# csm_nport_mem

Fig. 1: csm_nport_mem, clock routing
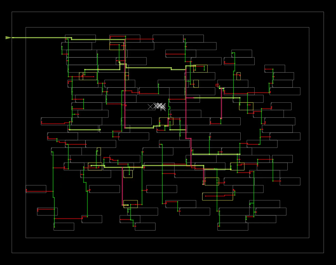
Fig. 2: csm_nport_mem, the metal 4 layer
Supply wires on this layer in gray. Cells faint in the background.
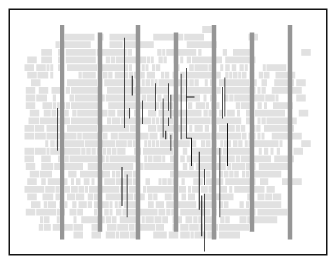
<file path="config.mk">
export PLATFORM = sky130hd
export DESIGN_NAME = csm_nport_mem
export DESIGN_NICKNAME = d
export VERILOG_FILES = /design/src/rtl/csm_nport_mem.sv
export SDC_FILE = /design/constraint.sdc
export NUM_CORES = 1
export LEC_CHECK = 0
export CORE_ASPECT_RATIO = 0.75
export CORE_MARGIN = 5
export CORE_UTILIZATION = 62
export DETAILED_ROUTE_END_ITERATION = 6
export PLACE_DENSITY = 0.93
export SKIP_CTS_REPAIR_TIMING = 1
export SYNTH_ARGS = -nofsm -noshare
export SYNTH_HDL_FRONTEND = slang
export SYNTH_SLANG_ARGS = --single-unit
</file>
<file path="constraint.sdc">
create_clock -name clk -period 10.3 [get_ports clk]
set_input_delay 2.06 -clock clk [delete_from_list [all_inputs] [get_ports clk]]
set_output_delay 2.06 -clock clk [all_outputs]
set_load 0.01 [all_outputs]
</file>
<file path="src/rtl/csm_nport_mem.sv">
// N-port shared memory with per-address hold/release locks.
// One request per cycle is granted round robin; its response follows one cycle later.
module csm_nport_mem #(
    parameter int NPORTS = 2,
    parameter int AW     = 3,
    parameter int DW     = 8
) (
    input  logic                 clk,
    input  logic                 reset,
    input  logic [NPORTS-1:0]    req_valid,
    input  logic [2*NPORTS-1:0]  req_op,
    input  logic [AW*NPORTS-1:0] req_addr,
    input  logic [DW*NPORTS-1:0] req_wdata,
    output logic [NPORTS-1:0]    req_ready,
    output logic [NPORTS-1:0]    rsp_valid,
    output logic [DW-1:0]        rsp_data,
    output logic                 rsp_err,
    output logic [AW:0]          lock_cnt
);
    localparam int DEPTH = 2 ** AW;
    localparam int PW    = (NPORTS > 1) ? $clog2(NPORTS) : 1;

    typedef enum logic [1:0] {
        OP_READ    = 2'b00,
        OP_WRITE   = 2'b01,
        OP_HOLD    = 2'b10,
        OP_RELEASE = 2'b11
    } op_e;

    logic [DW-1:0]     mem_q        [DEPTH];
    logic              lock_held_q  [DEPTH];
    logic [PW-1:0]     lock_owner_q [DEPTH];
    logic [PW-1:0]     ptr_q, ptr_d;
    logic [AW:0]       lock_cnt_q, lock_cnt_d;
    logic [NPORTS-1:0] rsp_valid_q;
    logic [DW-1:0]     rsp_data_q, rsp_data_d;
    logic              rsp_err_q, rsp_err_d;

    function automatic logic [PW-1:0] wrap_idx(input logic [PW-1:0] base, input int ofs);
        int sum;
        sum = int'(base) + ofs;
        if (sum >= NPORTS) sum = sum - NPORTS;
        return PW'(sum);
    endfunction

    logic          grant_any;
    logic [PW-1:0] grant_idx;

    always_comb begin
        // NOTE: every output gets a default first so no path leaves it unassigned, which would infer a latch.
        grant_any = 1'b0;
        grant_idx = ptr_q;
        for (int k = 0; k < NPORTS; k++) begin
            if (!grant_any && req_valid[wrap_idx(ptr_q, k)]) begin
                grant_any = 1'b1;
                grant_idx = wrap_idx(ptr_q, k);
            end
        end
    end

    assign req_ready = (grant_any && !reset) ? (NPORTS'(1) << grant_idx) : '0;

    op_e           sel_op;
    logic [AW-1:0] sel_addr;
    logic [DW-1:0] sel_wdata;

    assign sel_op    = op_e'(req_op[2*int'(grant_idx) +: 2]);
    assign sel_addr  = req_addr[AW*int'(grant_idx) +: AW];
    assign sel_wdata = req_wdata[DW*int'(grant_idx) +: DW];

    logic held, owned, foreign;
    logic mem_we, lock_set, lock_clr;

    always_comb begin
        held       = lock_held_q[sel_addr];
        owned      = held && (lock_owner_q[sel_addr] == grant_idx);
        foreign    = held && !owned;
        mem_we     = 1'b0;
        lock_set   = 1'b0;
        lock_clr   = 1'b0;
        rsp_err_d  = 1'b0;
        rsp_data_d = '0;
        if (grant_any) begin
            case (sel_op)
                OP_READ: begin
                    rsp_err_d = foreign;
                    if (!foreign) rsp_data_d = mem_q[sel_addr];
                end
                OP_WRITE: begin
                    rsp_err_d = foreign;
                    mem_we    = !foreign;
                end
                OP_HOLD: begin
                    // Re-holding an address already owned succeeds without touching the count.
                    rsp_err_d = foreign;
                    lock_set  = !held;
                end
                OP_RELEASE: begin
                    rsp_err_d = !owned;
                    lock_clr  = owned;
                end
                default: ;
            endcase
        end
        ptr_d      = grant_any ? wrap_idx(grant_idx, 1) : ptr_q;
        lock_cnt_d = lock_cnt_q;
        if (lock_set)      lock_cnt_d = lock_cnt_q + (AW+1)'(1);
        else if (lock_clr) lock_cnt_d = lock_cnt_q - (AW+1)'(1);
    end

    always_ff @(posedge clk) begin
        if (reset) begin
            // NOTE: reset must leave every word and lock cleared, so the arrays are built from resettable flops.
            for (int a = 0; a < DEPTH; a++) begin
                mem_q[a]        <= '0;
                lock_held_q[a]  <= 1'b0;
                lock_owner_q[a] <= '0;
            end
            ptr_q       <= '0;
            lock_cnt_q  <= '0;
            rsp_valid_q <= '0;
            rsp_data_q  <= '0;
            rsp_err_q   <= 1'b0;
        end else begin
            // NOTE: non-blocking assignments make all state update together at the edge, independent of statement order.
            ptr_q       <= ptr_d;
            lock_cnt_q  <= lock_cnt_d;
            rsp_valid_q <= req_ready;
            rsp_data_q  <= rsp_data_d;
            rsp_err_q   <= rsp_err_d;
            if (mem_we) mem_q[sel_addr] <= sel_wdata;
            if (lock_set) begin
                lock_held_q[sel_addr]  <= 1'b1;
                lock_owner_q[sel_addr] <= grant_idx;
            end else if (lock_clr) begin
                lock_held_q[sel_addr]  <= 1'b0;
            end
        end
    end

    assign rsp_valid = rsp_valid_q;
    assign rsp_data  = rsp_data_q;
    assign rsp_err   = rsp_err_q;
    assign lock_cnt  = lock_cnt_q;

endmodule
</file>
==> impl_metrics.tcl <==
# yosys + openroad results
set metrics [dict create \
    post_drt_wl_per_cell_um 21.49 \
    drt_iter0_drc 667 \
    ir_drop_mv 0.09235 \
    largest_class "sequential cells" \
    status "complete, but fails checks" \
    mux_area_share_pct 2.666 \
    r2r-end "mem_q[1][6]" \
    pwr-share-comb_pct 22.5 \
    worstReg2RegStart "ptr_q" \
    clk_pin_slew_worst_paths_ns 0.09 \
    flop_cell "edfxtp_1" \
    nets 533 \
    hold_path.class "flop to flop" \
    sh_seq_area_pct 48.83 \
    synthesis.nets 507 \
    max_stage_delay_ns 0.91 \
    worstRegToRegCells 9 \
    intPower_w 0.0006199 \
    drc 21 \
    syn2layout_area_growth_pct 13.15 \
    sh_comb_area_pct 35.93 \
    multi_input_comb_cells 334 \
    cts.htree.levels 3 \
    p_leak_nw 1.842 \
    violations "DRC" \
    cp-endpoint "mem_q[1][6]" \
    worst_path_max_delay_cell "o41ai_2" \
    grt_pass1_wl_um 21090 \
    regMostFlops "mem_q" \
    largest_reg_flops 64 \
    netlist.area_leader.share_pct 48.76 \
    overflow 0 \
    finalSetupTns_ns 0 \
    grt_start_max_net_pins 41 \
]
Notes on Fig. 1 above:
clk sink count: 96
cts bufs inserted: 9
CLK BUF: 12
post-route clock skew: 0.01387 ns

Notes on Fig. 2 above:
The longest straight run is 32.0 um. 20 nets have wire on it. The layer holds 2.5% of the routed length. The layer carries 332 um of wire.
final wirelength: 13110 um
total number of vias: 4209

## worst reg2reg max path, cell delays in order (launching register included)
cell and delay [ns]:
dfxtp_1 0.42, inv_1 0.18, a211o_1 0.34, nand2_1 0.80, a2111oi_0 0.21, or4_4 0.65
xor2_4 0.27, nor2_4 0.22, buf_4 0.35, o41ai_2 0.92
## stage by stage
step	power [W]	worst slack, ns	utilization, %
2_1_floorplan	0.0005903	4.838	-
6_report	0.0008933	3.485	71.36
5_1_grt	0.0009222	3.248	71.36
4_1_cts	0.0008854	3.670	71.36
3_3_place_gp	0.0006436	3.498	69.03
3_5_place_dp	0.0006523	3.357	69.03
## placed cells by master, fill, tap and decap left out, types with 5 or more instances in the layout
cell / n
a211oi_1: 8
clkbuf_8: 9
clkdlybuf4s50_1: 46
a221oi_1: 9
nand3_1: 20
nand2_1: 61
dfxtp_1: 16
inv_1: 5
nor2_1: 37
buf_4: 7
a21oi_1: 14
edfxtp_1: 80
mux2_2: 9
nor3_1: 76
o41ai_2: 5
o21ai_0: 28
## per-layer routing
metal	wire (um)	GRT usage (%)	up-vias
met5	0	0	-
met3	2045	9.444	52
met4	332	8.297	0
li1	-	-	1839
met2	5674	41.34	347
met1	5055	39.46	1971

# ball_collision

Fig. 3: ball_collision, the metal 1 layer
Supply wires on this layer in gray.
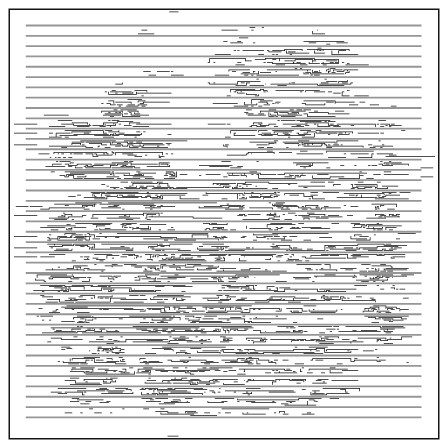
<file path="src/rtl/ball_collision.sv">
// rtl/ball_collision.sv - paddle/ball overlap detector with held collision request and bounce cooldown
// Stage 1 registers per-paddle overlap; stage 2 holds the request until the ball moves, then masks re-hits.
module ball_collision #(
  parameter int          BALL_R         = 10,
  parameter int          PADDLE_L_X     = 32,
  parameter int          PADDLE_R_X     = 984,
  parameter int          PADDLE_W       = 8,
  parameter int          PADDLE_HALF_H  = 48,
  parameter int          HOLD_MAX       = 1_600_000,
  parameter int          COOL_MOVES     = 4,
  parameter logic [15:0] HIT_COUNT_INIT = 16'd0
) (
  input  logic        pclk,
  input  logic        reset,
  input  logic [11:0] x_pos,
  input  logic [11:0] y_pos,
  input  logic [11:0] paddle_l_y,
  input  logic [11:0] paddle_r_y,
  output logic        collision_det,
  output logic [1:0]  hit_side,
  output logic [15:0] hit_count
);

  localparam int HOLD_W = $clog2(HOLD_MAX + 1);
  localparam int MOVE_W = $clog2(COOL_MOVES + 1);

  localparam logic signed [12:0] R  = 13'(BALL_R);
  localparam logic signed [12:0] LX = 13'(PADDLE_L_X);
  localparam logic signed [12:0] RX = 13'(PADDLE_R_X);
  localparam logic signed [12:0] W  = 13'(PADDLE_W);
  localparam logic signed [12:0] H  = 13'(PADDLE_HALF_H);

  typedef enum logic [1:0] {IDLE, HIT, COOL} state_t;

  state_t             state;
  logic signed [12:0] xs, ys, pls, prs;
  logic               hit_l, hit_r;
  logic               ovl_l, ovl_r;
  logic [11:0]        y_hit, y_prev;
  logic [HOLD_W-1:0]  hold_cnt;
  logic [MOVE_W-1:0]  move_cnt;
  logic               moved;

  // Zero-extended signed operands keep edges near 0 from wrapping to huge values.
  assign xs  = $signed({1'b0, x_pos});
  assign ys  = $signed({1'b0, y_pos});
  assign pls = $signed({1'b0, paddle_l_y});
  assign prs = $signed({1'b0, paddle_r_y});

  assign hit_l = (xs - R <= LX + W) && (xs + R >= LX) &&
                 (ys + R >= pls - H) && (ys - R <= pls + H);
  assign hit_r = (xs + R >= RX) && (xs - R <= RX + W) &&
                 (ys + R >= prs - H) && (ys - R <= prs + H);

  assign moved = (y_pos != y_prev);

  always_ff @(posedge pclk) begin
    if (reset) begin
      ovl_l  <= 1'b0;
      ovl_r  <= 1'b0;
      y_prev <= '0;
    end else begin
      ovl_l  <= hit_l;
      ovl_r  <= hit_r;
      y_prev <= y_pos;
    end
  end

  always_ff @(posedge pclk) begin
    if (reset) begin
      state         <= IDLE;
      collision_det <= 1'b0;
      hit_side      <= 2'b00;
      hit_count     <= HIT_COUNT_INIT;
      y_hit         <= '0;
      hold_cnt      <= '0;
      move_cnt      <= '0;
    end else begin
      case (state)
        IDLE: begin
          if (ovl_l || ovl_r) begin
            state         <= HIT;
            collision_det <= 1'b1;
            hit_side      <= ovl_l ? 2'b01 : 2'b10;
            hit_count     <= hit_count + 16'd1;
            y_hit         <= y_pos;
            hold_cnt      <= '0;
          end
        end
        HIT: begin
          // The motion logic only samples on movement ticks, so hold until it reacts.
          if (y_pos != y_hit || hold_cnt == HOLD_W'(HOLD_MAX - 1)) begin
            state         <= COOL;
            collision_det <= 1'b0;
            hit_side      <= 2'b00;
            move_cnt      <= '0;
          end else begin
            hold_cnt <= hold_cnt + 1'b1;
          end
        end
        COOL: begin
          if (!ovl_l && !ovl_r) begin
            state <= IDLE;
          end else if (moved) begin
            if (move_cnt == MOVE_W'(COOL_MOVES - 1)) state <= IDLE;
            else move_cnt <= move_cnt + 1'b1;
          end
        end
        default: state <= IDLE;
      endcase
    end
  end

endmodule

</file>
<file path="config.mk">
export PLATFORM = sky130hd
export DESIGN_NAME = ball_collision
export DESIGN_NICKNAME = d
export VERILOG_FILES = /design/src/rtl/ball_collision.sv
export SDC_FILE = /design/constraint.sdc
export NUM_CORES = 1
export LEC_CHECK = 0
export CAP_MARGIN = 10
export CORE_MARGIN = 4
export CORE_UTILIZATION = 50
export DETAILED_ROUTE_END_ITERATION = 12
export PLACE_DENSITY = 0.81
export SETUP_SLACK_MARGIN = 0.3
export SYNTH_ARGS = -nofsm -noshare
export SYNTH_HDL_FRONTEND = slang
export SYNTH_SLANG_ARGS = --single-unit
</file>
<file path="constraint.sdc">
create_clock -name pclk -period 5.25 [get_ports pclk]
set_input_delay 0.525 -clock pclk [delete_from_list [all_inputs] [get_ports pclk]]
set_output_delay 0.525 -clock pclk [all_outputs]
set_load 0.03 [all_outputs]
</file>
==> impl_metrics.tcl <==
# yosys + openroad results
set metrics [dict create \
    status "completed" \
    drc 0 \
    ys_seq_share_pct 25.84 \
    relSlewSlack_pct 46.61 \
    clk_pin_slew_worst_paths_ns 0.07 \
    worst_path_max_delay_cell "clkdlybuf4s50_1" \
    ctsRootBufferMaster "clkbuf_8" \
    met3_usage_pct 3.583 \
    swShare_pct 29.34 \
    grt_start_max_net_pins 41 \
    top_logic_kind "simple AND/OR/NAND/NOR gates" \
    synthesis.nets 779 \
    nClkBuffers 13 \
    core-area_sq_um 10790 \
    intPower_w 0.0008781 \
]
About Fig. 3:
772 nets have wire on it. The longest straight run is 48.8 um. The layer holds 43% of the routed length. The wires run mostly horizontal. The layer carries 5780 um of wire.
total number of vias: 4978
met1 Use GR: 26.20%
final wirelength: 13320 um

-- path summary, 6_finish.rpt --
check               from     endpoint  slack [ns]  cells after the start
max             y_pos[4]        ovl_r        1.33                     12
min reg2reg  move_cnt[1]  move_cnt[1]        0.46                      2
min          move_cnt[1]  move_cnt[1]        0.46                      2
max reg2reg  hold_cnt[5]  move_cnt[2]        2.62                      7
-- stage by stage --
| stage | hold WS [ns] | setup WS [ns] | instances | instance area [sq um] | util [%] |
|---|---|---|---|---|---|
| final | 0.4640 | 1.334 | 868 | 6419 | 59.47 |
| after global routing | 0.5015 | 1.227 | 868 | 6419 | 59.47 |
| after CTS | 0.4696 | 1.461 | 868 | 6419 | 59.47 |
| after detailed placement | 0.4615 | 1.117 | 854 | 6255 | 57.95 |
| after global placement | 0.4391 | 1.280 | 854 | 6255 | 57.95 |
| after floorplan | 0.4319 | 2.022 | 675 | 5502 | - |
-- state kept, by name, indices dropped and copies added, names as in the netlist --
register,flops
ovl_l,1
state,2
hit_count,16
ovl_r,1
move_cnt,3
y_prev,12
hold_cnt,21
collision_det,1
hit_side,2
y_hit,12

# cfg_frame_decoder

Fig. 4: cfg_frame_decoder, the metal 1 layer
Supply wires on this layer in gray.
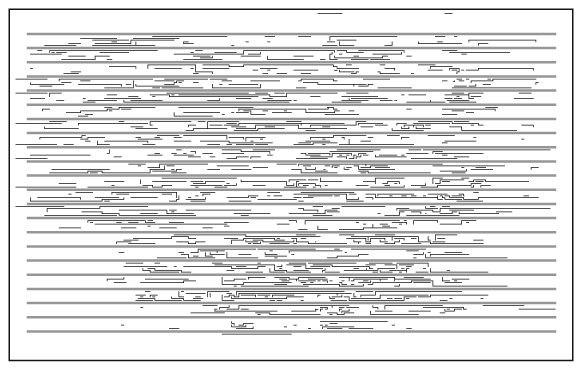
Fig. 5: cfg_frame_decoder, met2 routing
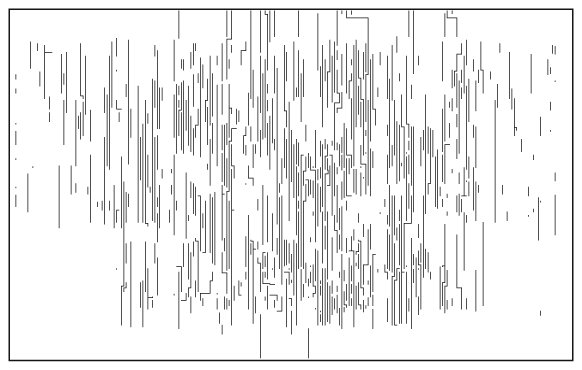
**src/rtl/cfg_frame_decoder_pkg.sv**
```systemverilog
// Shared types and constants for the UART configuration-frame decoder.
// Holds the state encoding, error codes, bus payload and checksum helper.
package cfg_frame_decoder_pkg;

   localparam int unsigned BYTE_W = 8;
   localparam int unsigned ADDR_W = 4;
   localparam int unsigned DHI_W  = 6;
   localparam int unsigned DATA_W = DHI_W + BYTE_W;
   localparam int unsigned ERR_W  = 4;
   localparam int unsigned CNT_OUT_W = 8;

   localparam logic [BYTE_W-1:0] HEADER_DEFAULT = 8'hA5;

   localparam logic [ERR_W-1:0] ERR_ADDR    = 4'h1;
   localparam logic [ERR_W-1:0] ERR_DATA    = 4'h2;
   localparam logic [ERR_W-1:0] ERR_CSUM    = 4'h3;
   localparam logic [ERR_W-1:0] ERR_TIMEOUT = 4'h4;

   typedef enum logic [2:0] {
      ST_IDLE     = 3'd0,
      ST_ADDR     = 3'd1,
      ST_DHI      = 3'd2,
      ST_DLO      = 3'd3,
      ST_CSUM     = 3'd4,
      ST_ISSUE    = 3'd5,
      ST_WAIT_RDY = 3'd6
   } state_e;

   typedef struct packed {
      logic [ADDR_W-1:0] addr;
      logic [DATA_W-1:0] data;
   } cfg_wr_t;

   // Checksum of the three payload bytes; the latched fields carry only the legal bits.
   function automatic logic [BYTE_W-1:0] frame_csum(
      input logic [ADDR_W-1:0] addr,
      input logic [DHI_W-1:0]  dhi,
      input logic [BYTE_W-1:0] dlo
   );
      return {4'h0, addr} ^ {2'b00, dhi} ^ dlo;
   endfunction

endpackage

```
**src/rtl/cfg_timeout_cnt.sv**
```systemverilog
// Inter-byte idle counter: clears on clr, counts while en, flags the last allowed cycle.
module cfg_timeout_cnt #(
   parameter int unsigned LIMIT = 100000,
   parameter int unsigned W     = 17
) (
   input  logic clk,
   input  logic rst,
   input  logic clr,
   input  logic en,
   output logic hit_c
);

   localparam logic [W-1:0] LAST = W'(LIMIT - 1);

   logic [W-1:0] cnt_q;
   logic [W-1:0] cnt_d;

   // Saturates at LAST so a stalled enable never wraps into a false gap.
   always_comb begin
      cnt_d = cnt_q;
      if (clr) begin
         cnt_d = '0;
      end else if (en && (cnt_q != LAST)) begin
         cnt_d = cnt_q + W'(1);
      end
   end

   always_ff @(posedge clk or negedge rst) begin
      if (!rst) begin
         cnt_q <= '0;
      end else begin
         cnt_q <= cnt_d;
      end
   end

   assign hit_c = en & (cnt_q == LAST);

endmodule

```
**src/rtl/cfg_frame_decoder.sv**
```systemverilog
// Parses 5-byte UART frames (HEADER, ADDR, DHI, DLO, CSUM) into configuration-bus
// writes, reporting malformed frames and inter-byte timeouts as error codes.
module cfg_frame_decoder
   import cfg_frame_decoder_pkg::*;
#(
   parameter logic [7:0]  HEADER         = HEADER_DEFAULT,
   parameter int unsigned TIMEOUT_CYCLES = 100000,
   parameter int unsigned CNT_W          = 17
) (
   input  logic                 clk,
   input  logic                 rst,
   input  logic [BYTE_W-1:0]    rx_data,
   input  logic                 rx_empty,
   output logic                 rx_rd,
   output logic                 c_valid,
   output logic [ADDR_W-1:0]    c_addr,
   output logic [DATA_W-1:0]    c_data,
   input  logic                 c_ready,
   output logic [ERR_W-1:0]     err_code,
   output logic                 err_valid,
   output logic                 frame_done,
   output logic [CNT_OUT_W-1:0] frame_count
);

   state_e                 state_q, state_d;
   logic [ADDR_W-1:0]      addr_q, addr_d;
   logic [DHI_W-1:0]       dhi_q, dhi_d;
   logic [BYTE_W-1:0]      dlo_q, dlo_d;
   cfg_wr_t                wr_q, wr_d;
   logic                   c_valid_q, c_valid_d;
   logic [ERR_W-1:0]       err_code_q, err_code_d;
   logic                   err_valid_q, err_valid_d;
   logic                   frame_done_q, frame_done_d;
   logic [CNT_OUT_W-1:0]   frame_count_q, frame_count_d;

   logic in_frame;
   logic pop;
   logic tmo_hit_c;
   logic timeout;

   // Bytes are popped in every parsing state; ISSUE/WAIT_RDY backpressure upstream.
   assign in_frame = (state_q == ST_ADDR) || (state_q == ST_DHI) ||
                     (state_q == ST_DLO)  || (state_q == ST_CSUM);
   assign pop      = ((state_q == ST_IDLE) || in_frame) && !rx_empty;
   assign rx_rd    = pop;
   assign timeout  = tmo_hit_c & rx_empty;

   cfg_timeout_cnt #(
      .LIMIT (TIMEOUT_CYCLES),
      .W     (CNT_W)
   ) u_tmo (
      .clk   (clk),
      .rst   (rst),
      .clr   (pop || (state_q == ST_IDLE)),
      .en    (in_frame),
      .hit_c (tmo_hit_c)
   );

   always_comb begin
      state_d       = state_q;
      addr_d        = addr_q;
      dhi_d         = dhi_q;
      dlo_d         = dlo_q;
      wr_d          = wr_q;
      c_valid_d     = 1'b0;
      err_code_d    = err_code_q;
      err_valid_d   = 1'b0;
      frame_done_d  = 1'b0;
      frame_count_d = frame_count_q;

      case (state_q)
         ST_IDLE: begin
            if (pop && (rx_data == HEADER)) begin
               state_d = ST_ADDR;
            end
         end
         ST_ADDR: begin
            if (pop) begin
               if (rx_data[7:4] != 4'h0) begin
                  err_code_d  = ERR_ADDR;
                  err_valid_d = 1'b1;
                  state_d     = ST_IDLE;
               end else begin
                  addr_d  = rx_data[ADDR_W-1:0];
                  state_d = ST_DHI;
               end
            end
         end
         ST_DHI: begin
            if (pop) begin
               if (rx_data[7:6] != 2'b00) begin
                  err_code_d  = ERR_DATA;
                  err_valid_d = 1'b1;
                  state_d     = ST_IDLE;
               end else begin
                  dhi_d   = rx_data[DHI_W-1:0];
                  state_d = ST_DLO;
               end
            end
         end
         ST_DLO: begin
            if (pop) begin
               dlo_d   = rx_data;
               state_d = ST_CSUM;
            end
         end
         ST_CSUM: begin
            if (pop) begin
               if (rx_data == frame_csum(addr_q, dhi_q, dlo_q)) begin
                  state_d = ST_ISSUE;
               end else begin
                  err_code_d  = ERR_CSUM;
                  err_valid_d = 1'b1;
                  state_d     = ST_IDLE;
               end
            end
         end
         ST_ISSUE: begin
            c_valid_d = 1'b1;
            wr_d.addr = addr_q;
            wr_d.data = {dhi_q, dlo_q};
            state_d   = ST_WAIT_RDY;
         end
         ST_WAIT_RDY: begin
            // Valid stays up through the acceptance cycle and drops one cycle later.
            c_valid_d = 1'b1;
            if (c_ready) begin
               frame_done_d  = 1'b1;
               frame_count_d = frame_count_q + CNT_OUT_W'(1);
               state_d       = ST_IDLE;
            end
         end
         default: begin
            state_d = ST_IDLE;
         end
      endcase

      // Only raised when no byte is available, so it never competes with a pop.
      if (timeout) begin
         err_code_d  = ERR_TIMEOUT;
         err_valid_d = 1'b1;
         state_d     = ST_IDLE;
      end
   end

   always_ff @(posedge clk or negedge rst) begin
      if (!rst) begin
         state_q       <= ST_IDLE;
         addr_q        <= '0;
         dhi_q         <= '0;
         dlo_q         <= '0;
         wr_q          <= '0;
         c_valid_q     <= 1'b0;
         err_code_q    <= '0;
         err_valid_q   <= 1'b0;
         frame_done_q  <= 1'b0;
         frame_count_q <= '0;
      end else begin
         state_q       <= state_d;
         addr_q        <= addr_d;
         dhi_q         <= dhi_d;
         dlo_q         <= dlo_d;
         wr_q          <= wr_d;
         c_valid_q     <= c_valid_d;
         err_code_q    <= err_code_d;
         err_valid_q   <= err_valid_d;
         frame_done_q  <= frame_done_d;
         frame_count_q <= frame_count_d;
      end
   end

   assign c_valid     = c_valid_q;
   assign c_addr      = wr_q.addr;
   assign c_data      = wr_q.data;
   assign err_code    = err_code_q;
   assign err_valid   = err_valid_q;
   assign frame_done  = frame_done_q;
   assign frame_count = frame_count_q;

endmodule

```
**config.mk**
```make
export PLATFORM = sky130hd
export DESIGN_NAME = cfg_frame_decoder
export DESIGN_NICKNAME = d
export VERILOG_FILES = /design/src/rtl/cfg_frame_decoder_pkg.sv /design/src/rtl/cfg_timeout_cnt.sv /design/src/rtl/cfg_frame_decoder.sv
export SDC_FILE = /design/constraint.sdc
export NUM_CORES = 1
export LEC_CHECK = 0
export CORE_ASPECT_RATIO = 0.6
export CORE_MARGIN = 3
export CORE_UTILIZATION = 55
export CTS_CLUSTER_SIZE = 12
export DETAILED_ROUTE_END_ITERATION = 8
export PLACE_DENSITY = 0.83
export SLEW_MARGIN = 20
export SYNTH_ARGS = -nofsm -noshare
export SYNTH_HDL_FRONTEND = slang
export SYNTH_HIERARCHICAL = 1
export SYNTH_SLANG_ARGS = --single-unit
```
**constraint.sdc**
```tcl
create_clock -name clk -period 2.3 [get_ports clk]
set_input_delay 0.345 -clock clk [delete_from_list [all_inputs] [get_ports clk]]
set_output_delay 0.345 -clock clk [all_outputs]
set_load 0.005 [all_outputs]
```
==> impl_metrics.tcl <==
# yosys + openroad results
set metrics [dict create \
    drv_slew 0 \
    wl_met3_um 630 \
    pwr-share-comb_pct 18.2 \
    p_leak_nw 1.909 \
    syn_area_sq_um 3427 \
    worstRegToRegCells 8 \
    xor_share_pct 9.456 \
    grt_pass1_vias 2472 \
    status "completed" \
    grt_use_total_pct 23.91 \
    ctsLongestPathBuffers 2 \
    whs_path_depth 1 \
    period_needed_ns 2.139 \
    dr_wl_met2_um 3518 \
    yosys_warnings 6 \
    ir_drop_mv 0.4509 \
    power-top-group "registers" \
    post_drt_wl_per_cell_um 17.83 \
    synth_cell_types 56 \
    critPathTopFamily "simple AND/OR/NAND/NOR gates" \
    n_fill_cell 378 \
]
## Picture notes: Fig. 4
The wires run mostly horizontal. 325 nets have wire on it. The layer carries 3520 um of wire. The longest straight run is 31.7 um.
met1 Use GR: 32.98%
final wirelength: 7756 um
total number of vias: 2488

## Picture notes: Fig. 5
The wires run mostly vertical. The longest straight run is 29.9 um. 318 nets have wire on it.
GR Util met2: 35.99%

## timing repair
action | in CTS | in global routing
hold buffers | 1 | 0
hold endpoints to repair | 20 | 0
buffers inserted | 0 | 0
resized | 0 | 2
setup endpoints to repair | 0 | 3
## state kept, by name (all words and copies together), names as in the netlist, 3 cells and up
register / count
u_tmo/cnt_q: 17
addr_q: 4
c_addr: 4
c_data: 14
err_code: 3
frame_count: 8
dhi_q: 6
dlo_q: 8
state_q: 3
## worst min-delay path by stage
stage | startpoint | endpoint
4_1_cts | frame_count[7] | frame_count[7]
2_1_floorplan | rst | addr_q[0]
6_report | frame_count[7] | frame_count[7]
3_3_place_gp | rst | u_tmo/cnt_q[11]
3_5_place_dp | rst | u_tmo/cnt_q[11]
5_1_grt | rst | err_valid
## cell type report
| cell class | count | share of cell area (%) |
|---|---|---|
| sequential | 70 | 40.73 |
| multi-input combinational | 202 | 37.27 |
| timing repair buffer | 61 | 13.43 |
| clock buffer | 10 | 3.198 |
| clock inverter | 6 | 2.529 |
| tap | 80 | 2.326 |
| inverter | 6 | 0.5233 |

# fft_agu

File: config.mk
export PLATFORM = sky130hd
export DESIGN_NAME = fft_agu
export DESIGN_NICKNAME = d
export VERILOG_FILES = /design/src/rtl/fft_agu_pkg.sv /design/src/rtl/agu_delay_line.sv /design/src/rtl/fft_agu.sv
export SDC_FILE = /design/constraint.sdc
export NUM_CORES = 1
export LEC_CHECK = 0
export CORE_ASPECT_RATIO = 1.4
export CORE_MARGIN = 1
export CORE_UTILIZATION = 55
export CTS_CLUSTER_SIZE = 28
export DETAILED_ROUTE_END_ITERATION = 6
export PLACE_DENSITY = 0.74
export SLEW_MARGIN = 5
export SYNTH_ARGS = -nofsm -noshare
export SYNTH_HDL_FRONTEND = slang
export SYNTH_HIERARCHICAL = 1
export SYNTH_SLANG_ARGS = --single-unit
File: constraint.sdc
create_clock -name clk -period 6.5 [get_ports clk]
set_clock_uncertainty 0.15 [all_clocks]
set_input_delay 0.975 -clock clk [delete_from_list [all_inputs] [get_ports clk]]
set_output_delay 0.975 -clock clk [all_outputs]
set_load 0.02 [all_outputs]
File: src/rtl/fft_agu_pkg.sv
// fft_consts: shared state type and default sizing for the FFT address generator.
// Imported by fft_agu.
package fft_consts;

  typedef enum logic [1:0] {
    S_IDLE,
    S_ISSUE,
    S_DRAIN,
    S_DONE
  } agu_state_t;

  localparam int DEF_N_POINTS = 64;
  localparam int DEF_MEM_LAT  = 1;
  localparam int DEF_BFU_LAT  = 4;

endpackage

File: src/rtl/agu_delay_line.sv
// agu_delay_line: DEPTH-stage shift register with enable and async clear.
// Carries write-back valid/addresses across the memory + butterfly latency.
module agu_delay_line #(
  parameter int DEPTH = 1,
  parameter int WIDTH = 1
) (
  input  logic             clk,
  input  logic             rst_n,
  input  logic             en,
  input  logic [WIDTH-1:0] din,
  output logic [WIDTH-1:0] dout
);

  logic [WIDTH-1:0] sr [DEPTH];

  always_ff @(posedge clk or negedge rst_n) begin
    if (!rst_n) begin
      for (int i = 0; i < DEPTH; i++) sr[i] <= '0;
    end else if (en) begin
      sr[0] <= din;
      for (int i = 1; i < DEPTH; i++) sr[i] <= sr[i-1];
    end
  end

  assign dout = sr[DEPTH-1];

endmodule

File: src/rtl/fft_agu.sv
// fft_agu: in-place radix-2 DIT FFT address generator with drain-aware stage sequencing.
// Defining FFT_AGU_CYCLE_CNT_EN adds a 32-bit busy-cycle counter output (cycle_cnt).
module fft_agu
  import fft_consts::*;
#(
  parameter int N_POINTS = DEF_N_POINTS,
  parameter int MEM_LAT  = DEF_MEM_LAT,
  parameter int BFU_LAT  = DEF_BFU_LAT
) (
  input  logic                                clk,
  input  logic                                rst_n,
  input  logic                                start,
  input  logic                                stall,
  output logic                                rd_en,
  output logic [$clog2(N_POINTS)-1:0]         rd_addr_a,
  output logic [$clog2(N_POINTS)-1:0]         rd_addr_b,
  output logic [$clog2(N_POINTS)-2:0]         tw_addr,
  output logic                                bfu_en,
  output logic                                wr_en,
  output logic [$clog2(N_POINTS)-1:0]         wr_addr_a,
  output logic [$clog2(N_POINTS)-1:0]         wr_addr_b,
  output logic [$clog2($clog2(N_POINTS)):0]   stage_idx,
  output logic                                busy,
`ifdef FFT_AGU_CYCLE_CNT_EN
  output logic [31:0]                         cycle_cnt,
`endif
  output logic                                done
);

  localparam int LOG2N    = $clog2(N_POINTS);
  localparam int PIPE_LAT = MEM_LAT + BFU_LAT;
  localparam int AW       = LOG2N;
  localparam int KW       = LOG2N - 1;
  localparam int SW       = $clog2(LOG2N) + 1;
  localparam int DW       = $clog2(PIPE_LAT + 1);

  localparam logic [KW-1:0] K_LAST = KW'(N_POINTS / 2 - 1);
  localparam logic [SW-1:0] S_LAST = SW'(LOG2N - 1);
  localparam logic [DW-1:0] D_LAST = DW'(PIPE_LAT - 1);

  agu_state_t state, state_nx;

  logic [KW-1:0] k;
  logic [SW-1:0] stage;
  logic [DW-1:0] dcnt;
  logic          adv;

  logic [AW-1:0] k_ext, half, j, base;
  logic [AW-1:0] addr_a, addr_b;
  logic [KW-1:0] tw;
  logic [AW-1:0] a_q, b_q;
  logic [KW-1:0] tw_q;

  logic          d_valid;
  logic [AW-1:0] d_a, d_b;

  assign adv = ~stall;

  always_ff @(posedge clk or negedge rst_n) begin
    if (!rst_n) state <= S_IDLE;
    else if (adv) state <= state_nx;
  end

  always_comb begin
    state_nx = state;
    unique case (state)
      S_IDLE:  if (start) state_nx = S_ISSUE;
      S_ISSUE: if (k == K_LAST) state_nx = S_DRAIN;
      S_DRAIN: begin
        if (dcnt == D_LAST)
          state_nx = (stage == S_LAST) ? S_DONE : S_ISSUE;
      end
      S_DONE:  state_nx = S_IDLE;
      default: state_nx = S_IDLE;
    endcase
  end

  always_comb begin
    rd_en  = (state == S_ISSUE) & adv;
    bfu_en = adv & rst_n;
    busy   = (state != S_IDLE);
    done   = (state == S_DONE) & adv;
  end

  always_ff @(posedge clk or negedge rst_n) begin
    if (!rst_n) begin
      k     <= '0;
      stage <= '0;
      dcnt  <= '0;
    end else if (adv) begin
      unique case (state)
        S_IDLE: begin
          k     <= '0;
          stage <= '0;
          dcnt  <= '0;
        end
        S_ISSUE: begin
          k    <= (k == K_LAST) ? '0 : k + KW'(1);
          dcnt <= '0;
        end
        S_DRAIN: begin
          if (dcnt == D_LAST) begin
            dcnt <= '0;
            if (stage != S_LAST) stage <= stage + SW'(1);
          end else begin
            dcnt <= dcnt + DW'(1);
          end
        end
        S_DONE:  stage <= '0;
        default: stage <= '0;
      endcase
    end
  end

  // butterfly k of stage s: group k>>s spans 2*half words, j is the offset inside it
  always_comb begin
    k_ext  = AW'(k);
    half   = AW'(1) << stage;
    j      = k_ext & (half - AW'(1));
    base   = (k_ext >> stage) << (stage + SW'(1));
    addr_a = base + j;
    addr_b = addr_a + half;
    tw     = KW'(j) << (S_LAST - stage);
  end

  always_ff @(posedge clk or negedge rst_n) begin
    if (!rst_n) begin
      a_q  <= '0;
      b_q  <= '0;
      tw_q <= '0;
    end else if (rd_en) begin
      a_q  <= addr_a;
      b_q  <= addr_b;
      tw_q <= tw;
    end
  end

  assign rd_addr_a = rd_en ? addr_a : a_q;
  assign rd_addr_b = rd_en ? addr_b : b_q;
  assign tw_addr   = rd_en ? tw     : tw_q;
  assign stage_idx = stage;

  // idle slots carry the held addresses so write addresses stay put between writes
  agu_delay_line #(
    .DEPTH(PIPE_LAT),
    .WIDTH(1 + 2 * AW)
  ) u_dly (
    .clk  (clk),
    .rst_n(rst_n),
    .en   (adv),
    .din  ({rd_en, rd_addr_a, rd_addr_b}),
    .dout ({d_valid, d_a, d_b})
  );

  assign wr_en     = d_valid & adv;
  assign wr_addr_a = d_a;
  assign wr_addr_b = d_b;

`ifdef FFT_AGU_CYCLE_CNT_EN
  always_ff @(posedge clk or negedge rst_n) begin
    if (!rst_n) cycle_cnt <= '0;
    else if (state == S_IDLE && start && adv) cycle_cnt <= '0;
    else if (busy) cycle_cnt <= cycle_cnt + 32'd1;
  end
`endif

endmodule

==> impl_metrics.tcl <==
# yosys + openroad results
set metrics [dict create \
    status "completed" \
    multi_input_comb_cells 287 \
    vias_per_cell 5.535 \
    synthCells 435 \
    largest_reg_flops 52 \
    period_needed_ns 5.885 \
    sh_comb_area_pct 42.17 \
    synthesis.nets 469 \
    ir_drop_mv 0.3100 \
    grt_start_max_net_pins 67 \
    area_leaders "dfrtp_1 47%, mux2_4 15%, ha_1 6.8%" \
    drv_slew 0 \
    syn_avg_cell_area_sq_um 11.82 \
    endpoint_kind "output port" \
    dp.cells 557 \
    clock_area_share_pct 4.715 \
    core-area_sq_um 9029 \
    hold_path.class "flop to flop" \
    max_freq_ghz 0.1699 \
    setup_viol 0 \
    drive_above_1_share_pct 21.08 \
    place_ws_ns 0.4515 \
    syn2layout_area_growth_pct 12.56 \
    crit_chain "nand2b_1 > a21oi_1 > o2111a_1 > nor2_1 > or3_1 > inv_1 > ha_1 > a21o_1 > a21oi_1 > xnor2_1 > ha_1 > and2_1 > a311o_1 > a21oi_1 > xor2_1 > xnor3_1 > o21ai_1 > dlymetal6s2s_1" \
    flop_cell "dfrtp_1" \
    drt_iter0_drc 172 \
    grt_pass1_vias 3271 \
    cts_num_sinks 96 \
    ys_seq_share_pct 46.74 \
    netlist.area_leader.share_pct 46.74 \
    top_logic_kind "multiplexers" \
    ctsRootBufferMaster "clkbuf_16" \
    ys_cells 435 \
    clkLatencyLatePin_ns 0.34 \
    synthTopCellsByCount "96 x dfrtp_1, 50 x mux2_4, 45 x nand2_1" \
    tapCellCount 107 \
    postCtsSetupRepairBufs 0 \
    critPathTopFamily "AND-OR/OR-AND gates" \
]
## timing repair
item	CTS	global route
setup endpoints to repair	0	1
gates resized	0	6
hold buffers	0	0
## power breakdown
group          total [W]  switching [W]  internal (W)
registers        0.00101       0.000176      0.000839
logic            0.00128       0.000636      0.000640
clock network   0.000490       0.000221      0.000269
total            0.00278        0.00103       0.00175
## path summary, 6_finish.rpt
path | start | end | slack (ns) | cells after the start
setup / recovery | stage_idx[1] | rd_addr_b[5] | 0.62 | 18
hold / removal | u_dly/sr[21] | u_dly/dout[8] | 0.35 | 1
setup reg to reg | stage_idx[1] | u_dly/sr[57] | 1.94 | 18
hold reg to reg | u_dly/sr[21] | u_dly/dout[8] | 0.35 | 1
max in group asynchronous | rst_n | u_dly/sr[14] | 4.64 | 2
min in group asynchronous | rst_n | u_dly/sr[22] | 0.48 | 1
## through the flow
stage               instance area [sq um]  total power, W
finish                               5786        0.002780
global route                         5786        0.002978
CTS                                  5771        0.002802
detailed placement                   5498        0.002301
global placement                     5498        0.002260
floorplan                            5140        0.001917
## layer usage
metal	track usage, %	up-vias	wire, um
li1	-	1549	-
met1	27.59	1546	4255
met2	37.51	58	4988
met3	3.816	13	304
met4	9.153	0	196
met5	0	-	0
Fig. 6: fft_agu, the metal 1 layer
Supply wires on this layer in gray.
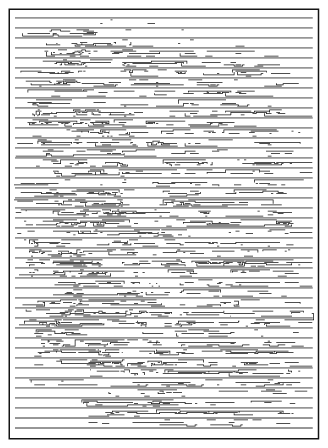
The wires run mostly horizontal. The layer carries 4260 um of wire. The longest straight run is 28.1 um. 438 nets have wire on it. The layer holds 44% of the routed length.
total number of vias: 3166
met1 Use GR: 27.59%

Fig. 7: fft_agu, met2 routing
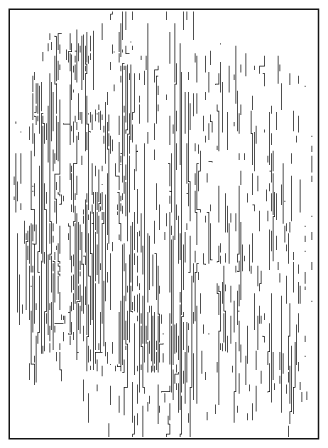
422 nets have wire on it. The layer carries 4990 um of wire. The wires run mostly vertical.
final wirelength: 9744 um
GR Util met2: 37.51%


# logit_inv

Fig. 8: logit_inv, the metal 1 layer
Supply wires on this layer in gray.
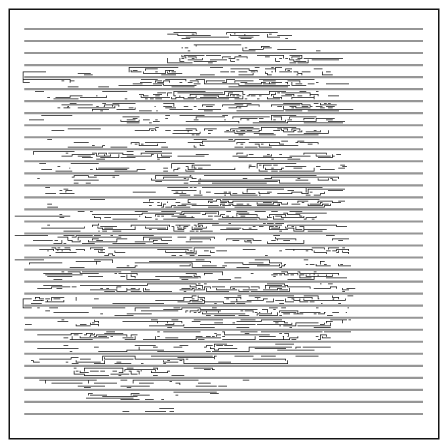
Fig. 9: logit_inv, met2 routing
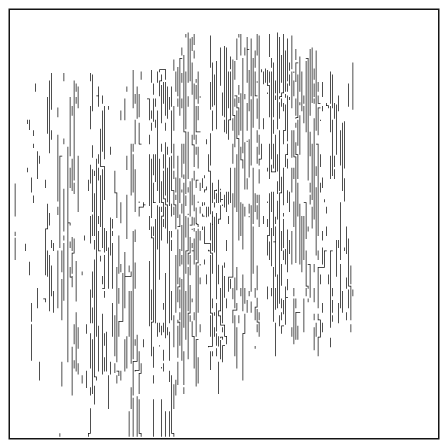
Fig. 10: logit_inv, M3 wires
Scale bar: 20 um. Cells faint in the background.
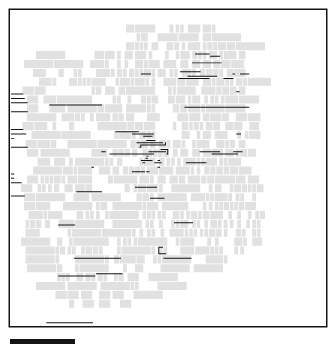
===== config.mk =====
export PLATFORM = sky130hd
export DESIGN_NAME = logit_inv
export DESIGN_NICKNAME = d
export VERILOG_FILES = /design/src/rtl/logit_inv.sv
export SDC_FILE = /design/constraint.sdc
export NUM_CORES = 1
export LEC_CHECK = 0
export ABC_AREA = 1
export CORE_MARGIN = 3
export CORE_UTILIZATION = 40
export DETAILED_ROUTE_END_ITERATION = 16
export PLACE_DENSITY = 0.68
export SLEW_MARGIN = 15
export SYNTH_ARGS = -nofsm -noshare
export SYNTH_HDL_FRONTEND = slang
export SYNTH_SLANG_ARGS = --single-unit

===== constraint.sdc =====
create_clock -name clk -period 5 [get_ports clk]
set_input_delay 1.25 -clock clk [delete_from_list [all_inputs] [get_ports clk]]
set_output_delay 1.25 -clock clk [all_outputs]
set_load 0.03 [all_outputs]

===== src/rtl/logit_inv.sv =====
// Inverse-sigmoid (logit) by 8-step bisection over a piecewise-linear sigmoid.
// Define LOGIT_CLAMP_EN to clamp p > 1.0 instead of flagging it on err.
module logit_inv (
   input  logic       clk,
   input  logic       rst_n,
   input  logic       p_valid,
   output logic       p_ready,
   input  logic [7:0] p,
   output logic       x_valid,
   input  logic       x_ready,
   output logic [7:0] x,
   output logic       err
);

   typedef enum logic [1:0] {IDLE, SEARCH, FIN, DONE} state_t;

   state_t            state_q, state_d;
   logic [2:0]        cnt_q, cnt_d;
   logic signed [7:0] lo_q, lo_d;
   logic signed [7:0] hi_q, hi_d;
   logic [7:0]        p_q, p_d;
   logic [7:0]        x_q, x_d;
   logic              err_q, err_d;

   logic signed [8:0] sum;
   logic signed [7:0] mid;
   logic              pbig;
   logic [7:0]        pc;
   logic [8:0]        ptgt;
   logic              ge;

   function automatic logic [8:0] sig(input logic signed [7:0] c);
      logic [7:0] a;
      logic [8:0] s;
      a = c[7] ? 8'(-c) : 8'(c);
      if (a >= 8'd80)
         s = 9'd256;
      else if (a >= 8'd38)
         s = {2'b00, a[7:1]} + 9'd216;
      else if (a >= 8'd16)
         s = {a, 1'b0} + 9'd160;
      else
         s = {a[6:0], 2'b00} + 9'd128;
      return c[7] ? 9'd256 - s : s;
   endfunction

   // floor((lo+hi)/2): drop the LSB of the sign-extended sum
   assign sum  = {lo_q[7], lo_q} + {hi_q[7], hi_q};
   assign mid  = sum[8:1];
   assign pbig = p_q > 8'd16;
   assign pc   = pbig ? 8'd16 : p_q;
   assign ptgt = {pc[4:0], 4'b0000};
   assign ge   = sig(mid) >= ptgt;

   always_ff @(posedge clk or negedge rst_n) begin
      if (!rst_n) begin
         state_q <= IDLE;
         cnt_q   <= '0;
         lo_q    <= '0;
         hi_q    <= '0;
         p_q     <= '0;
         x_q     <= '0;
         err_q   <= 1'b0;
      end else begin
         state_q <= state_d;
         cnt_q   <= cnt_d;
         lo_q    <= lo_d;
         hi_q    <= hi_d;
         p_q     <= p_d;
         x_q     <= x_d;
         err_q   <= err_d;
      end
   end

   always_comb begin
      state_d = state_q;
      unique case (state_q)
         IDLE:    if (p_valid) state_d = SEARCH;
         SEARCH:  if (cnt_q == 3'd7) state_d = FIN;
         FIN:     state_d = DONE;
         DONE:    if (x_ready) state_d = IDLE;
         default: state_d = IDLE;
      endcase
   end

   always_comb begin
      cnt_d = cnt_q;
      lo_d  = lo_q;
      hi_d  = hi_q;
      p_d   = p_q;
      x_d   = x_q;
      err_d = err_q;
      unique case (state_q)
         IDLE: begin
            if (p_valid) begin
               p_d   = p;
               lo_d  = -8'sd128;
               hi_d  = 8'sd127;
               cnt_d = '0;
            end
         end
         SEARCH: begin
            if (ge) hi_d = mid;
            else    lo_d = mid + 8'sd1;
            cnt_d = cnt_q + 3'd1;
         end
         FIN: begin
`ifdef LOGIT_CLAMP_EN
            x_d   = lo_q;
            err_d = 1'b0;
`else
            x_d   = pbig ? 8'h7F : lo_q;
            err_d = pbig;
`endif
         end
         default: ;
      endcase
   end

   assign p_ready = (state_q == IDLE);
   assign x_valid = (state_q == DONE);
   assign x       = x_q;
   assign err     = err_q;

endmodule


==> impl_metrics.tcl <==
# yosys + openroad results
set metrics [dict create \
    status "completed" \
    wl_met3_um 304 \
    worst_path_max_delay_cell "dfrtp_1" \
    cts_tree "done" \
    finalSetupTns_ns 0 \
    crit_type "flop to flop" \
    ctsLongestPathBuffers 2 \
    n_fill_cell 699 \
    cap_violations 0 \
    ys_seq_elements 38 \
    grt_pass1_wl_um 13180 \
    seq_area_sq_um 950.9 \
    whs_ns 0.4914 \
    dieArea_sq_um 9364 \
    syn2layout_area_growth_pct 32.08 \
    fp-utilization_pct 42.00 \
    ys_area_sq_um 3296 \
    endpoint_kind "flop" \
    place_ws_ns -0.08418 \
    whs_path_depth 2 \
    fin_area_sq_um 4353 \
    hold_viol 0 \
    hold_buffers 0 \
    io_pins 23 \
    setup_viol 0 \
    clock_area_share_pct 3.162 \
    dp.cells 594 \
    cp.arrival_ns 4.99 \
    period_needed_ns 4.757 \
    tapCellCount 102 \
    ff_count 38 \
    inverters 62 \
    sh_comb_area_pct 55.25 \
    layout_top_cells "116 x nand2_1, 42 x inv_1, 38 x dfrtp_1" \
    drv_slew 0 \
    fin_util_pct 55.47 \
    n_all_buffers 57 \
]
## Picture notes: Fig. 8
514 nets have wire on it. The longest straight run is 27.1 um.
met1 Use GR: 21.94%
total number of vias: 3250
final wirelength: 8402 um

## Picture notes: Fig. 9
The longest straight run is 48.6 um. The layer holds 50% of the routed length. 465 nets have wire on it. The wires run mostly vertical.
GR Util met2: 28.50%

## Picture notes: Fig. 10
The layer carries 304 um of wire. The longest straight run is 19.6 um. The wires run mostly horizontal.
met3 Use GR: 1.514%

-- sequential cells by signal (all words and copies together), names as in the netlist --
| name | count |
|---|---|
| hi_q | 8 |
| lo_q | 8 |
| p_q | 8 |
| x | 8 |
| cnt_q | 3 |
| state_q | 2 |
| err | 1 |
-- kinds of logic (layout without fill, tap and decap cells) --
family          count (synthesis)  count (layout)  share of synthesized area, %
flops                          38              38                         28.85
xor+xnor                        4               4                         1.063
fa+ha+maj                      25              25                         9.719
compound gates                 42              42                         7.745
simple gates                  280             280                         42.18
buf+inv                        67             127                         8.048
mux                             7               7                         2.392
-- worst max-delay path: cells and delay by family, from the launching register on --
family | cells | cell delay (ns)
simple gates | 22 | 2.34
compound gates | 2 | 0.45
flops | 1 | 0.40
xor+xnor | 1 | 0.16
fa+ha+maj | 4 | 0.95
buf+inv | 5 | 0.39
-- what timing repair did --
| item | in CTS | in global routing |
|---|---|---|
| gates resized | 5 | 80 |
| pin swaps | 3 | 37 |
| setup endpoints to repair | 16 | 16 |
| setup buffers | 1 | 22 |

# fp_adder_scheduler_flat

## config.mk

```make
export PLATFORM = sky130hd
export DESIGN_NAME = fp_adder_scheduler_flat
export DESIGN_NICKNAME = d
export VERILOG_FILES = /design/src/rtl/fp_pkg.sv /design/src/rtl/fp_adder_scheduler_if.sv /design/src/rtl/floatingPointAdder.sv /design/src/rtl/rr_arbiter.sv /design/src/rtl/fp_adder_scheduler.sv /design/src/flat_wrapper.sv
export SDC_FILE = /design/constraint.sdc
export NUM_CORES = 1
export LEC_CHECK = 0
export CAP_MARGIN = 20
export CELL_PAD_IN_SITES_DETAIL_PLACEMENT = 1
export CELL_PAD_IN_SITES_GLOBAL_PLACEMENT = 1
export CORE_MARGIN = 2
export CORE_UTILIZATION = 40
export CTS_BUF_LIST = sky130_fd_sc_hd__clkbuf_8
export CTS_CLUSTER_SIZE = 8
export DETAILED_ROUTE_END_ITERATION = 16
export GPL_TIMING_DRIVEN = 0
export MAX_ROUTING_LAYER = met4
export PLACE_DENSITY = 0.84
export SLEW_MARGIN = 20
export SYNTH_ARGS = -nofsm -noshare
export SYNTH_HDL_FRONTEND = slang
export SYNTH_SLANG_ARGS = --single-unit
```

## constraint.sdc

```tcl
create_clock -name clk -period 37.8 [get_ports clk]
set_clock_uncertainty 0.15 [all_clocks]
set_input_delay 7.56 -clock clk [delete_from_list [all_inputs] [get_ports clk]]
set_output_delay 7.56 -clock clk [all_outputs]
set_load 0.01 [all_outputs]
```

## src/rtl/fp_pkg.sv

```systemverilog
// Shared floating-point widths, constants and the scheduler state encoding.
package fp_pkg;
  localparam int FP_W  = 32;
  localparam int EXP_W = 8;
  localparam int MAN_W = 23;

  localparam logic [FP_W-1:0] FP_QNAN    = 32'h7FC00000;
  localparam logic [FP_W-1:0] FP_POS_INF = 32'h7F800000;

  typedef enum logic [1:0] {IDLE, EXEC, RESP} state_t;
endpackage

```

## src/rtl/fp_adder_scheduler_if.sv

```systemverilog
// Request/response bundle between the arithmetic clients and the shared adder scheduler.
interface fp_adder_scheduler_if
  import fp_pkg::*;
#(
  parameter int NUM_REQ = 4,
  parameter int ID_W    = 2
) ();
  logic [NUM_REQ-1:0]           req_valid;
  logic [NUM_REQ-1:0]           req_ready;
  logic [NUM_REQ-1:0][FP_W-1:0] req_x;
  logic [NUM_REQ-1:0][FP_W-1:0] req_y;
  logic                         rsp_valid;
  logic                         rsp_ready;
  logic [ID_W-1:0]              rsp_id;
  logic [FP_W-1:0]              rsp_result;
  logic                         rsp_overflow;

  modport master (
    output req_valid, req_x, req_y, rsp_ready,
    input  req_ready, rsp_valid, rsp_id, rsp_result, rsp_overflow
  );

  modport slave (
    input  req_valid, req_x, req_y, rsp_ready,
    output req_ready, rsp_valid, rsp_id, rsp_result, rsp_overflow
  );
endinterface

```

## src/rtl/floatingPointAdder.sv

```systemverilog
// Combinational IEEE-754 single adder: truncating, denormals flushed to zero,
// canonical quiet NaN out, overflow flag when a finite sum exceeds the range.
module floatingPointAdder
  import fp_pkg::*;
(
  input  logic [FP_W-1:0] x,
  input  logic [FP_W-1:0] y,
  output logic [FP_W-1:0] result,
  output logic            overflow
);
  // hidden bit + mantissa + 3 guard bits keep subtraction from losing the low bits early
  localparam int SIG_W = MAN_W + 4;

  logic [FP_W-1:0]        a, b;
  logic                   x_nan, y_nan, x_inf, y_inf, sa, sb, found;
  logic [EXP_W-1:0]       ea, eb, d;
  logic [SIG_W-1:0]       al, bl, bs, norm;
  logic [SIG_W:0]         sum;
  logic [4:0]             lz;
  logic signed [EXP_W+1:0] e;
  logic [MAN_W-1:0]       man;
  logic                   unused_bits;

  always_comb begin
    x_nan = (&x[30:23]) & (|x[22:0]);
    y_nan = (&y[30:23]) & (|y[22:0]);
    x_inf = (&x[30:23]) & ~(|x[22:0]);
    y_inf = (&y[30:23]) & ~(|y[22:0]);
    if (y[30:0] > x[30:0]) begin
      a = y;
      b = x;
    end else begin
      a = x;
      b = y;
    end
    sa = a[31];
    sb = b[31];
    ea = a[30:23];
    eb = b[30:23];
    al = (ea == '0) ? '0 : {1'b1, a[22:0], 3'b000};
    bl = (eb == '0) ? '0 : {1'b1, b[22:0], 3'b000};
    d  = ea - eb;
    bs = bl >> d;
    sum = (sa == sb) ? ({1'b0, al} + {1'b0, bs}) : ({1'b0, al} - {1'b0, bs});

    lz    = '0;
    found = 1'b0;
    for (int i = SIG_W - 1; i >= 0; i--) begin
      if (!found) begin
        if (sum[i]) found = 1'b1;
        else        lz    = lz + 5'd1;
      end
    end
    norm = sum[SIG_W-1:0] << lz;

    if (sum[SIG_W]) begin
      e   = $signed({2'b00, ea}) + 10'sd1;
      man = sum[SIG_W-1:4];
    end else begin
      e   = $signed({2'b00, ea}) - $signed({5'b00000, lz});
      man = norm[SIG_W-2:3];
    end

    result   = {sa, e[EXP_W-1:0], man};
    overflow = 1'b0;
    if (x_nan | y_nan | (x_inf & y_inf & (x[31] ^ y[31]))) begin
      result = FP_QNAN;
    end else if (x_inf) begin
      result = x;
    end else if (y_inf) begin
      result = y;
    end else if (sum == '0 || e <= 10'sd0) begin
      result = {sa & sb, 31'd0};
    end else if (e >= 10'sd255) begin
      result   = FP_POS_INF | {sa, 31'd0};
      overflow = 1'b1;
    end
  end

  assign unused_bits = ^{norm[SIG_W-1], norm[2:0]};
endmodule

```

## src/rtl/rr_arbiter.sv

```systemverilog
// Combinational round-robin arbiter: searches upward from last_grant+1, wrapping.
module rr_arbiter #(
  parameter int NUM_REQ = 4,
  parameter int ID_W    = 2
) (
  input  logic [NUM_REQ-1:0] req,
  input  logic [ID_W-1:0]    last_grant,
  output logic [NUM_REQ-1:0] grant,
  output logic [ID_W-1:0]    grant_id,
  output logic               any_grant
);
  int              cand;
  logic [ID_W-1:0] idx;

  always_comb begin
    grant     = '0;
    grant_id  = '0;
    any_grant = 1'b0;
    cand      = 0;
    idx       = '0;
    for (int i = 1; i <= NUM_REQ; i++) begin
      cand = int'(last_grant) + i;
      if (cand >= NUM_REQ) cand = cand - NUM_REQ;
      idx = ID_W'(cand);
      if (!any_grant && req[idx]) begin
        any_grant  = 1'b1;
        grant[idx] = 1'b1;
        grant_id   = idx;
      end
    end
  end
endmodule

```

## src/rtl/fp_adder_scheduler.sv

```systemverilog
// Time-shares one floatingPointAdder among NUM_REQ requesters with round-robin
// grants; one transaction in flight, response tagged with the owner index.
module fp_adder_scheduler
  import fp_pkg::*;
#(
  parameter int NUM_REQ = 4,
  parameter int ID_W    = 2
) (
  input  logic                 clk,
  input  logic                 rst,
  fp_adder_scheduler_if.slave  bus,
  output logic                 busy
);
  state_t              state, state_nxt;
  logic [ID_W-1:0]     last_grant, cur_id, win_id;
  logic [NUM_REQ-1:0]  win_oh;
  logic                any_win, hs;
  logic [FP_W-1:0]     op_x, op_y, sum;
  logic                sum_ovf;

  rr_arbiter #(.NUM_REQ(NUM_REQ), .ID_W(ID_W)) u_arb (
    .req        (bus.req_valid),
    .last_grant (last_grant),
    .grant      (win_oh),
    .grant_id   (win_id),
    .any_grant  (any_win)
  );

  floatingPointAdder u_add (
    .x        (op_x),
    .y        (op_y),
    .result   (sum),
    .overflow (sum_ovf)
  );

  assign busy = (state != IDLE);

  always_ff @(posedge clk) begin
    if (rst) state <= IDLE;
    else     state <= state_nxt;
  end

  // Ready is only offered from IDLE, so every grant is a handshake.
  always_comb begin
    state_nxt     = state;
    bus.req_ready = '0;
    hs            = 1'b0;
    case (state)
      IDLE: if (!rst) begin
        bus.req_ready = win_oh;
        hs            = any_win;
        if (any_win) state_nxt = EXEC;
      end
      EXEC:    state_nxt = RESP;
      RESP:    if (bus.rsp_ready) state_nxt = IDLE;
      default: state_nxt = IDLE;
    endcase
  end

  always_ff @(posedge clk) begin
    if (rst) begin
      last_grant       <= ID_W'(NUM_REQ - 1);
      cur_id           <= '0;
      op_x             <= '0;
      op_y             <= '0;
      bus.rsp_valid    <= 1'b0;
      bus.rsp_id       <= '0;
      bus.rsp_result   <= '0;
      bus.rsp_overflow <= 1'b0;
    end else begin
      if (hs) begin
        op_x       <= bus.req_x[win_id];
        op_y       <= bus.req_y[win_id];
        cur_id     <= win_id;
        last_grant <= win_id;
      end
      if (state == EXEC) begin
        bus.rsp_valid    <= 1'b1;
        bus.rsp_id       <= cur_id;
        bus.rsp_result   <= sum;
        bus.rsp_overflow <= sum_ovf;
      end
      if (state == RESP && bus.rsp_ready) bus.rsp_valid <= 1'b0;
    end
  end
endmodule

```

## src/flat_wrapper.sv

```systemverilog
// flat-port wrapper written by rule: the top's interface ports become plain ports
module fp_adder_scheduler_flat import fp_pkg::*;
#(
  parameter int NUM_REQ = 4,
  parameter int ID_W    = 2
)
  (clk, rst, busy, bus_req_valid, bus_req_x, bus_req_y, bus_rsp_ready, bus_req_ready, bus_rsp_valid, bus_rsp_id, bus_rsp_result, bus_rsp_overflow);
  fp_adder_scheduler_if #(.NUM_REQ(NUM_REQ), .ID_W(ID_W)) bus_i ();
  input  logic clk;
  input  logic rst;
  output logic busy;
  input wire logic [$bits(bus_i.req_valid)-1:0] bus_req_valid;
  input wire logic [$bits(bus_i.req_x)-1:0] bus_req_x;
  input wire logic [$bits(bus_i.req_y)-1:0] bus_req_y;
  input wire logic [$bits(bus_i.rsp_ready)-1:0] bus_rsp_ready;
  output wire logic [$bits(bus_i.req_ready)-1:0] bus_req_ready;
  output wire logic [$bits(bus_i.rsp_valid)-1:0] bus_rsp_valid;
  output wire logic [$bits(bus_i.rsp_id)-1:0] bus_rsp_id;
  output wire logic [$bits(bus_i.rsp_result)-1:0] bus_rsp_result;
  output wire logic [$bits(bus_i.rsp_overflow)-1:0] bus_rsp_overflow;
  assign bus_i.req_valid = bus_req_valid;
  assign bus_i.req_x = bus_req_x;
  assign bus_i.req_y = bus_req_y;
  assign bus_i.rsp_ready = bus_rsp_ready;
  assign bus_req_ready = bus_i.req_ready;
  assign bus_rsp_valid = bus_i.rsp_valid;
  assign bus_rsp_id = bus_i.rsp_id;
  assign bus_rsp_result = bus_i.rsp_result;
  assign bus_rsp_overflow = bus_i.rsp_overflow;
  fp_adder_scheduler #(.NUM_REQ(NUM_REQ), .ID_W(ID_W)) u_core (.clk(clk), .rst(rst), .bus(bus_i), .busy(busy));
endmodule
```

Fig. 11: fp_adder_scheduler_flat, the metal 1 layer
Supply wires on this layer in gray.
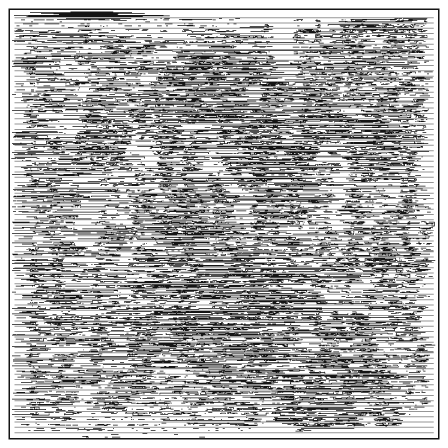
The longest straight run is 88.8 um. 3229 nets have wire on it. The wires run mostly horizontal.
total number of vias: 23130
met1 Use GR: 45.22%
final wirelength: 91660 um

Fig. 12: fp_adder_scheduler_flat, met2 routing
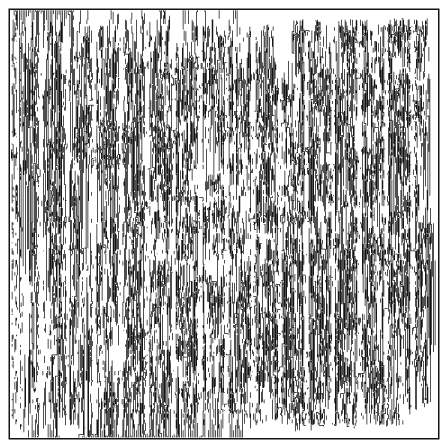
The wires run mostly vertical. The layer carries 44.4 mm of wire. The longest straight run is 140 um. The layer holds 48% of the routed length. 3026 nets have wire on it.
GR Util met2: 65.91%

==> impl_metrics.tcl <==
# yosys + openroad results
set metrics [dict create \
    flop_cell "dfxtp_1" \
    cp-endpoint "u_core.bus.rsp_result[5]" \
    top_logic_kind "simple AND/OR/NAND/NOR gates" \
    netlist.area_leader.share_pct 11.50 \
    crit_buf_inv 17 \
    firstDrtPassIters 5 \
    post_cts_resized 0 \
    ys_seq_elements 106 \
    max_freq_ghz 0.03271 \
    post_drt_wl_per_cell_um 24.98 \
    status "completed" \
    worstRegToRegCells 121 \
    die_h_um 218.8 \
    fin_area_sq_um 22420 \
]
Fig. 13: fp_adder_scheduler_flat, M3 wires
Scale bar: 50 um. Cells faint in the background.
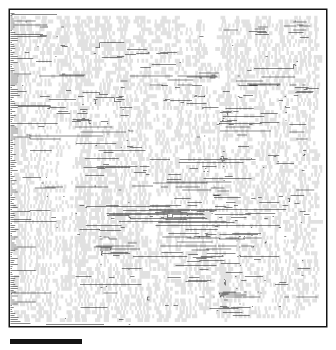
The wires run mostly horizontal. The layer holds 5.3% of the routed length. 426 nets have wire on it.
met3 Use GR: 4.948%

## sequential cells by signal, summed over array words and instances, names as in the netlist
name,cells
u_core.bus.rsp_result,32
u_core.op_x,32
u_core.bus.rsp_overflow,1
u_core.state,2
u_core.bus.rsp_valid,1
u_core.cur_id,2
u_core.op_y,32
u_core.last_grant,2
u_core.bus.rsp_id,2
## routing by layer
metal	wire [um]	GRT usage, %	vias up
li1	-	-	10700
met1	38350	45.22	11400
met2	44390	65.91	824
met3	4864	4.948	207
met4	4056	16.67	0
met5	0	-	-
## through the flow
step / worst slack [ns] / utilization (%)
4_1_cts: 7.907 / 49.30
5_1_grt: 5.314 / 49.31
2_1_floorplan: 14.59 / -
6_report: 7.227 / 49.31
3_3_place_gp: 8.191 / 48.83
3_5_place_dp: 8.055 / 48.92
## area by class of cell
| type | count | area, sq um |
|---|---|---|
| Clock inverter | 7 | 48.80 |
| Inverter | 84 | 315.3 |
| Clock buffer | 9 | 123.9 |
| Multi-Input combinational cell | 2389 | 15370 |
| Timing Repair Buffer | 300 | 3003 |
| Tap cell | 600 | 750.7 |
| Antenna cell | 2 | 5.005 |
| Buffer | 172 | 680.7 |
| Fill cell | 5991 | 23050 |
| Sequential cell | 106 | 2122 |

# kf8237_channel_arbiter

[config.mk]
export PLATFORM = sky130hd
export DESIGN_NAME = kf8237_channel_arbiter
export DESIGN_NICKNAME = d
export VERILOG_FILES = /design/src/rtl/kf8237_channel_arbiter.sv
export SDC_FILE = /design/constraint.sdc
export NUM_CORES = 1
export LEC_CHECK = 0
export CAP_MARGIN = 20
export CORE_MARGIN = 2
export CORE_UTILIZATION = 49
export CTS_CLUSTER_DIAMETER = 50
export DETAILED_ROUTE_END_ITERATION = 12
export PLACE_DENSITY = 0.77
export SETUP_SLACK_MARGIN = 0.2
export SYNTH_ARGS = -nofsm -noshare
export SYNTH_HDL_FRONTEND = slang
export SYNTH_SLANG_ARGS = --single-unit
[constraint.sdc]
create_clock -name clock -period 2.9 [get_ports clock]
set_clock_uncertainty 0.1 [all_clocks]
set_input_delay 0.435 -clock clock [delete_from_list [all_inputs] [get_ports clock]]
set_output_delay 0.435 -clock clock [all_outputs]
set_load 0.02 [all_outputs]
[src/rtl/kf8237_channel_arbiter.sv]
// kf8237_channel_arbiter
// Request/priority stage of the KF8237 DMA controller, parametrised on channel
// count. It merges synchronised DREQ pins with software requests and masks,
// picks one channel by fixed or rotating priority and runs HRQ/HLDA/DACK.
//
// Ports:
//   clock, reset           system clock, async active-high reset
//   write_command          load command_data (b0 disable, b1 rotate, b2 DREQ low, b3 DACK high)
//   write_request          software request write (request_channel/request_value)
//   set_or_reset_mask      single mask bit write (mask_channel/mask_value)
//   write_mask, mask_data  full mask load
//   clear_mask             clear all masks
//   master_clear           synchronous soft reset
//   channel_autoinit       per-channel autoinit mode (suppresses EOP auto-mask)
//   dma_request            asynchronous DREQ pins
//   hold_acknowledge       HLDA
//   end_of_process         EOP / terminal count for the granted channel
//   service_release        end of service without EOP
//   hold_request           HRQ (registered)
//   dma_acknowledge        one-hot DACK, polarity from b3 (registered, resets to zero)
//   grant_valid            channel in service
//   active_channel         latched channel
//   request_status         effective pending requests (one cycle behind)
//   mask_status            mask register
module kf8237_channel_arbiter #(
  parameter int unsigned CHANNELS    = 4,
  parameter int unsigned CH_ID_WIDTH = 2
) (
  input  logic                   clock,
  input  logic                   reset,
  input  logic                   write_command,
  input  logic [3:0]             command_data,
  input  logic                   write_request,
  input  logic [CH_ID_WIDTH-1:0] request_channel,
  input  logic                   request_value,
  input  logic                   set_or_reset_mask,
  input  logic [CH_ID_WIDTH-1:0] mask_channel,
  input  logic                   mask_value,
  input  logic                   write_mask,
  input  logic [CHANNELS-1:0]    mask_data,
  input  logic                   clear_mask,
  input  logic                   master_clear,
  input  logic [CHANNELS-1:0]    channel_autoinit,
  input  logic [CHANNELS-1:0]    dma_request,
  input  logic                   hold_acknowledge,
  input  logic                   end_of_process,
  input  logic                   service_release,
  output logic                   hold_request,
  output logic [CHANNELS-1:0]    dma_acknowledge,
  output logic                   grant_valid,
  output logic [CH_ID_WIDTH-1:0] active_channel,
  output logic [CHANNELS-1:0]    request_status,
  output logic [CHANNELS-1:0]    mask_status
);

  localparam int unsigned SUM_W = CH_ID_WIDTH + 1;

  typedef enum logic [1:0] {ST_IDLE, ST_HOLD, ST_GRANT, ST_RELEASE} state_t;

  state_t                  state, state_n;
  logic [3:0]              cmd, cmd_n;
  logic [CHANNELS-1:0]     sync1, sync1_n, sync2, sync2_n;
  logic [CHANNELS-1:0]     mask, mask_n, sw_req, sw_req_n;
  logic [CH_ID_WIDTH-1:0]  prio, prio_n, chan, chan_n;
  logic [CHANNELS-1:0]     hw_req, pend;
  logic [CHANNELS-1:0]     dack_n, onehot, req_stat_n;
  logic                    hrq_n, gv_n, leave;

  logic [CH_ID_WIDTH-1:0]  base, off, winner;
  logic [2*CHANNELS-1:0]   pend2;
  logic [CHANNELS-1:0]     rot;
  logic [SUM_W-1:0]        sum;

  assign hw_req         = sync2 ^ {CHANNELS{cmd[2]}};
  assign pend           = (hw_req & ~mask) | sw_req;
  assign active_channel = chan;
  assign mask_status    = mask;

  // Winner: first pending channel at or after the priority base, wrapping.
  always_comb begin
    base  = cmd[1] ? prio : '0;
    pend2 = {pend, pend} >> base;
    rot   = pend2[CHANNELS-1:0];
    off   = '0;
    for (int i = int'(CHANNELS) - 1; i >= 0; i--) begin
      if (rot[i]) off = CH_ID_WIDTH'(i);
    end
    sum = {1'b0, base} + {1'b0, off};
    if (sum >= SUM_W'(CHANNELS)) winner = CH_ID_WIDTH'(sum - SUM_W'(CHANNELS));
    else                         winner = CH_ID_WIDTH'(sum);
  end

  // Next-state, register updates and registered-output values.
  always_comb begin
    state_n  = state;
    cmd_n    = cmd;
    chan_n   = chan;
    prio_n   = prio;
    mask_n   = mask;
    sw_req_n = sw_req;
    sync1_n  = dma_request;
    sync2_n  = sync1;
    leave    = 1'b0;

    unique case (state)
      ST_IDLE:    if (|pend && !cmd[0]) begin
                    chan_n  = winner;
                    state_n = ST_HOLD;
                  end
      ST_HOLD:    if (!pend[chan])           state_n = ST_RELEASE;
                  else if (hold_acknowledge) state_n = ST_GRANT;
      ST_GRANT:   if (end_of_process || service_release) begin
                    leave   = 1'b1;
                    state_n = ST_RELEASE;
                  end
      ST_RELEASE: if (!hold_acknowledge) state_n = ST_IDLE;
      default:    state_n = ST_IDLE;
    endcase

    if (write_mask)      mask_n = mask_data;
    else if (clear_mask) mask_n = '0;
    else if (set_or_reset_mask) begin
      for (int i = 0; i < int'(CHANNELS); i++) begin
        if (mask_channel == CH_ID_WIDTH'(i)) mask_n[i] = mask_value;
      end
    end

    if (write_request) begin
      for (int i = 0; i < int'(CHANNELS); i++) begin
        if (request_channel == CH_ID_WIDTH'(i)) sw_req_n[i] = request_value;
      end
    end

    // EOP side effects applied last so the auto-mask set wins over clears.
    if (leave && end_of_process) begin
      for (int i = 0; i < int'(CHANNELS); i++) begin
        if (chan == CH_ID_WIDTH'(i)) begin
          sw_req_n[i] = 1'b0;
          if (!channel_autoinit[i]) mask_n[i] = 1'b1;
        end
      end
    end

    if (leave && cmd[1])
      prio_n = (chan == CH_ID_WIDTH'(CHANNELS - 1)) ? '0 : chan + 1'b1;

    if (write_command) begin
      cmd_n  = command_data;
      prio_n = '0;
    end

    if (master_clear) begin
      state_n  = ST_IDLE;
      cmd_n    = '0;
      chan_n   = '0;
      prio_n   = '0;
      mask_n   = '1;
      sw_req_n = '0;
      sync1_n  = '0;
      sync2_n  = '0;
    end

    hrq_n = (state_n == ST_HOLD) || (state_n == ST_GRANT);
    gv_n  = (state_n == ST_GRANT);
    for (int i = 0; i < int'(CHANNELS); i++) begin
      onehot[i] = gv_n && (chan_n == CH_ID_WIDTH'(i));
    end
    dack_n     = cmd[3] ? onehot : ~onehot;
    req_stat_n = pend;
    if (master_clear) begin
      dack_n     = '0;
      req_stat_n = '0;
    end
  end

  // FSM state register.
  always_ff @(posedge clock or posedge reset) begin
    if (reset) state <= ST_IDLE;
    else       state <= state_n;
  end

  // Datapath and output registers.
  always_ff @(posedge clock or posedge reset) begin
    if (reset) begin
      cmd             <= '0;
      sync1           <= '0;
      sync2           <= '0;
      mask            <= '1;
      sw_req          <= '0;
      prio            <= '0;
      chan            <= '0;
      hold_request    <= 1'b0;
      grant_valid     <= 1'b0;
      dma_acknowledge <= '0;
      request_status  <= '0;
    end else begin
      cmd             <= cmd_n;
      sync1           <= sync1_n;
      sync2           <= sync2_n;
      mask            <= mask_n;
      sw_req          <= sw_req_n;
      prio            <= prio_n;
      chan            <= chan_n;
      hold_request    <= hrq_n;
      grant_valid     <= gv_n;
      dma_acknowledge <= dack_n;
      request_status  <= req_stat_n;
    end
  end

endmodule
Fig. 14: kf8237_channel_arbiter, the metal 1 layer
Supply wires on this layer in gray.
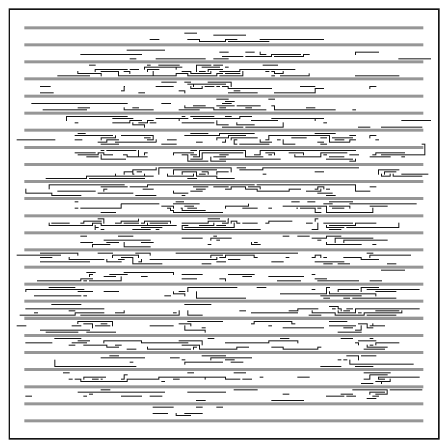
The layer carries 1980 um of wire. The layer holds 42% of the routed length. The longest straight run is 19.3 um.
final wirelength: 4756 um
total number of vias: 1616
met1 Use GR: 26.20%

Fig. 15: kf8237_channel_arbiter, met2 routing
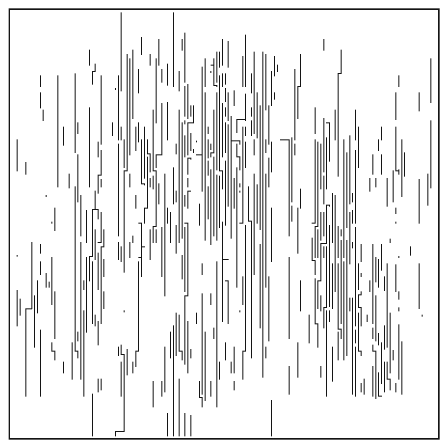
The layer holds 50% of the routed length. The layer carries 2360 um of wire. The wires run mostly vertical.
GR Util met2: 37.26%

Fig. 16: kf8237_channel_arbiter, M3 wires
Scale bar: 20 um. Cells faint in the background.
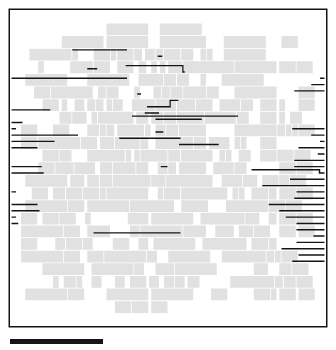
48 nets have wire on it. The layer holds 7.6% of the routed length. The longest straight run is 24.6 um.
met3 Use GR: 6.743%

==> impl_metrics.tcl <==
# yosys + openroad results
set metrics [dict create \
    aoi_share_pct 18.52 \
    most_common_cell "dfrtp_1" \
    clk_pin_slew_worst_paths_ns 0.07 \
    ys_area_sq_um 2013 \
    grt_pass1_vias 1579 \
    clkLatencyLatePin_ns 0.29 \
    p_leak_nw 1.221 \
    synth_cell_types 45 \
    cts_inserted_buffers 5 \
    post_drt_wl_per_cell_um 16.12 \
    p_comb_w 0.000437 \
    rsz0062_at_grt "yes" \
    ctsRootBufferMaster "clkbuf_8" \
    antenna_cells 0 \
    crit_required_ns 3.01 \
    hold_viol 0 \
    dr_wl_met2_um 2361 \
    synthTopCellsByCount "32 x dfrtp_1, 18 x mux2i_1, 15 x nor2_1" \
    sh_seq_area_pct 31.45 \
    ys_seq_elements 36 \
    cts_num_sinks 36 \
    cp-endpoint "dma_acknowledge[3]" \
    intPower_w 0.001028 \
    pwr-share-comb_pct 30.0 \
    status "completed" \
    flop_cell "dfrtp_1" \
]
-- repair_timing --
item / 4_1_cts / 5_1_grt
setup buffers: 7 / 6
resized: 16 / 9
setup endpoints to repair: 4 / 4
pin swaps: 13 / 19
gates cloned: 0 / 0
-- critical path: stages, from the launching register on --
cell and delay (ns):
dfrtp_2 0.52, xnor2_4 0.19, o21ba_4 0.24, a22oi_2 0.20, o32ai_2 0.10, nor2_1 0.09
a21oi_1 0.05, ha_2 0.35, mux2i_4 0.08, nor2_4 0.15, nor4bb_4 0.30, mux2i_1 0.23
-- per-stage QoR --
stage	worst slack (ns)	total power (W)	area (sq um)	utilization, %	std cells
5_1_grt	0.03394	0.001541	2884	72.62	295
2_1_floorplan	0.2854	0.0008163	2013	-	178
3_5_place_dp	0.03927	0.0009658	2556	64.37	274
6_report	0.2036	0.001459	2884	72.62	295
4_1_cts	0.1895	0.001425	2800	70.51	289
3_3_place_gp	0.1393	0.0009578	2556	64.37	274
-- layout by cell type, fill, tap and decap left out, drive strengths merged, types with 6 or more instances in the layout --
cell	n
clkdlybuf4s50	48
nor2b	9
a21oi	9
nor2	16
mux2i	19
inv	8
ha	6
buf	17
clkbuf	6
dfrtp	32
nand2	11
o21bai	7

# ball_ctrl

===== src/rtl/sprite_pkg.sv =====
// rtl/sprite_pkg.sv - shared sprite geometry, ball sequencer types and constants
package sprite_pkg;

    localparam int SCREEN_H_RES     = 640;
    localparam int SCREEN_V_RES     = 480;
    localparam int BALL_SIDE        = 10;
    localparam int PADDLE_HEIGHT    = 50;
    localparam int SCREEN_BORDER    = 10;
    localparam int SPEED_W          = 5;
    localparam int MAX_SPEED_X      = 8;
    localparam int SERVE_FRAMES     = 60;

    localparam int X_POS_W          = 10;
    localparam int Y_POS_W          = 9;

    localparam int HIT_ZONE         = PADDLE_HEIGHT / 3;
    localparam int HIT_ZONE_HI      = 2 * PADDLE_HEIGHT / 3;

    localparam int INIT_SPEED_B     = 4;
    localparam int DEFLECT_SPEED_Y  = 1;
    localparam int SIDE_HIT_SPEED_Y = 5;

    localparam int SERVE_CNT_W      = $clog2(SERVE_FRAMES);

    typedef struct packed {
        logic [X_POS_W-1:0] x_pos;
        logic [Y_POS_W-1:0] y_pos;
        logic [X_POS_W-1:0] right;
        logic [Y_POS_W-1:0] bottom;
    } sprite_t;

    // One guard bit so position sums never wrap before clamping.
    typedef logic [X_POS_W:0] x_ext_t;
    typedef logic [Y_POS_W:0] y_ext_t;

    // Signed paddle offset: guard bit plus sign bit.
    typedef logic signed [Y_POS_W+1:0] y_off_t;

    typedef enum logic [1:0] {
        SERVE = 2'd0,
        MOVE  = 2'd1,
        CHECK = 2'd2,
        SCORE = 2'd3
    } ball_state_e;

    typedef enum logic [1:0] {
        ZONE_TOP = 2'd0,
        ZONE_MID = 2'd1,
        ZONE_BOT = 2'd2
    } hit_zone_e;

    localparam sprite_t INIT_ST_B = '{
        x_pos:  X_POS_W'((SCREEN_H_RES - BALL_SIDE) / 2),
        y_pos:  Y_POS_W'((SCREEN_V_RES - BALL_SIDE) / 2),
        right:  X_POS_W'((SCREEN_H_RES + BALL_SIDE) / 2),
        bottom: Y_POS_W'((SCREEN_V_RES + BALL_SIDE) / 2)
    };

    // Build a ball sprite from an already-clamped top-left corner.
    function automatic sprite_t place_ball(input x_ext_t x, input y_ext_t y);
        sprite_t s;
        s.x_pos  = X_POS_W'(x);
        s.y_pos  = Y_POS_W'(y);
        s.right  = X_POS_W'(x + x_ext_t'(BALL_SIDE));
        s.bottom = Y_POS_W'(y + y_ext_t'(BALL_SIDE));
        return s;
    endfunction

endpackage


===== src/rtl/paddle_hit.sv =====
// rtl/paddle_hit.sv - combinational ball/paddle overlap test and hit zone
module paddle_hit
    import sprite_pkg::*;
(
    input  sprite_t   i_ball,
    input  sprite_t   i_pad,
    output logic      o_hit,
    output hit_zone_e o_zone
);

    y_off_t w_offset;

    assign o_hit = (i_ball.right  > i_pad.x_pos) &&
                   (i_ball.x_pos  < i_pad.right) &&
                   (i_ball.bottom > i_pad.y_pos) &&
                   (i_ball.y_pos  < i_pad.bottom);

    // Ball centre relative to paddle top; negative when the ball clips the top edge.
    assign w_offset = y_off_t'({2'b00, i_ball.y_pos}) + y_off_t'(BALL_SIDE / 2)
                    - y_off_t'({2'b00, i_pad.y_pos});

    // Classify the contact point into top / middle / bottom thirds.
    always_comb begin
        o_zone = ZONE_MID;
        if (w_offset < y_off_t'(HIT_ZONE)) begin
            o_zone = ZONE_TOP;
        end else if (w_offset >= y_off_t'(HIT_ZONE_HI)) begin
            o_zone = ZONE_BOT;
        end
    end

endmodule


===== src/rtl/ball_ctrl.sv =====
// rtl/ball_ctrl.sv - per-frame ball sequencer: serve, move, collide, score
module ball_ctrl
    import sprite_pkg::*;
(
    input  logic               clk_i,
    input  logic               rst_i,
    input  logic               frame_tick_i,
    input  sprite_t            player_i,
    input  sprite_t            enemy_i,
    output sprite_t            ball_o,
    output logic [SPEED_W-1:0] speed_x_o,
    output logic [SPEED_W-1:0] speed_y_o,
    output logic               dir_x_o,
    output logic               dir_y_o,
    output logic               serving_o,
    output logic               score_player_o,
    output logic               score_enemy_o
);

    ball_state_e            r_state;
    logic [SERVE_CNT_W-1:0] r_cnt;
    sprite_t                r_ball;
    logic [SPEED_W-1:0]     r_speed_x;
    logic [SPEED_W-1:0]     r_speed_y;
    logic                   r_dir_x;
    logic                   r_dir_y;
    logic                   r_serving;
    logic                   r_score_p;
    logic                   r_score_e;

    ball_state_e            w_state_nxt;
    logic [SERVE_CNT_W-1:0] w_cnt_nxt;
    sprite_t                w_ball_nxt;
    logic [SPEED_W-1:0]     w_speed_x_nxt;
    logic [SPEED_W-1:0]     w_speed_y_nxt;
    logic                   w_dir_x_nxt;
    logic                   w_dir_y_nxt;
    logic                   w_serving_nxt;
    logic                   w_score_p_nxt;
    logic                   w_score_e_nxt;

    x_ext_t                 w_x_ext;
    y_ext_t                 w_y_ext;
    x_ext_t                 w_x_fwd;
    x_ext_t                 w_mv_x;
    y_ext_t                 w_mv_y;
    logic                   w_miss_r;
    logic                   w_miss_l;

    logic                   w_hit_player;
    logic                   w_hit_enemy;
    hit_zone_e              w_zone_player;
    hit_zone_e              w_zone_enemy;
    logic                   w_sel_hit;
    hit_zone_e              w_sel_zone;

    x_ext_t                 w_chk_x;
    y_ext_t                 w_chk_y;
    logic                   w_chk_dir_x;
    logic                   w_chk_dir_y;
    logic [SPEED_W-1:0]     w_chk_speed_x;
    logic [SPEED_W-1:0]     w_chk_speed_y;

    paddle_hit u_hit_player (
        .i_ball (r_ball),
        .i_pad  (player_i),
        .o_hit  (w_hit_player),
        .o_zone (w_zone_player)
    );

    paddle_hit u_hit_enemy (
        .i_ball (r_ball),
        .i_pad  (enemy_i),
        .o_hit  (w_hit_enemy),
        .o_zone (w_zone_enemy)
    );

    // Only the paddle the ball is travelling toward can deflect it.
    assign w_sel_hit  = r_dir_x ? w_hit_player  : w_hit_enemy;
    assign w_sel_zone = r_dir_x ? w_zone_player : w_zone_enemy;

    // Widened move arithmetic; the left-miss test compares before subtracting.
    assign w_x_ext  = x_ext_t'(r_ball.x_pos);
    assign w_y_ext  = y_ext_t'(r_ball.y_pos);
    assign w_x_fwd  = w_x_ext + x_ext_t'(r_speed_x);
    assign w_miss_r = r_dir_x && ((w_x_fwd + x_ext_t'(BALL_SIDE)) > x_ext_t'(SCREEN_H_RES));
    assign w_miss_l = !r_dir_x && (w_x_ext < x_ext_t'(r_speed_x));
    assign w_mv_x   = r_dir_x ? w_x_fwd : (w_x_ext - x_ext_t'(r_speed_x));
    assign w_mv_y   = r_dir_y ? (w_y_ext + y_ext_t'(r_speed_y))
                              : (w_y_ext - y_ext_t'(r_speed_y));

    // Collision resolution on the moved ball: paddle first, then walls on the result.
    always_comb begin
        w_chk_x       = w_x_ext;
        w_chk_y       = w_y_ext;
        w_chk_dir_x   = r_dir_x;
        w_chk_dir_y   = r_dir_y;
        w_chk_speed_x = r_speed_x;
        w_chk_speed_y = r_speed_y;

        if (w_sel_hit) begin
            w_chk_dir_x   = ~r_dir_x;
            w_chk_x       = r_dir_x ? (x_ext_t'(player_i.x_pos) - x_ext_t'(BALL_SIDE))
                                    : x_ext_t'(enemy_i.right);
            w_chk_speed_x = (r_speed_x >= SPEED_W'(MAX_SPEED_X)) ? SPEED_W'(MAX_SPEED_X)
                                                                 : (r_speed_x + SPEED_W'(1));
            case (w_sel_zone)
                ZONE_TOP: begin
                    w_chk_speed_y = SPEED_W'(SIDE_HIT_SPEED_Y);
                    w_chk_dir_y   = 1'b0;
                end
                ZONE_BOT: begin
                    w_chk_speed_y = SPEED_W'(SIDE_HIT_SPEED_Y);
                    w_chk_dir_y   = 1'b1;
                end
                default: begin
                    w_chk_speed_y = SPEED_W'(DEFLECT_SPEED_Y);
                end
            endcase
        end

        if (!w_chk_dir_y && (w_chk_y <= y_ext_t'(SCREEN_BORDER))) begin
            w_chk_y     = y_ext_t'(SCREEN_BORDER);
            w_chk_dir_y = 1'b1;
        end else if (w_chk_dir_y &&
                     ((w_chk_y + y_ext_t'(BALL_SIDE)) >= y_ext_t'(SCREEN_V_RES - SCREEN_BORDER))) begin
            w_chk_y     = y_ext_t'(SCREEN_V_RES - SCREEN_BORDER - BALL_SIDE);
            w_chk_dir_y = 1'b0;
        end
    end

    // Next-state and next-register selection for the serve/move/check/score sequence.
    always_comb begin
        w_state_nxt   = r_state;
        w_cnt_nxt     = r_cnt;
        w_ball_nxt    = r_ball;
        w_speed_x_nxt = r_speed_x;
        w_speed_y_nxt = r_speed_y;
        w_dir_x_nxt   = r_dir_x;
        w_dir_y_nxt   = r_dir_y;
        w_serving_nxt = r_serving;
        w_score_p_nxt = 1'b0;
        w_score_e_nxt = 1'b0;

        case (r_state)
            SERVE: begin
                if (frame_tick_i) begin
                    if (r_cnt == SERVE_CNT_W'(SERVE_FRAMES - 1)) begin
                        w_cnt_nxt     = '0;
                        w_serving_nxt = 1'b0;
                        w_state_nxt   = MOVE;
                    end else begin
                        w_cnt_nxt = r_cnt + SERVE_CNT_W'(1);
                    end
                end
            end
            MOVE: begin
                if (frame_tick_i) begin
                    if (w_miss_r) begin
                        w_score_e_nxt = 1'b1;
                        w_state_nxt   = SCORE;
                    end else if (w_miss_l) begin
                        w_score_p_nxt = 1'b1;
                        w_state_nxt   = SCORE;
                    end else begin
                        w_ball_nxt  = place_ball(w_mv_x, w_mv_y);
                        w_state_nxt = CHECK;
                    end
                end
            end
            CHECK: begin
                w_ball_nxt    = place_ball(w_chk_x, w_chk_y);
                w_dir_x_nxt   = w_chk_dir_x;
                w_dir_y_nxt   = w_chk_dir_y;
                w_speed_x_nxt = w_chk_speed_x;
                w_speed_y_nxt = w_chk_speed_y;
                w_state_nxt   = MOVE;
            end
            SCORE: begin
                w_ball_nxt    = INIT_ST_B;
                w_speed_x_nxt = SPEED_W'(INIT_SPEED_B);
                w_speed_y_nxt = SPEED_W'(DEFLECT_SPEED_Y);
                w_dir_x_nxt   = r_score_e;
                w_serving_nxt = 1'b1;
                w_cnt_nxt     = '0;
                w_state_nxt   = SERVE;
            end
            default: begin
                w_state_nxt = SERVE;
            end
        endcase
    end

    // State and datapath registers, all asynchronously reset.
    always_ff @(posedge clk_i or posedge rst_i) begin
        if (rst_i) begin
            r_state   <= SERVE;
            r_cnt     <= '0;
            r_ball    <= INIT_ST_B;
            r_speed_x <= SPEED_W'(INIT_SPEED_B);
            r_speed_y <= SPEED_W'(DEFLECT_SPEED_Y);
            r_dir_x   <= 1'b0;
            r_dir_y   <= 1'b1;
            r_serving <= 1'b1;
            r_score_p <= 1'b0;
            r_score_e <= 1'b0;
        end else begin
            r_state   <= w_state_nxt;
            r_cnt     <= w_cnt_nxt;
            r_ball    <= w_ball_nxt;
            r_speed_x <= w_speed_x_nxt;
            r_speed_y <= w_speed_y_nxt;
            r_dir_x   <= w_dir_x_nxt;
            r_dir_y   <= w_dir_y_nxt;
            r_serving <= w_serving_nxt;
            r_score_p <= w_score_p_nxt;
            r_score_e <= w_score_e_nxt;
        end
    end

    assign ball_o         = r_ball;
    assign speed_x_o      = r_speed_x;
    assign speed_y_o      = r_speed_y;
    assign dir_x_o        = r_dir_x;
    assign dir_y_o        = r_dir_y;
    assign serving_o      = r_serving;
    assign score_player_o = r_score_p;
    assign score_enemy_o  = r_score_e;

endmodule


===== config.mk =====
export PLATFORM = sky130hd
export DESIGN_NAME = ball_ctrl
export DESIGN_NICKNAME = d
export VERILOG_FILES = /design/src/rtl/sprite_pkg.sv /design/src/rtl/paddle_hit.sv /design/src/rtl/ball_ctrl.sv
export SDC_FILE = /design/constraint.sdc
export NUM_CORES = 1
export LEC_CHECK = 0
export CAP_MARGIN = 10
export CELL_PAD_IN_SITES_DETAIL_PLACEMENT = 1
export CELL_PAD_IN_SITES_GLOBAL_PLACEMENT = 1
export CORE_MARGIN = 1.5
export CORE_UTILIZATION = 44
export DETAILED_ROUTE_END_ITERATION = 10
export PLACE_DENSITY_LB_ADDON = 0.1
export SYNTH_ARGS = -nofsm -noshare
export SYNTH_HDL_FRONTEND = slang
export SYNTH_SLANG_ARGS = --single-unit
export TNS_END_PERCENT = 10

===== constraint.sdc =====
create_clock -name clk_i -period 10.3 [get_ports clk_i]
set_input_delay 1.545 -clock clk_i [delete_from_list [all_inputs] [get_ports clk_i]]
set_output_delay 1.545 -clock clk_i [all_outputs]
set_load 0.05 [all_outputs]

Fig. 17: ball_ctrl, the metal 1 layer
Supply wires on this layer in gray.
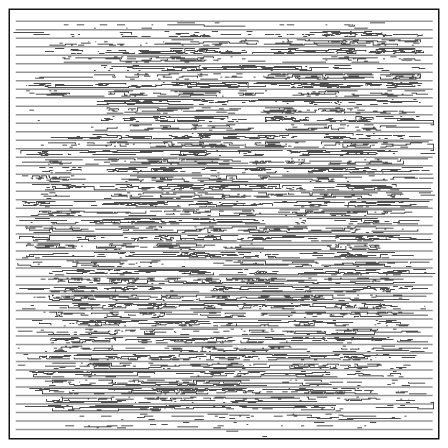
The layer holds 48% of the routed length. The longest straight run is 53.4 um. 1189 nets have wire on it. The layer carries 12700 um of wire. The wires run mostly horizontal.
total number of vias: 7816
final wirelength: 26350 um
met1 Use GR: 39.27%

==> impl_metrics.tcl <==
# yosys + openroad results
set metrics [dict create \
    relSlewSlack_pct 29.83 \
    worstSetupStartpointType "primary input" \
    worst_path_max_delay_cell "a211oi_2" \
    hold_buffers 0 \
    seq_power_share_pct 15.8 \
    pg_clk_w 0.000176 \
    period_needed_ns 5.869 \
    critPathMaxFanout 12 \
    crit_required_ns 10.54 \
    firstDrtPassIters 5 \
    r2r_slack_ns 4.46 \
    status "completed" \
    antenna_found_initial 0 \
    dr_wl_met2_um 12180 \
    n_fill_cell 2185 \
    layout_setup_ws_ns 4.431 \
    fin_skew_ns 0.008530 \
    drive_above_1_share_pct 6.588 \
    async_reset_ff_share_pct 100.0 \
    wl_met1_um 12710 \
    lay_top_count "clkdlybuf4s50_1" \
    yosys_warnings 0 \
]
Fig. 18: ball_ctrl, met2 routing
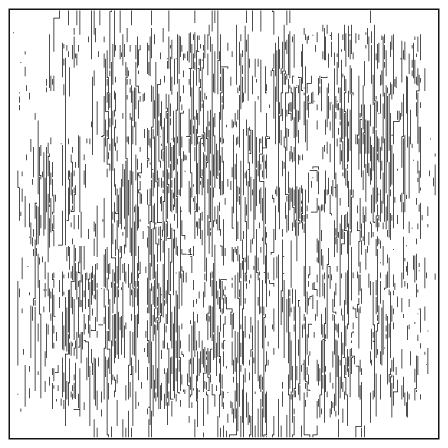
1134 nets have wire on it. The layer carries 12200 um of wire. The wires run mostly vertical.
GR Util met2: 47.93%

final cells by class:
| cell class | instances | area share [%] |
|---|---|---|
| clock buffer | 6 | 1.379 |
| clock inverter | 2 | 0.1339 |
| inverter | 107 | 4.299 |
| multi-input combinational | 805 | 62.05 |
| sequential | 55 | 15.04 |
| tap | 225 | 3.013 |
| timing repair buffer | 133 | 14.09 |
through the flow:
stage          instances  instance area [sq um]
2_1_floorplan       1009                   7894
3_3_place_gp        1325                   9201
3_5_place_dp        1325                   9201
4_1_cts             1333                   9343
5_1_grt             1333                   9343
6_report            1333                   9343
cell families (layout without fill, tap and decap cells):
family          count (synthesis)  count (layout)  share of synthesized area [%]
compound gates                321             321                          27.08
simple gates                  289             289                          18.26
buf+inv                       149             248                          8.773
fa+ha+maj                     126             126                          20.43
flops                          55              55                          17.82
xor+xnor                       50              50                          5.553
mux                            15              15                          1.983
other cells                     2               4                        0.09523
routing by layer:
layer  up-vias  track usage [%]
li1       3827                -
met1      3808            39.27
met2       158            47.93
met3        23            2.593
met4         0            6.784
met5         -                0
registers in the layout (all words and copies together) (netlist names), 2 cells and up:
register,cells
ball_o,36
r_cnt,6
speed_x_o,5
r_state,2

# frame_reader

Fig. 19: frame_reader, the metal 1 layer
Supply wires on this layer in gray.
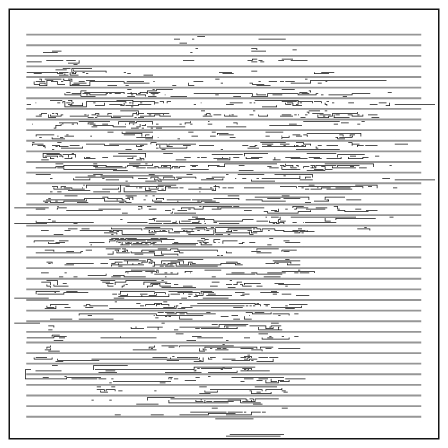
Fig. 20: frame_reader, met2 routing
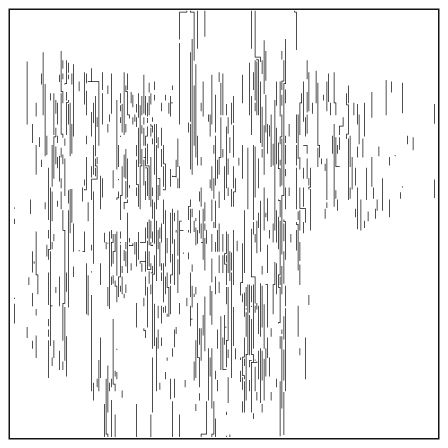
`src/rtl/frame_pkg.sv`:
```
// Shared frame-buffer definitions: reader FSM states and default stored/full geometry.
// Used by frame_reader (optional FRAME_READER_REPEAT_EN upscale) and the downscaler.
package frame_pkg;

   typedef enum logic [2:0] {
      IDLE,
      VSYNC,
      HSYNC,
      ACTIVE,
      HBLANK,
      DONE
   } state_t;

   localparam int H_OUT_DEF     = 384;
   localparam int V_OUT_DEF     = 256;
   localparam int H_BLANK_DEF   = 16;
   localparam int AW_DEF        = 19;
   localparam int BASE_ADDR_DEF = 1;

   // pre-decimation geometry; FRAME_READER_REPEAT_EN output matches it
   localparam int H_FULL = 768;
   localparam int V_FULL = 512;

endpackage

```
`src/rtl/frame_reader_addr.sv`:
```
// Read-address generator for frame_reader: ra = line base + offset within the line.
// With FRAME_READER_REPEAT_EN each pixel is read twice and each line replayed once.
module frame_reader_addr
   import frame_pkg::*;
#(
   parameter int H_OUT     = H_OUT_DEF,
   parameter int AW        = AW_DEF,
   parameter int BASE_ADDR = BASE_ADDR_DEF
) (
   input  logic          clk,
   input  logic          rst,
   input  logic          frame_start,
   input  logic          load,
   input  logic          line_end,
   output logic [AW-1:0] ra
);

   localparam int OW = $clog2(H_OUT + 1);

   logic [AW-1:0] line_base;
   logic [OW-1:0] offset;

`ifdef FRAME_READER_REPEAT_EN
   logic phase;   // second read of the current pixel pending
   logic copy;    // second copy of the current line in progress

   always_ff @(posedge clk) begin
      if (rst || frame_start) begin
         line_base <= AW'(BASE_ADDR);
         offset    <= '0;
         phase     <= 1'b0;
         copy      <= 1'b0;
      end else if (line_end) begin
         // clearing offset rewinds to the line base after the first copy
         offset <= '0;
         phase  <= 1'b0;
         copy   <= !copy;
         if (copy)
            line_base <= line_base + AW'(H_OUT);
      end else if (load) begin
         phase <= !phase;
         if (phase)
            offset <= offset + 1'b1;
      end
   end
`else
   always_ff @(posedge clk) begin
      if (rst || frame_start) begin
         line_base <= AW'(BASE_ADDR);
         offset    <= '0;
      end else if (line_end) begin
         line_base <= line_base + AW'(H_OUT);
         offset    <= '0;
      end else if (load) begin
         offset <= offset + 1'b1;
      end
   end
`endif

   assign ra = line_base + AW'(offset);

endmodule

```
`src/rtl/frame_reader.sv`:
```
// Streams a stored frame out of the frame RAM with regenerated V_sig/H_sig/enable framing.
// Define FRAME_READER_REPEAT_EN for 2x nearest-neighbour upscaled readout.
module frame_reader
   import frame_pkg::*;
#(
   parameter int H_OUT     = H_OUT_DEF,
   parameter int V_OUT     = V_OUT_DEF,
   parameter int H_BLANK   = H_BLANK_DEF,
   parameter int AW        = AW_DEF,
   parameter int BASE_ADDR = BASE_ADDR_DEF
) (
   input  logic          clk,
   input  logic          rst,
   input  logic          start,
   output logic [AW-1:0] ra,
   input  logic [7:0]    ram_out,
   output logic [7:0]    dout,
   output logic          enable,
   input  logic          ready,
   output logic          H_sig,
   output logic          V_sig,
   output logic          busy,
   output logic          done
);

`ifdef FRAME_READER_REPEAT_EN
   localparam int REP = 2;
`else
   localparam int REP = 1;
`endif

   localparam int PW = $clog2(2 * H_OUT + 1);
   localparam int LW = $clog2(2 * V_OUT + 1);
   localparam int BW = $clog2(H_BLANK + 1);

   localparam logic [PW-1:0] N_PIX  = PW'(REP * H_OUT);
   localparam logic [LW-1:0] N_LINE = LW'(REP * V_OUT);

   state_t state, state_nx;

   logic [PW-1:0] pix_cnt;
   logic [LW-1:0] line_cnt;
   logic [BW-1:0] blank_cnt;
   logic          accept, load, last_pix, last_blank;

   always_comb begin
      // NOTE: every output of this block gets a default first, so no path infers a latch.
      state_nx   = state;
      accept     = (state == ACTIVE) && enable && ready;
      last_pix   = accept && (pix_cnt == N_PIX - 1'b1);
      last_blank = (state == HBLANK) && (blank_cnt == BW'(H_BLANK - 1));
      // HSYNC prefetches the first pixel so enable rises as ACTIVE begins
      load       = (state == HSYNC) ||
                   ((state == ACTIVE) && (!enable || ready) &&
                    ((pix_cnt + PW'(enable)) < N_PIX));

      case (state)
         IDLE:    if (start) state_nx = VSYNC;
         VSYNC:   state_nx = HSYNC;
         HSYNC:   state_nx = ACTIVE;
         ACTIVE:  if (last_pix) state_nx = HBLANK;
         HBLANK:  if (last_blank)
                     state_nx = (line_cnt + 1'b1 == N_LINE) ? DONE : HSYNC;
         DONE:    state_nx = IDLE;
         default: state_nx = IDLE;
      endcase
   end

   always_ff @(posedge clk) begin
      // NOTE: registered state is always assigned non-blocking.
      if (rst) state <= IDLE;
      else     state <= state_nx;
   end

   always_ff @(posedge clk) begin
      if (rst) begin
         pix_cnt   <= '0;
         line_cnt  <= '0;
         blank_cnt <= '0;
         dout      <= '0;
         enable    <= 1'b0;
      end else begin
         if (state == VSYNC)   line_cnt <= '0;
         else if (last_blank)  line_cnt <= line_cnt + 1'b1;

         if (state == HSYNC)   pix_cnt <= '0;
         else if (accept)      pix_cnt <= pix_cnt + 1'b1;

         if (state == HBLANK)  blank_cnt <= blank_cnt + 1'b1;
         else                  blank_cnt <= '0;

         if (load) begin
            dout   <= ram_out;
            enable <= 1'b1;
         end else if (accept) begin
            enable <= 1'b0;
         end
      end
   end

   assign V_sig = (state == VSYNC);
   assign H_sig = (state == HSYNC);
   assign busy  = (state != IDLE);
   assign done  = (state == DONE);

   // held through DONE and IDLE so ra rests at BASE_ADDR between frames
   frame_reader_addr #(
      .H_OUT     (H_OUT),
      .AW        (AW),
      .BASE_ADDR (BASE_ADDR)
   ) u_addr (
      .clk         (clk),
      .rst         (rst),
      .frame_start ((state == IDLE) || (state == DONE)),
      .load        (load),
      .line_end    (last_blank),
      .ra          (ra)
   );

endmodule

```
`config.mk`:
```
export PLATFORM = sky130hd
export DESIGN_NAME = frame_reader
export DESIGN_NICKNAME = d
export VERILOG_FILES = /design/src/rtl/frame_pkg.sv /design/src/rtl/frame_reader_addr.sv /design/src/rtl/frame_reader.sv
export SDC_FILE = /design/constraint.sdc
export NUM_CORES = 1
export LEC_CHECK = 0
export ABC_AREA = 1
export CAP_MARGIN = 20
export CORE_MARGIN = 4
export CORE_UTILIZATION = 30
export DETAILED_ROUTE_END_ITERATION = 12
export PLACE_DENSITY = 0.61
export SLEW_MARGIN = 20
export SYNTH_ARGS = -nofsm -noshare
export SYNTH_HDL_FRONTEND = slang
export SYNTH_SLANG_ARGS = --single-unit
```
`constraint.sdc`:
```
create_clock -name clk -period 1.6 [get_ports clk]
set_clock_uncertainty 0.05 [all_clocks]
set_input_delay 0.16 -clock clk [delete_from_list [all_inputs] [get_ports clk]]
set_output_delay 0.16 -clock clk [all_outputs]
set_load 0.02 [all_outputs]
```
==> impl_metrics.tcl <==
# yosys + openroad results
set metrics [dict create \
    status "complete, but fails checks" \
    synth_cell_types 32 \
    overflow 0 \
    worstRegToRegCells 10 \
    crit_start "u_addr.offset[0]" \
    min_from "ram_out[3]" \
    setup_viol 18 \
    fin_cells 724 \
    warnings 30 \
    fin_area_sq_um 5195 \
    ir_drop_mv 0.5765 \
    rsz0062_at_grt "yes" \
    fp-utilization_pct 31.29 \
    clk_pin_slew_worst_paths_ns 0.06 \
    dieArea_sq_um 12030 \
    drive_above_1_share_pct 43.32 \
    flop_cell "dfxtp_1" \
    synthTopCellsByCount "93 x nand2_1, 75 x nor2_1, 58 x dfxtp_1" \
    vias_per_cell 4.450 \
    firstDrtPassIters 4 \
    io_pins 44 \
    max_freq_ghz 0.4553 \
    async_reset_ff_share_pct 0 \
    worstSetupStartpointType "flop" \
    cts_inserted_buffers 9 \
    rows 36 \
    relSlewSlack_pct 77.83 \
    grt_use_total_pct 14.02 \
    seq_power_share_pct 37.0 \
    layout_setup_ws_ns -0.5962 \
    hold_path.class "primary input to flop" \
    place_ws_ns -0.7721 \
    min_to "dout[3]" \
    syn2layout_area_growth_pct 67.55 \
    violations "setup timing" \
    netlist.area_leader.share_pct 37.45 \
    yosys.area.top_type "dfxtp_1" \
    layout_top_cells "90 x buf_4, 75 x nand2_1, 57 x nor2_1" \
    r2r-end "u_addr.line_base[18]" \
    io_buffers 43 \
    fa_ha_area_share_pct 3.632 \
    ys_seq_share_pct 37.45 \
    top_logic_kind "simple AND/OR/NAND/NOR gates" \
    pwr-share-comb_pct 29.1 \
]
## Picture notes: Fig. 19
573 nets have wire on it. The wires run mostly horizontal. The layer carries 3660 um of wire. The longest straight run is 27.6 um.
total number of vias: 3222
met1 Use GR: 16.67%
final wirelength: 8321 um

## Picture notes: Fig. 20
The layer holds 51% of the routed length. The wires run mostly vertical. 510 nets have wire on it.
GR Util met2: 24.93%

[power by group through the flow]
stage	clock network, W	registers [W]	logic (W)
floorplan	0	0.00174	0.000518
global placement	0	0.00164	0.00110
detailed placement	0	0.00165	0.00110
CTS	0.00154	0.00162	0.00113
global route	0.00160	0.00165	0.00141
finish	0.00150	0.00164	0.00128
[critical path: stages, from the launching register on]
cell and delay, ns:
dfxtp_4 0.37, ha_4 0.14, nand2_4 0.05, nor2_4 0.09
nand2_2 0.07, nor2_4 0.09, nand3_2 0.09, a21oi_4 0.21
nand2_4 0.11, nor2_4 0.14, xor2_4 0.15, buf_6 0.13
[area by class of cell]
| class | instances | area, sq um |
|---|---|---|
| Timing Repair Buffer | 132 | 1121 |
| Clock inverter | 5 | 77.57 |
| Multi-Input combinational cell | 324 | 2256 |
| Clock buffer | 11 | 141.4 |
| Fill cell | 951 | 4715 |
| Inverter | 61 | 236.5 |
| Sequential cell | 58 | 1196 |
| Tap cell | 133 | 166.4 |
[routing by layer]
layer / GRT usage, % / vias to the layer above / wire length (um)
met5: 0 / - / 0
met1: 16.67 / 1474 / 3661
met2: 24.93 / 49 / 4249
met4: 4.541 / 0 / 96
met3: 3.112 / 7 / 314
li1: - / 1692 / -

# chrom_loader

==> src/rtl/chrom_loader.sv <==
// chrom_loader: serial chromosome writer that fills per-element gene shadows and commits them atomically
module chrom_loader #(
  parameter int N_LE   = 8,
  parameter int FUNC_W = 3,
  parameter int SEL_W  = 6,
  parameter int NUM_IN = 36
) (
  input  logic                      clk,
  input  logic                      rst,
  input  logic                      start_i,
  input  logic                      abort_i,
  input  logic                      ser_valid_i,
  input  logic                      ser_data_i,
  output logic                      ser_ready_o,
  output logic                      busy_o,
  output logic                      done_o,
  output logic                      err_o,
  output logic [N_LE*FUNC_W-1:0]    conf_func_o,
  output logic [N_LE*2*SEL_W-1:0]   conf_ins_o
);
  localparam int GENE_W = FUNC_W + 2 * SEL_W;
  localparam int BW     = $clog2(GENE_W);
  localparam int GW     = $clog2(N_LE + 1);
  typedef enum logic [1:0] {IDLE, LOAD, COMMIT} state_t;
  state_t                    state_q, state_d;
  logic [BW-1:0]             bit_cnt_q, bit_cnt_d;
  logic [GW-1:0]             gene_cnt_q, gene_cnt_d;
  logic [GENE_W-2:0]         shift_q, shift_d;
  logic                      bad_q, bad_d;
  logic                      err_q, err_d;
  logic                      done_q, done_d;
  logic [N_LE*FUNC_W-1:0]    shadow_func_q, shadow_func_d;
  logic [N_LE*2*SEL_W-1:0]   shadow_ins_q, shadow_ins_d;
  logic [N_LE*FUNC_W-1:0]    conf_func_q, conf_func_d;
  logic [N_LE*2*SEL_W-1:0]   conf_ins_q, conf_ins_d;
  logic                      xfer, gene_end, gene_bad, last;
  logic [GENE_W-1:0]         gene_w;
  assign ser_ready_o = state_q == LOAD;
  assign busy_o      = state_q != IDLE;
  assign done_o      = done_q;
  assign err_o       = err_q;
  assign conf_func_o = conf_func_q;
  assign conf_ins_o  = conf_ins_q;
  assign xfer     = ser_valid_i && ser_ready_o;
  assign gene_w   = {shift_q, ser_data_i};
  assign gene_end = xfer && bit_cnt_q == BW'(GENE_W - 1);
  // the completing gene is checked in the same cycle it lands in the shadow
  assign gene_bad = int'(gene_w[SEL_W-1:0]) >= NUM_IN || int'(gene_w[2*SEL_W-1:SEL_W]) >= NUM_IN;
  assign last     = gene_end && gene_cnt_q == GW'(N_LE - 1);
  always_comb begin
    state_d       = state_q;
    bit_cnt_d     = bit_cnt_q;
    gene_cnt_d    = gene_cnt_q;
    shift_d       = shift_q;
    bad_d         = bad_q;
    err_d         = err_q;
    done_d        = 1'b0;
    shadow_func_d = shadow_func_q;
    shadow_ins_d  = shadow_ins_q;
    conf_func_d   = conf_func_q;
    conf_ins_d    = conf_ins_q;
    case (state_q)
      IDLE: if (start_i && !abort_i) begin
        state_d    = LOAD;
        bit_cnt_d  = '0;
        gene_cnt_d = '0;
        bad_d      = 1'b0;
        err_d      = 1'b0;
      end
      LOAD: if (abort_i) begin
        state_d = IDLE;
      end else if (xfer) begin
        shift_d   = gene_w[GENE_W-2:0];
        bit_cnt_d = gene_end ? '0 : bit_cnt_q + 1'b1;
        if (gene_end) begin
          shadow_func_d[gene_cnt_q*FUNC_W +: FUNC_W]   = gene_w[GENE_W-1 -: FUNC_W];
          shadow_ins_d[gene_cnt_q*2*SEL_W +: 2*SEL_W]  = gene_w[2*SEL_W-1:0];
          gene_cnt_d = gene_cnt_q + 1'b1;
          bad_d      = bad_q || gene_bad;
        end
        if (last) begin
          state_d = (bad_q || gene_bad) ? IDLE : COMMIT;
          err_d   = bad_q || gene_bad;
        end
      end
      COMMIT: begin
        state_d = IDLE;
        if (!abort_i) begin
          conf_func_d = shadow_func_q;
          conf_ins_d  = shadow_ins_q;
          done_d      = 1'b1;
        end
      end
      default: state_d = IDLE;
    endcase
  end
  always_ff @(posedge clk) begin
    if (rst) begin
      state_q       <= IDLE;
      bit_cnt_q     <= '0;
      gene_cnt_q    <= '0;
      shift_q       <= '0;
      bad_q         <= 1'b0;
      err_q         <= 1'b0;
      done_q        <= 1'b0;
      shadow_func_q <= '0;
      shadow_ins_q  <= '0;
      conf_func_q   <= '0;
      conf_ins_q    <= '0;
    end else begin
      state_q       <= state_d;
      bit_cnt_q     <= bit_cnt_d;
      gene_cnt_q    <= gene_cnt_d;
      shift_q       <= shift_d;
      bad_q         <= bad_d;
      err_q         <= err_d;
      done_q        <= done_d;
      shadow_func_q <= shadow_func_d;
      shadow_ins_q  <= shadow_ins_d;
      conf_func_q   <= conf_func_d;
      conf_ins_q    <= conf_ins_d;
    end
  end
endmodule

==> config.mk <==
export PLATFORM = sky130hd
export DESIGN_NAME = chrom_loader
export DESIGN_NICKNAME = d
export VERILOG_FILES = /design/src/rtl/chrom_loader.sv
export SDC_FILE = /design/constraint.sdc
export NUM_CORES = 1
export LEC_CHECK = 0
export CAP_MARGIN = 15
export CORE_MARGIN = 8
export CORE_UTILIZATION = 40
export CTS_BUF_LIST = sky130_fd_sc_hd__clkbuf_8
export DETAILED_ROUTE_END_ITERATION = 8
export SETUP_SLACK_MARGIN = 0.05
export SLEW_MARGIN = 10
export SYNTH_ARGS = -nofsm -noshare
export SYNTH_HDL_FRONTEND = slang
export SYNTH_SLANG_ARGS = --single-unit
==> constraint.sdc <==
create_clock -name clk -period 5 [get_ports clk]
set_clock_uncertainty 0.05 [all_clocks]
set_input_delay 0.5 -clock clk [delete_from_list [all_inputs] [get_ports clk]]
set_output_delay 0.5 -clock clk [all_outputs]
set_load 0.01 [all_outputs]
Fig. 21: chrom_loader, the metal 1 layer
Supply wires on this layer in gray.
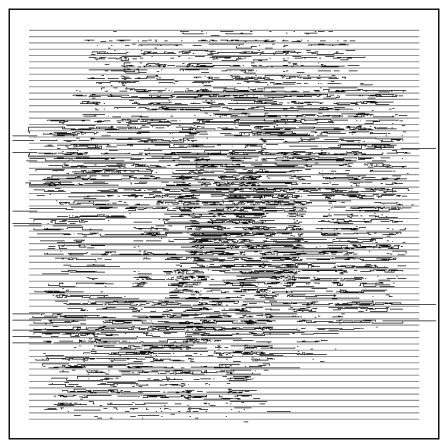
1373 nets have wire on it. The longest straight run is 59.8 um. The layer holds 47% of the routed length. The layer carries 15000 um of wire. The wires run mostly horizontal.
total number of vias: 9883
final wirelength: 32010 um
met1 Use GR: 25.30%

Fig. 22: chrom_loader, met2 routing
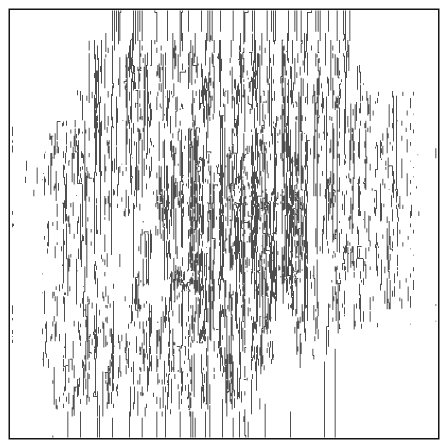
The wires run mostly vertical. 1175 nets have wire on it.
GR Util met2: 28.42%

==> impl_metrics.tcl <==
# yosys + openroad results
set metrics [dict create \
    fin_crit_sh_pct 88.88 \
    synthCells 1364 \
    synthesis.nets 1386 \
    crit_required_ns 5.39 \
    simple_gate_area_share_pct 22.47 \
    fin_util_pct 48.96 \
    clk_pin_slew_worst_paths_ns 0.06 \
    area_leaders "dfxtp_1 46%, nand2_1 11%, a21oi_1 7.2%" \
    hold_viol 0 \
    io_buffers 129 \
    critPathMaxFanout 11 \
    tightestPinTransition_ns 0.9851 \
    fa_ha_area_share_pct 1.739 \
    die_w_um 185.6 \
    relSlewSlack_pct 33.72 \
    period_needed_ns 4.444 \
    finalPower_w 0.004136 \
    cp-endpoint "shadow_ins_q[27]" \
    ctsRootBufferMaster "clkbuf_8" \
    async_reset_ff_share_pct 0 \
    io_pins 130 \
    fp-utilization_pct 40.32 \
    cp.arrival_ns 4.83 \
    r2r-end "shadow_ins_q[27]" \
    synth-edff-count 0 \
    worstSetupStartpointType "flop" \
    overflow 0 \
    firstDrtPassIters 8 \
    worstReg2RegStart "gene_cnt_q[3]" \
    aoi_share_pct 16.33 \
    status "completed" \
    post_drt_wl_per_cell_um 17.06 \
    cp.depth 13 \
    syn_area_sq_um 11510 \
    crit_type "flop to flop" \
    layout_top_cells "324 x nand2_1, 267 x dfxtp_1, 166 x a21oi_1" \
    worstRegToRegCells 13 \
    cts_tree "done" \
    hold_buffers 0 \
    swShare_pct 22.14 \
    ir_drop_mv 0.2026 \
    grt_use_total_pct 18.34 \
    met3_usage_pct 4.138 \
    max_stage_delay_ns 0.58 \
    warnings 39 \
]
area by class of cell:
class	count	area, sq um	area share [%]
Sequential cell	267	5345	38.25
Clock inverter	22	130.1	0.9311
Inverter	15	56.30	0.4029
Multi-Input combinational cell	982	5724	40.96
Clock buffer	57	784.5	5.613
Tap cell	384	480.5	3.438
Timing Repair Buffer	149	1455	10.41
how the worst min path moves through the flow:
| stage | startpoint | end | slack, ns |
|---|---|---|---|
| after floorplan | shadow_ins_q[26] | conf_ins_o[26] | 0.38 |
| after global placement | shadow_ins_q[40] | conf_ins_o[40] | 0.39 |
| after detailed placement | shadow_ins_q[40] | conf_ins_o[40] | 0.39 |
| after CTS | rst | shadow_ins_q[60] | 0.32 |
| after global routing | rst | shadow_ins_q[60] | 0.34 |
| final | rst | shadow_ins_q[60] | 0.33 |
power groups by stage:
stage / clock network (W) / logic (W) / registers (W)
final: 0.00194 / 0.0000614 / 0.00213
after global routing: 0.00210 / 0.0000682 / 0.00213
after CTS: 0.00199 / 0.0000617 / 0.00213
after detailed placement: 0 / 0.0000615 / 0.00218
after global placement: 0 / 0.0000618 / 0.00218
after floorplan: 0 / 0.0000419 / 0.00218

# seq_mult_flat

Fig. 23: seq_mult_flat, the metal 1 layer
Supply wires on this layer in gray.
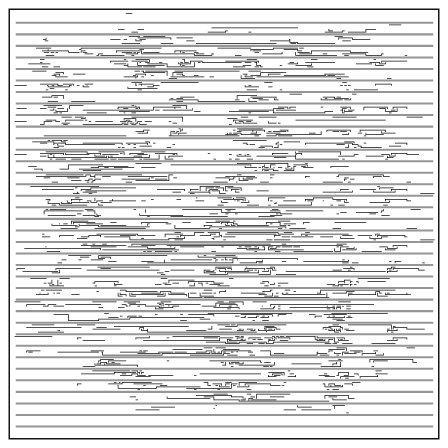
Fig. 24: seq_mult_flat, met2 routing
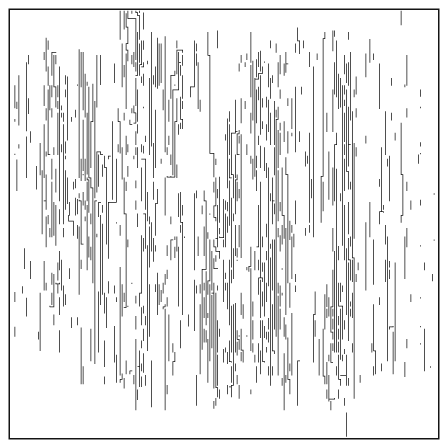
File: src/rtl/seq_mult_pkg.sv
// Shared definitions for the sequential shift-add multiplier.
// State encoding is fixed so that the unused code 2'b11 is recoverable.
package seq_mult_pkg;

  typedef enum logic [1:0] {
    S_IDLE = 2'b00,
    S_CALC = 2'b01,
    S_FIN  = 2'b10
  } state_t;

endpackage

File: src/rtl/seq_mult_if.sv
// Request/response bundle between a client and the sequential multiplier.
interface seq_mult_if #(
  parameter int WIDTH = 8
);
  logic                   start;
  logic                   signed_mode;
  logic [WIDTH-1:0]       op_a;
  logic [WIDTH-1:0]       op_b;
  logic                   busy;
  logic                   done;
  logic [2*WIDTH-1:0]     product;

  modport master (
    output start, signed_mode, op_a, op_b,
    input  busy, done, product
  );

  modport slave (
    input  start, signed_mode, op_a, op_b,
    output busy, done, product
  );
endinterface

File: src/rtl/seq_mult_ctrl.sv
// Control FSM for the shift-add multiplier; issues load/step/finish strobes.
//   state  | meaning
//   S_IDLE | waiting for start; operands latched on accept
//   S_CALC | one add+shift per edge until the multiplier is exhausted
//   S_FIN  | apply sign, publish product, pulse done
module seq_mult_ctrl
  import seq_mult_pkg::*;
(
  input  logic clk,
  input  logic reset,
  input  logic start,
  input  logic b_zero_next,
  output logic load,
  output logic step,
  output logic finish,
  output logic busy
);

  state_t r_state;
  state_t w_state_next;

  always_ff @(posedge clk or posedge reset) begin
    if (reset) r_state <= S_IDLE;
    else       r_state <= w_state_next;
  end

  always_comb begin
    w_state_next = S_IDLE;
    load         = 1'b0;
    step         = 1'b0;
    finish       = 1'b0;
    busy         = (r_state != S_IDLE);
    case (r_state)
      S_IDLE: begin
        if (start) begin
          load         = 1'b1;
          w_state_next = S_CALC;
        end
      end
      S_CALC: begin
        step         = 1'b1;
        w_state_next = b_zero_next ? S_FIN : S_CALC;
      end
      S_FIN: begin
        finish       = 1'b1;
        w_state_next = S_IDLE;
      end
      default: w_state_next = S_IDLE;
    endcase
  end

endmodule

File: src/rtl/seq_mult.sv
// Sequential shift-add multiplier: signed/unsigned, early termination,
// one add+shift per cycle. Operates on magnitudes and re-applies the sign.
module seq_mult
  import seq_mult_pkg::*;
#(
  parameter int WIDTH = 8
) (
  input logic         clk,
  input logic         reset,
  seq_mult_if.slave   bus
);

  localparam int PW = 2 * WIDTH;

  logic             w_load;
  logic             w_step;
  logic             w_finish;
  logic             w_busy;
  logic             w_b_zero_next;
  logic [WIDTH-1:0] w_mag_a;
  logic [WIDTH-1:0] w_mag_b;
  logic             w_neg;

  logic [PW-1:0]    r_a;
  logic [WIDTH-1:0] r_b;
  logic [PW-1:0]    r_acc;
  logic             r_neg;
  logic [PW-1:0]    r_product;
  logic             r_done;

  // Negating the most negative value wraps back to itself, which read as
  // unsigned is exactly its magnitude.
  assign w_mag_a = (bus.signed_mode && bus.op_a[WIDTH-1]) ? -bus.op_a : bus.op_a;
  assign w_mag_b = (bus.signed_mode && bus.op_b[WIDTH-1]) ? -bus.op_b : bus.op_b;
  assign w_neg   = bus.signed_mode & (bus.op_a[WIDTH-1] ^ bus.op_b[WIDTH-1]);

  assign w_b_zero_next = ((r_b >> 1) == '0);

  seq_mult_ctrl u_ctrl (
    .clk         (clk),
    .reset       (reset),
    .start       (bus.start),
    .b_zero_next (w_b_zero_next),
    .load        (w_load),
    .step        (w_step),
    .finish      (w_finish),
    .busy        (w_busy)
  );

  always_ff @(posedge clk or posedge reset) begin
    if (reset) begin
      r_a       <= '0;
      r_b       <= '0;
      r_acc     <= '0;
      r_neg     <= 1'b0;
      r_product <= '0;
      r_done    <= 1'b0;
    end else begin
      r_done <= w_finish;
      if (w_load) begin
        r_a   <= {{WIDTH{1'b0}}, w_mag_a};
        r_b   <= w_mag_b;
        r_acc <= '0;
        r_neg <= w_neg;
      end
      if (w_step) begin
        if (r_b[0]) r_acc <= r_acc + r_a;
        r_a <= r_a << 1;
        r_b <= r_b >> 1;
      end
      if (w_finish) r_product <= r_neg ? -r_acc : r_acc;
    end
  end

  assign bus.busy    = w_busy;
  assign bus.done    = r_done;
  assign bus.product = r_product;

endmodule

File: src/flat_wrapper.sv
// flat-port wrapper written by rule: the top's interface ports become plain ports
module seq_mult_flat import seq_mult_pkg::*;
#(
  parameter int WIDTH = 8
)
  (clk, reset, bus_start, bus_signed_mode, bus_op_a, bus_op_b, bus_busy, bus_done, bus_product);
  seq_mult_if #(.WIDTH(WIDTH)) bus_i ();
  input logic clk;
  input logic reset;
  input wire logic [$bits(bus_i.start)-1:0] bus_start;
  input wire logic [$bits(bus_i.signed_mode)-1:0] bus_signed_mode;
  input wire logic [$bits(bus_i.op_a)-1:0] bus_op_a;
  input wire logic [$bits(bus_i.op_b)-1:0] bus_op_b;
  output wire logic [$bits(bus_i.busy)-1:0] bus_busy;
  output wire logic [$bits(bus_i.done)-1:0] bus_done;
  output wire logic [$bits(bus_i.product)-1:0] bus_product;
  assign bus_i.start = bus_start;
  assign bus_i.signed_mode = bus_signed_mode;
  assign bus_i.op_a = bus_op_a;
  assign bus_i.op_b = bus_op_b;
  assign bus_busy = bus_i.busy;
  assign bus_done = bus_i.done;
  assign bus_product = bus_i.product;
  seq_mult #(.WIDTH(WIDTH)) u_core (.clk(clk), .reset(reset), .bus(bus_i));
endmodule
File: config.mk
export PLATFORM = sky130hd
export DESIGN_NAME = seq_mult_flat
export DESIGN_NICKNAME = d
export VERILOG_FILES = /design/src/rtl/seq_mult_pkg.sv /design/src/rtl/seq_mult_if.sv /design/src/rtl/seq_mult_ctrl.sv /design/src/rtl/seq_mult.sv /design/src/flat_wrapper.sv
export SDC_FILE = /design/constraint.sdc
export NUM_CORES = 1
export LEC_CHECK = 0
export ABC_AREA = 1
export CORE_UTILIZATION = 40
export CTS_CLUSTER_SIZE = 40
export DETAILED_ROUTE_END_ITERATION = 16
export GPL_ROUTABILITY_DRIVEN = 0
export PLACE_DENSITY = 0.55
export SLEW_MARGIN = 20
export SYNTH_ARGS = -nofsm -noshare
export SYNTH_HDL_FRONTEND = slang
export SYNTH_HIERARCHICAL = 1
export SYNTH_SLANG_ARGS = --single-unit
File: constraint.sdc
create_clock -name clk -period 2.3 [get_ports clk]
set_clock_uncertainty 0.1 [all_clocks]
set_input_delay 0.46 -clock clk [delete_from_list [all_inputs] [get_ports clk]]
set_output_delay 0.46 -clock clk [all_outputs]
set_load 0.02 [all_outputs]
==> impl_metrics.tcl <==
# yosys + openroad results
set metrics [dict create \
    yosys.area.top_type "dfrtp_1" \
    cp.arrival_ns 2.16 \
    fin_area_sq_um 4649 \
    dieArea_sq_um 10190 \
    yosys_warnings 6 \
    synth_cell_types 40 \
    cap_violations 0 \
    top_layer_used "met4" \
    drc 0 \
    ys_seq_elements 60 \
    critPathTopFamily "adder cells" \
    die_w_um 100.9 \
    die_h_um 100.9 \
    hold_viol 0 \
    ctsRootBufferMaster "clkbuf_8" \
    grt_pass1_wl_um 16100 \
    seq_power_share_pct 30.4 \
    endpoint_kind "flop" \
    core-area_sq_um 9371 \
    met3_usage_pct 2.913 \
    warnings 26 \
    fin_crit_sh_pct 88.06 \
    intPower_w 0.003185 \
    antenna_found_initial 0 \
    io_pins 38 \
    busiest_layer "met2" \
    wl_met1_um 4297 \
    powerDensity_nw_per_um2 1284 \
    synth-edff-count 0 \
    wl_met3_um 378 \
    synthCells 536 \
    pg_clk_w 0.000941 \
    pwr-share-comb_pct 53.9 \
    p_leak_nw 2.299 \
    hold_path.class "primary input to async pin" \
    status "completed" \
    ir_drop_mv 0.6762 \
    dr_wl_met2_um 4565 \
]
## Picture notes: Fig. 23
570 nets have wire on it. The layer carries 4300 um of wire. The layer holds 46% of the routed length.
total number of vias: 3523
final wirelength: 9444 um

## Picture notes: Fig. 24
The longest straight run is 51.2 um. 471 nets have wire on it. The layer carries 4570 um of wire. The wires run mostly vertical.
GR Util met2: 36.14%

-- area by class of cell --
class                      instances  area (sq um)  area share [%]
multi-input combinational        383          2061           44.32
sequential                        60          1501           32.29
timing repair buffer              43         427.9           9.203
inverter                          82         307.8           6.620
tap                              129         161.4           3.471
clock buffer                      10         137.6           2.960
clock inverter                     5         52.55           1.130
-- final timing paths --
path | from | endpoint | slack, ns | depth (start not counted)
min | reset | u_core/u_ctrl/r_state[1] | 0.22 | 2
max reg2reg | u_core/r_a[0] | u_core/r_acc[14] | 0.27 | 10
max | u_core/r_a[0] | u_core/r_acc[14] | 0.27 | 10
max in group asynchronous | reset | u_core/bus.product[11] | 1.40 | 3
min reg2reg | u_core/bus.product[15] | u_core/bus.product[15] | 0.38 | 2
min in group clk | u_core/bus.product[15] | u_core/bus.product[15] | 0.38 | 2
-- stage by stage --
step	hold WS, ns	cells
floorplan	0.1012	536
global placement	0.3612	697
detailed placement	0.3655	697
CTS	0.2220	712
global route	0.2563	712
finish	0.2213	712
-- cell families after synthesis --
group                      share of synthesized area (%)
buffers and inverters                              9.169
DFF                                                38.34
adders and majority gates                          6.262
xor gates and xnor gates                           3.578
and+or+nand+nor                                    27.89
AOI/OAI and AO/OA                                  14.76


==> notes/layouts.md <==
Pictures saved along the way, in no particular order.

Logic cells by family.
shot_01.png
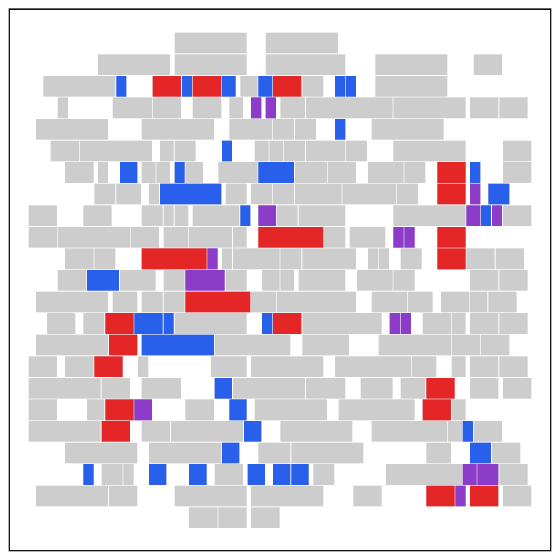
shot_02.png
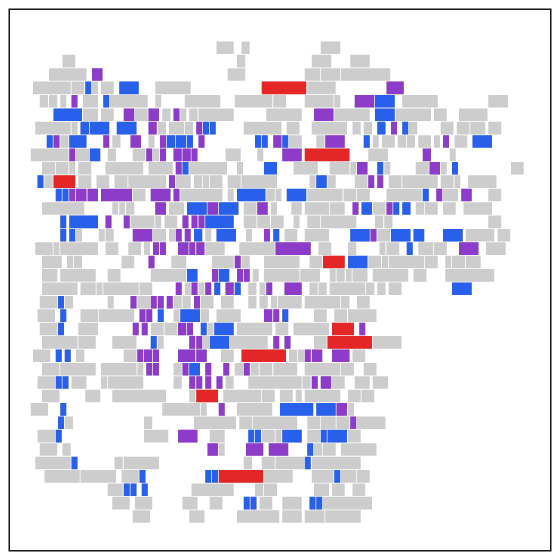
shot_03.png
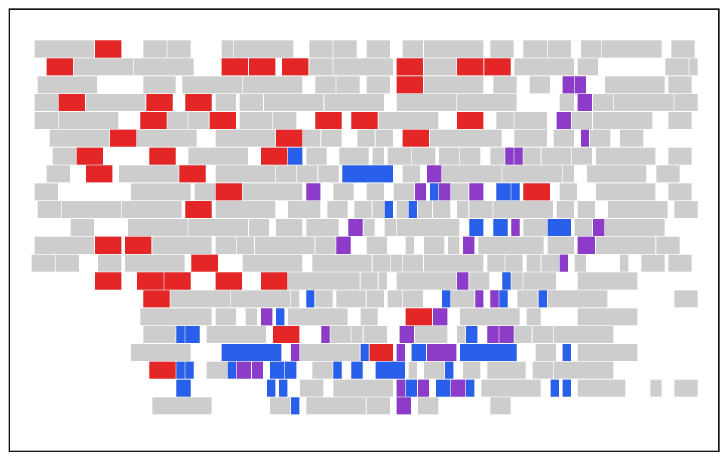
shot_01.png is kf8237_channel_arbiter.
shot_03.png is cfg_frame_decoder.
shot_02.png is frame_reader.
Of these, fewest cells: shot_01.png
Of these, most cells: shot_02.png

Key to shot_03.png:
Purple stands for NAND gates, cells 37. Blue stands for NOR gates, cells 42. Red stands for multiplexers, cells 41.


==> layout pictures side by side <==
Clock routing.
image #1
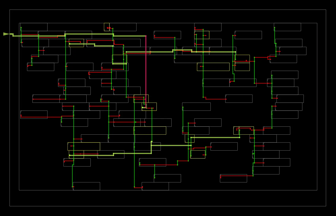
image #2
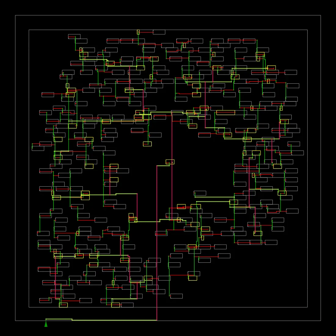
image #3
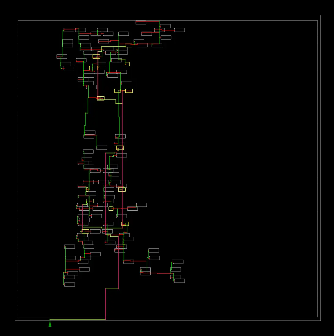
image #4
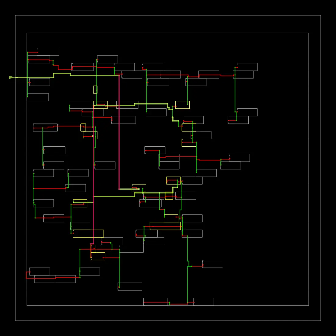
image #5
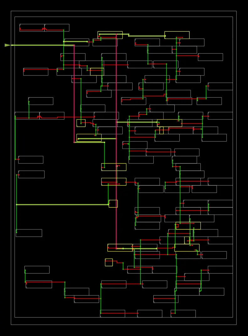
image #6
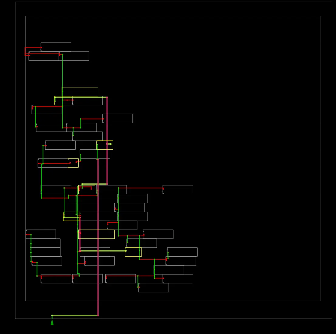
chrom_loader -> image #2
frame_reader -> image #4
fp_adder_scheduler_flat -> image #3
fft_agu -> image #5
logit_inv -> image #6
cfg_frame_decoder -> image #1
- fewest sequential cells: image #6

Power figures rest on the tool's default switching activity, not on a simulated workload.
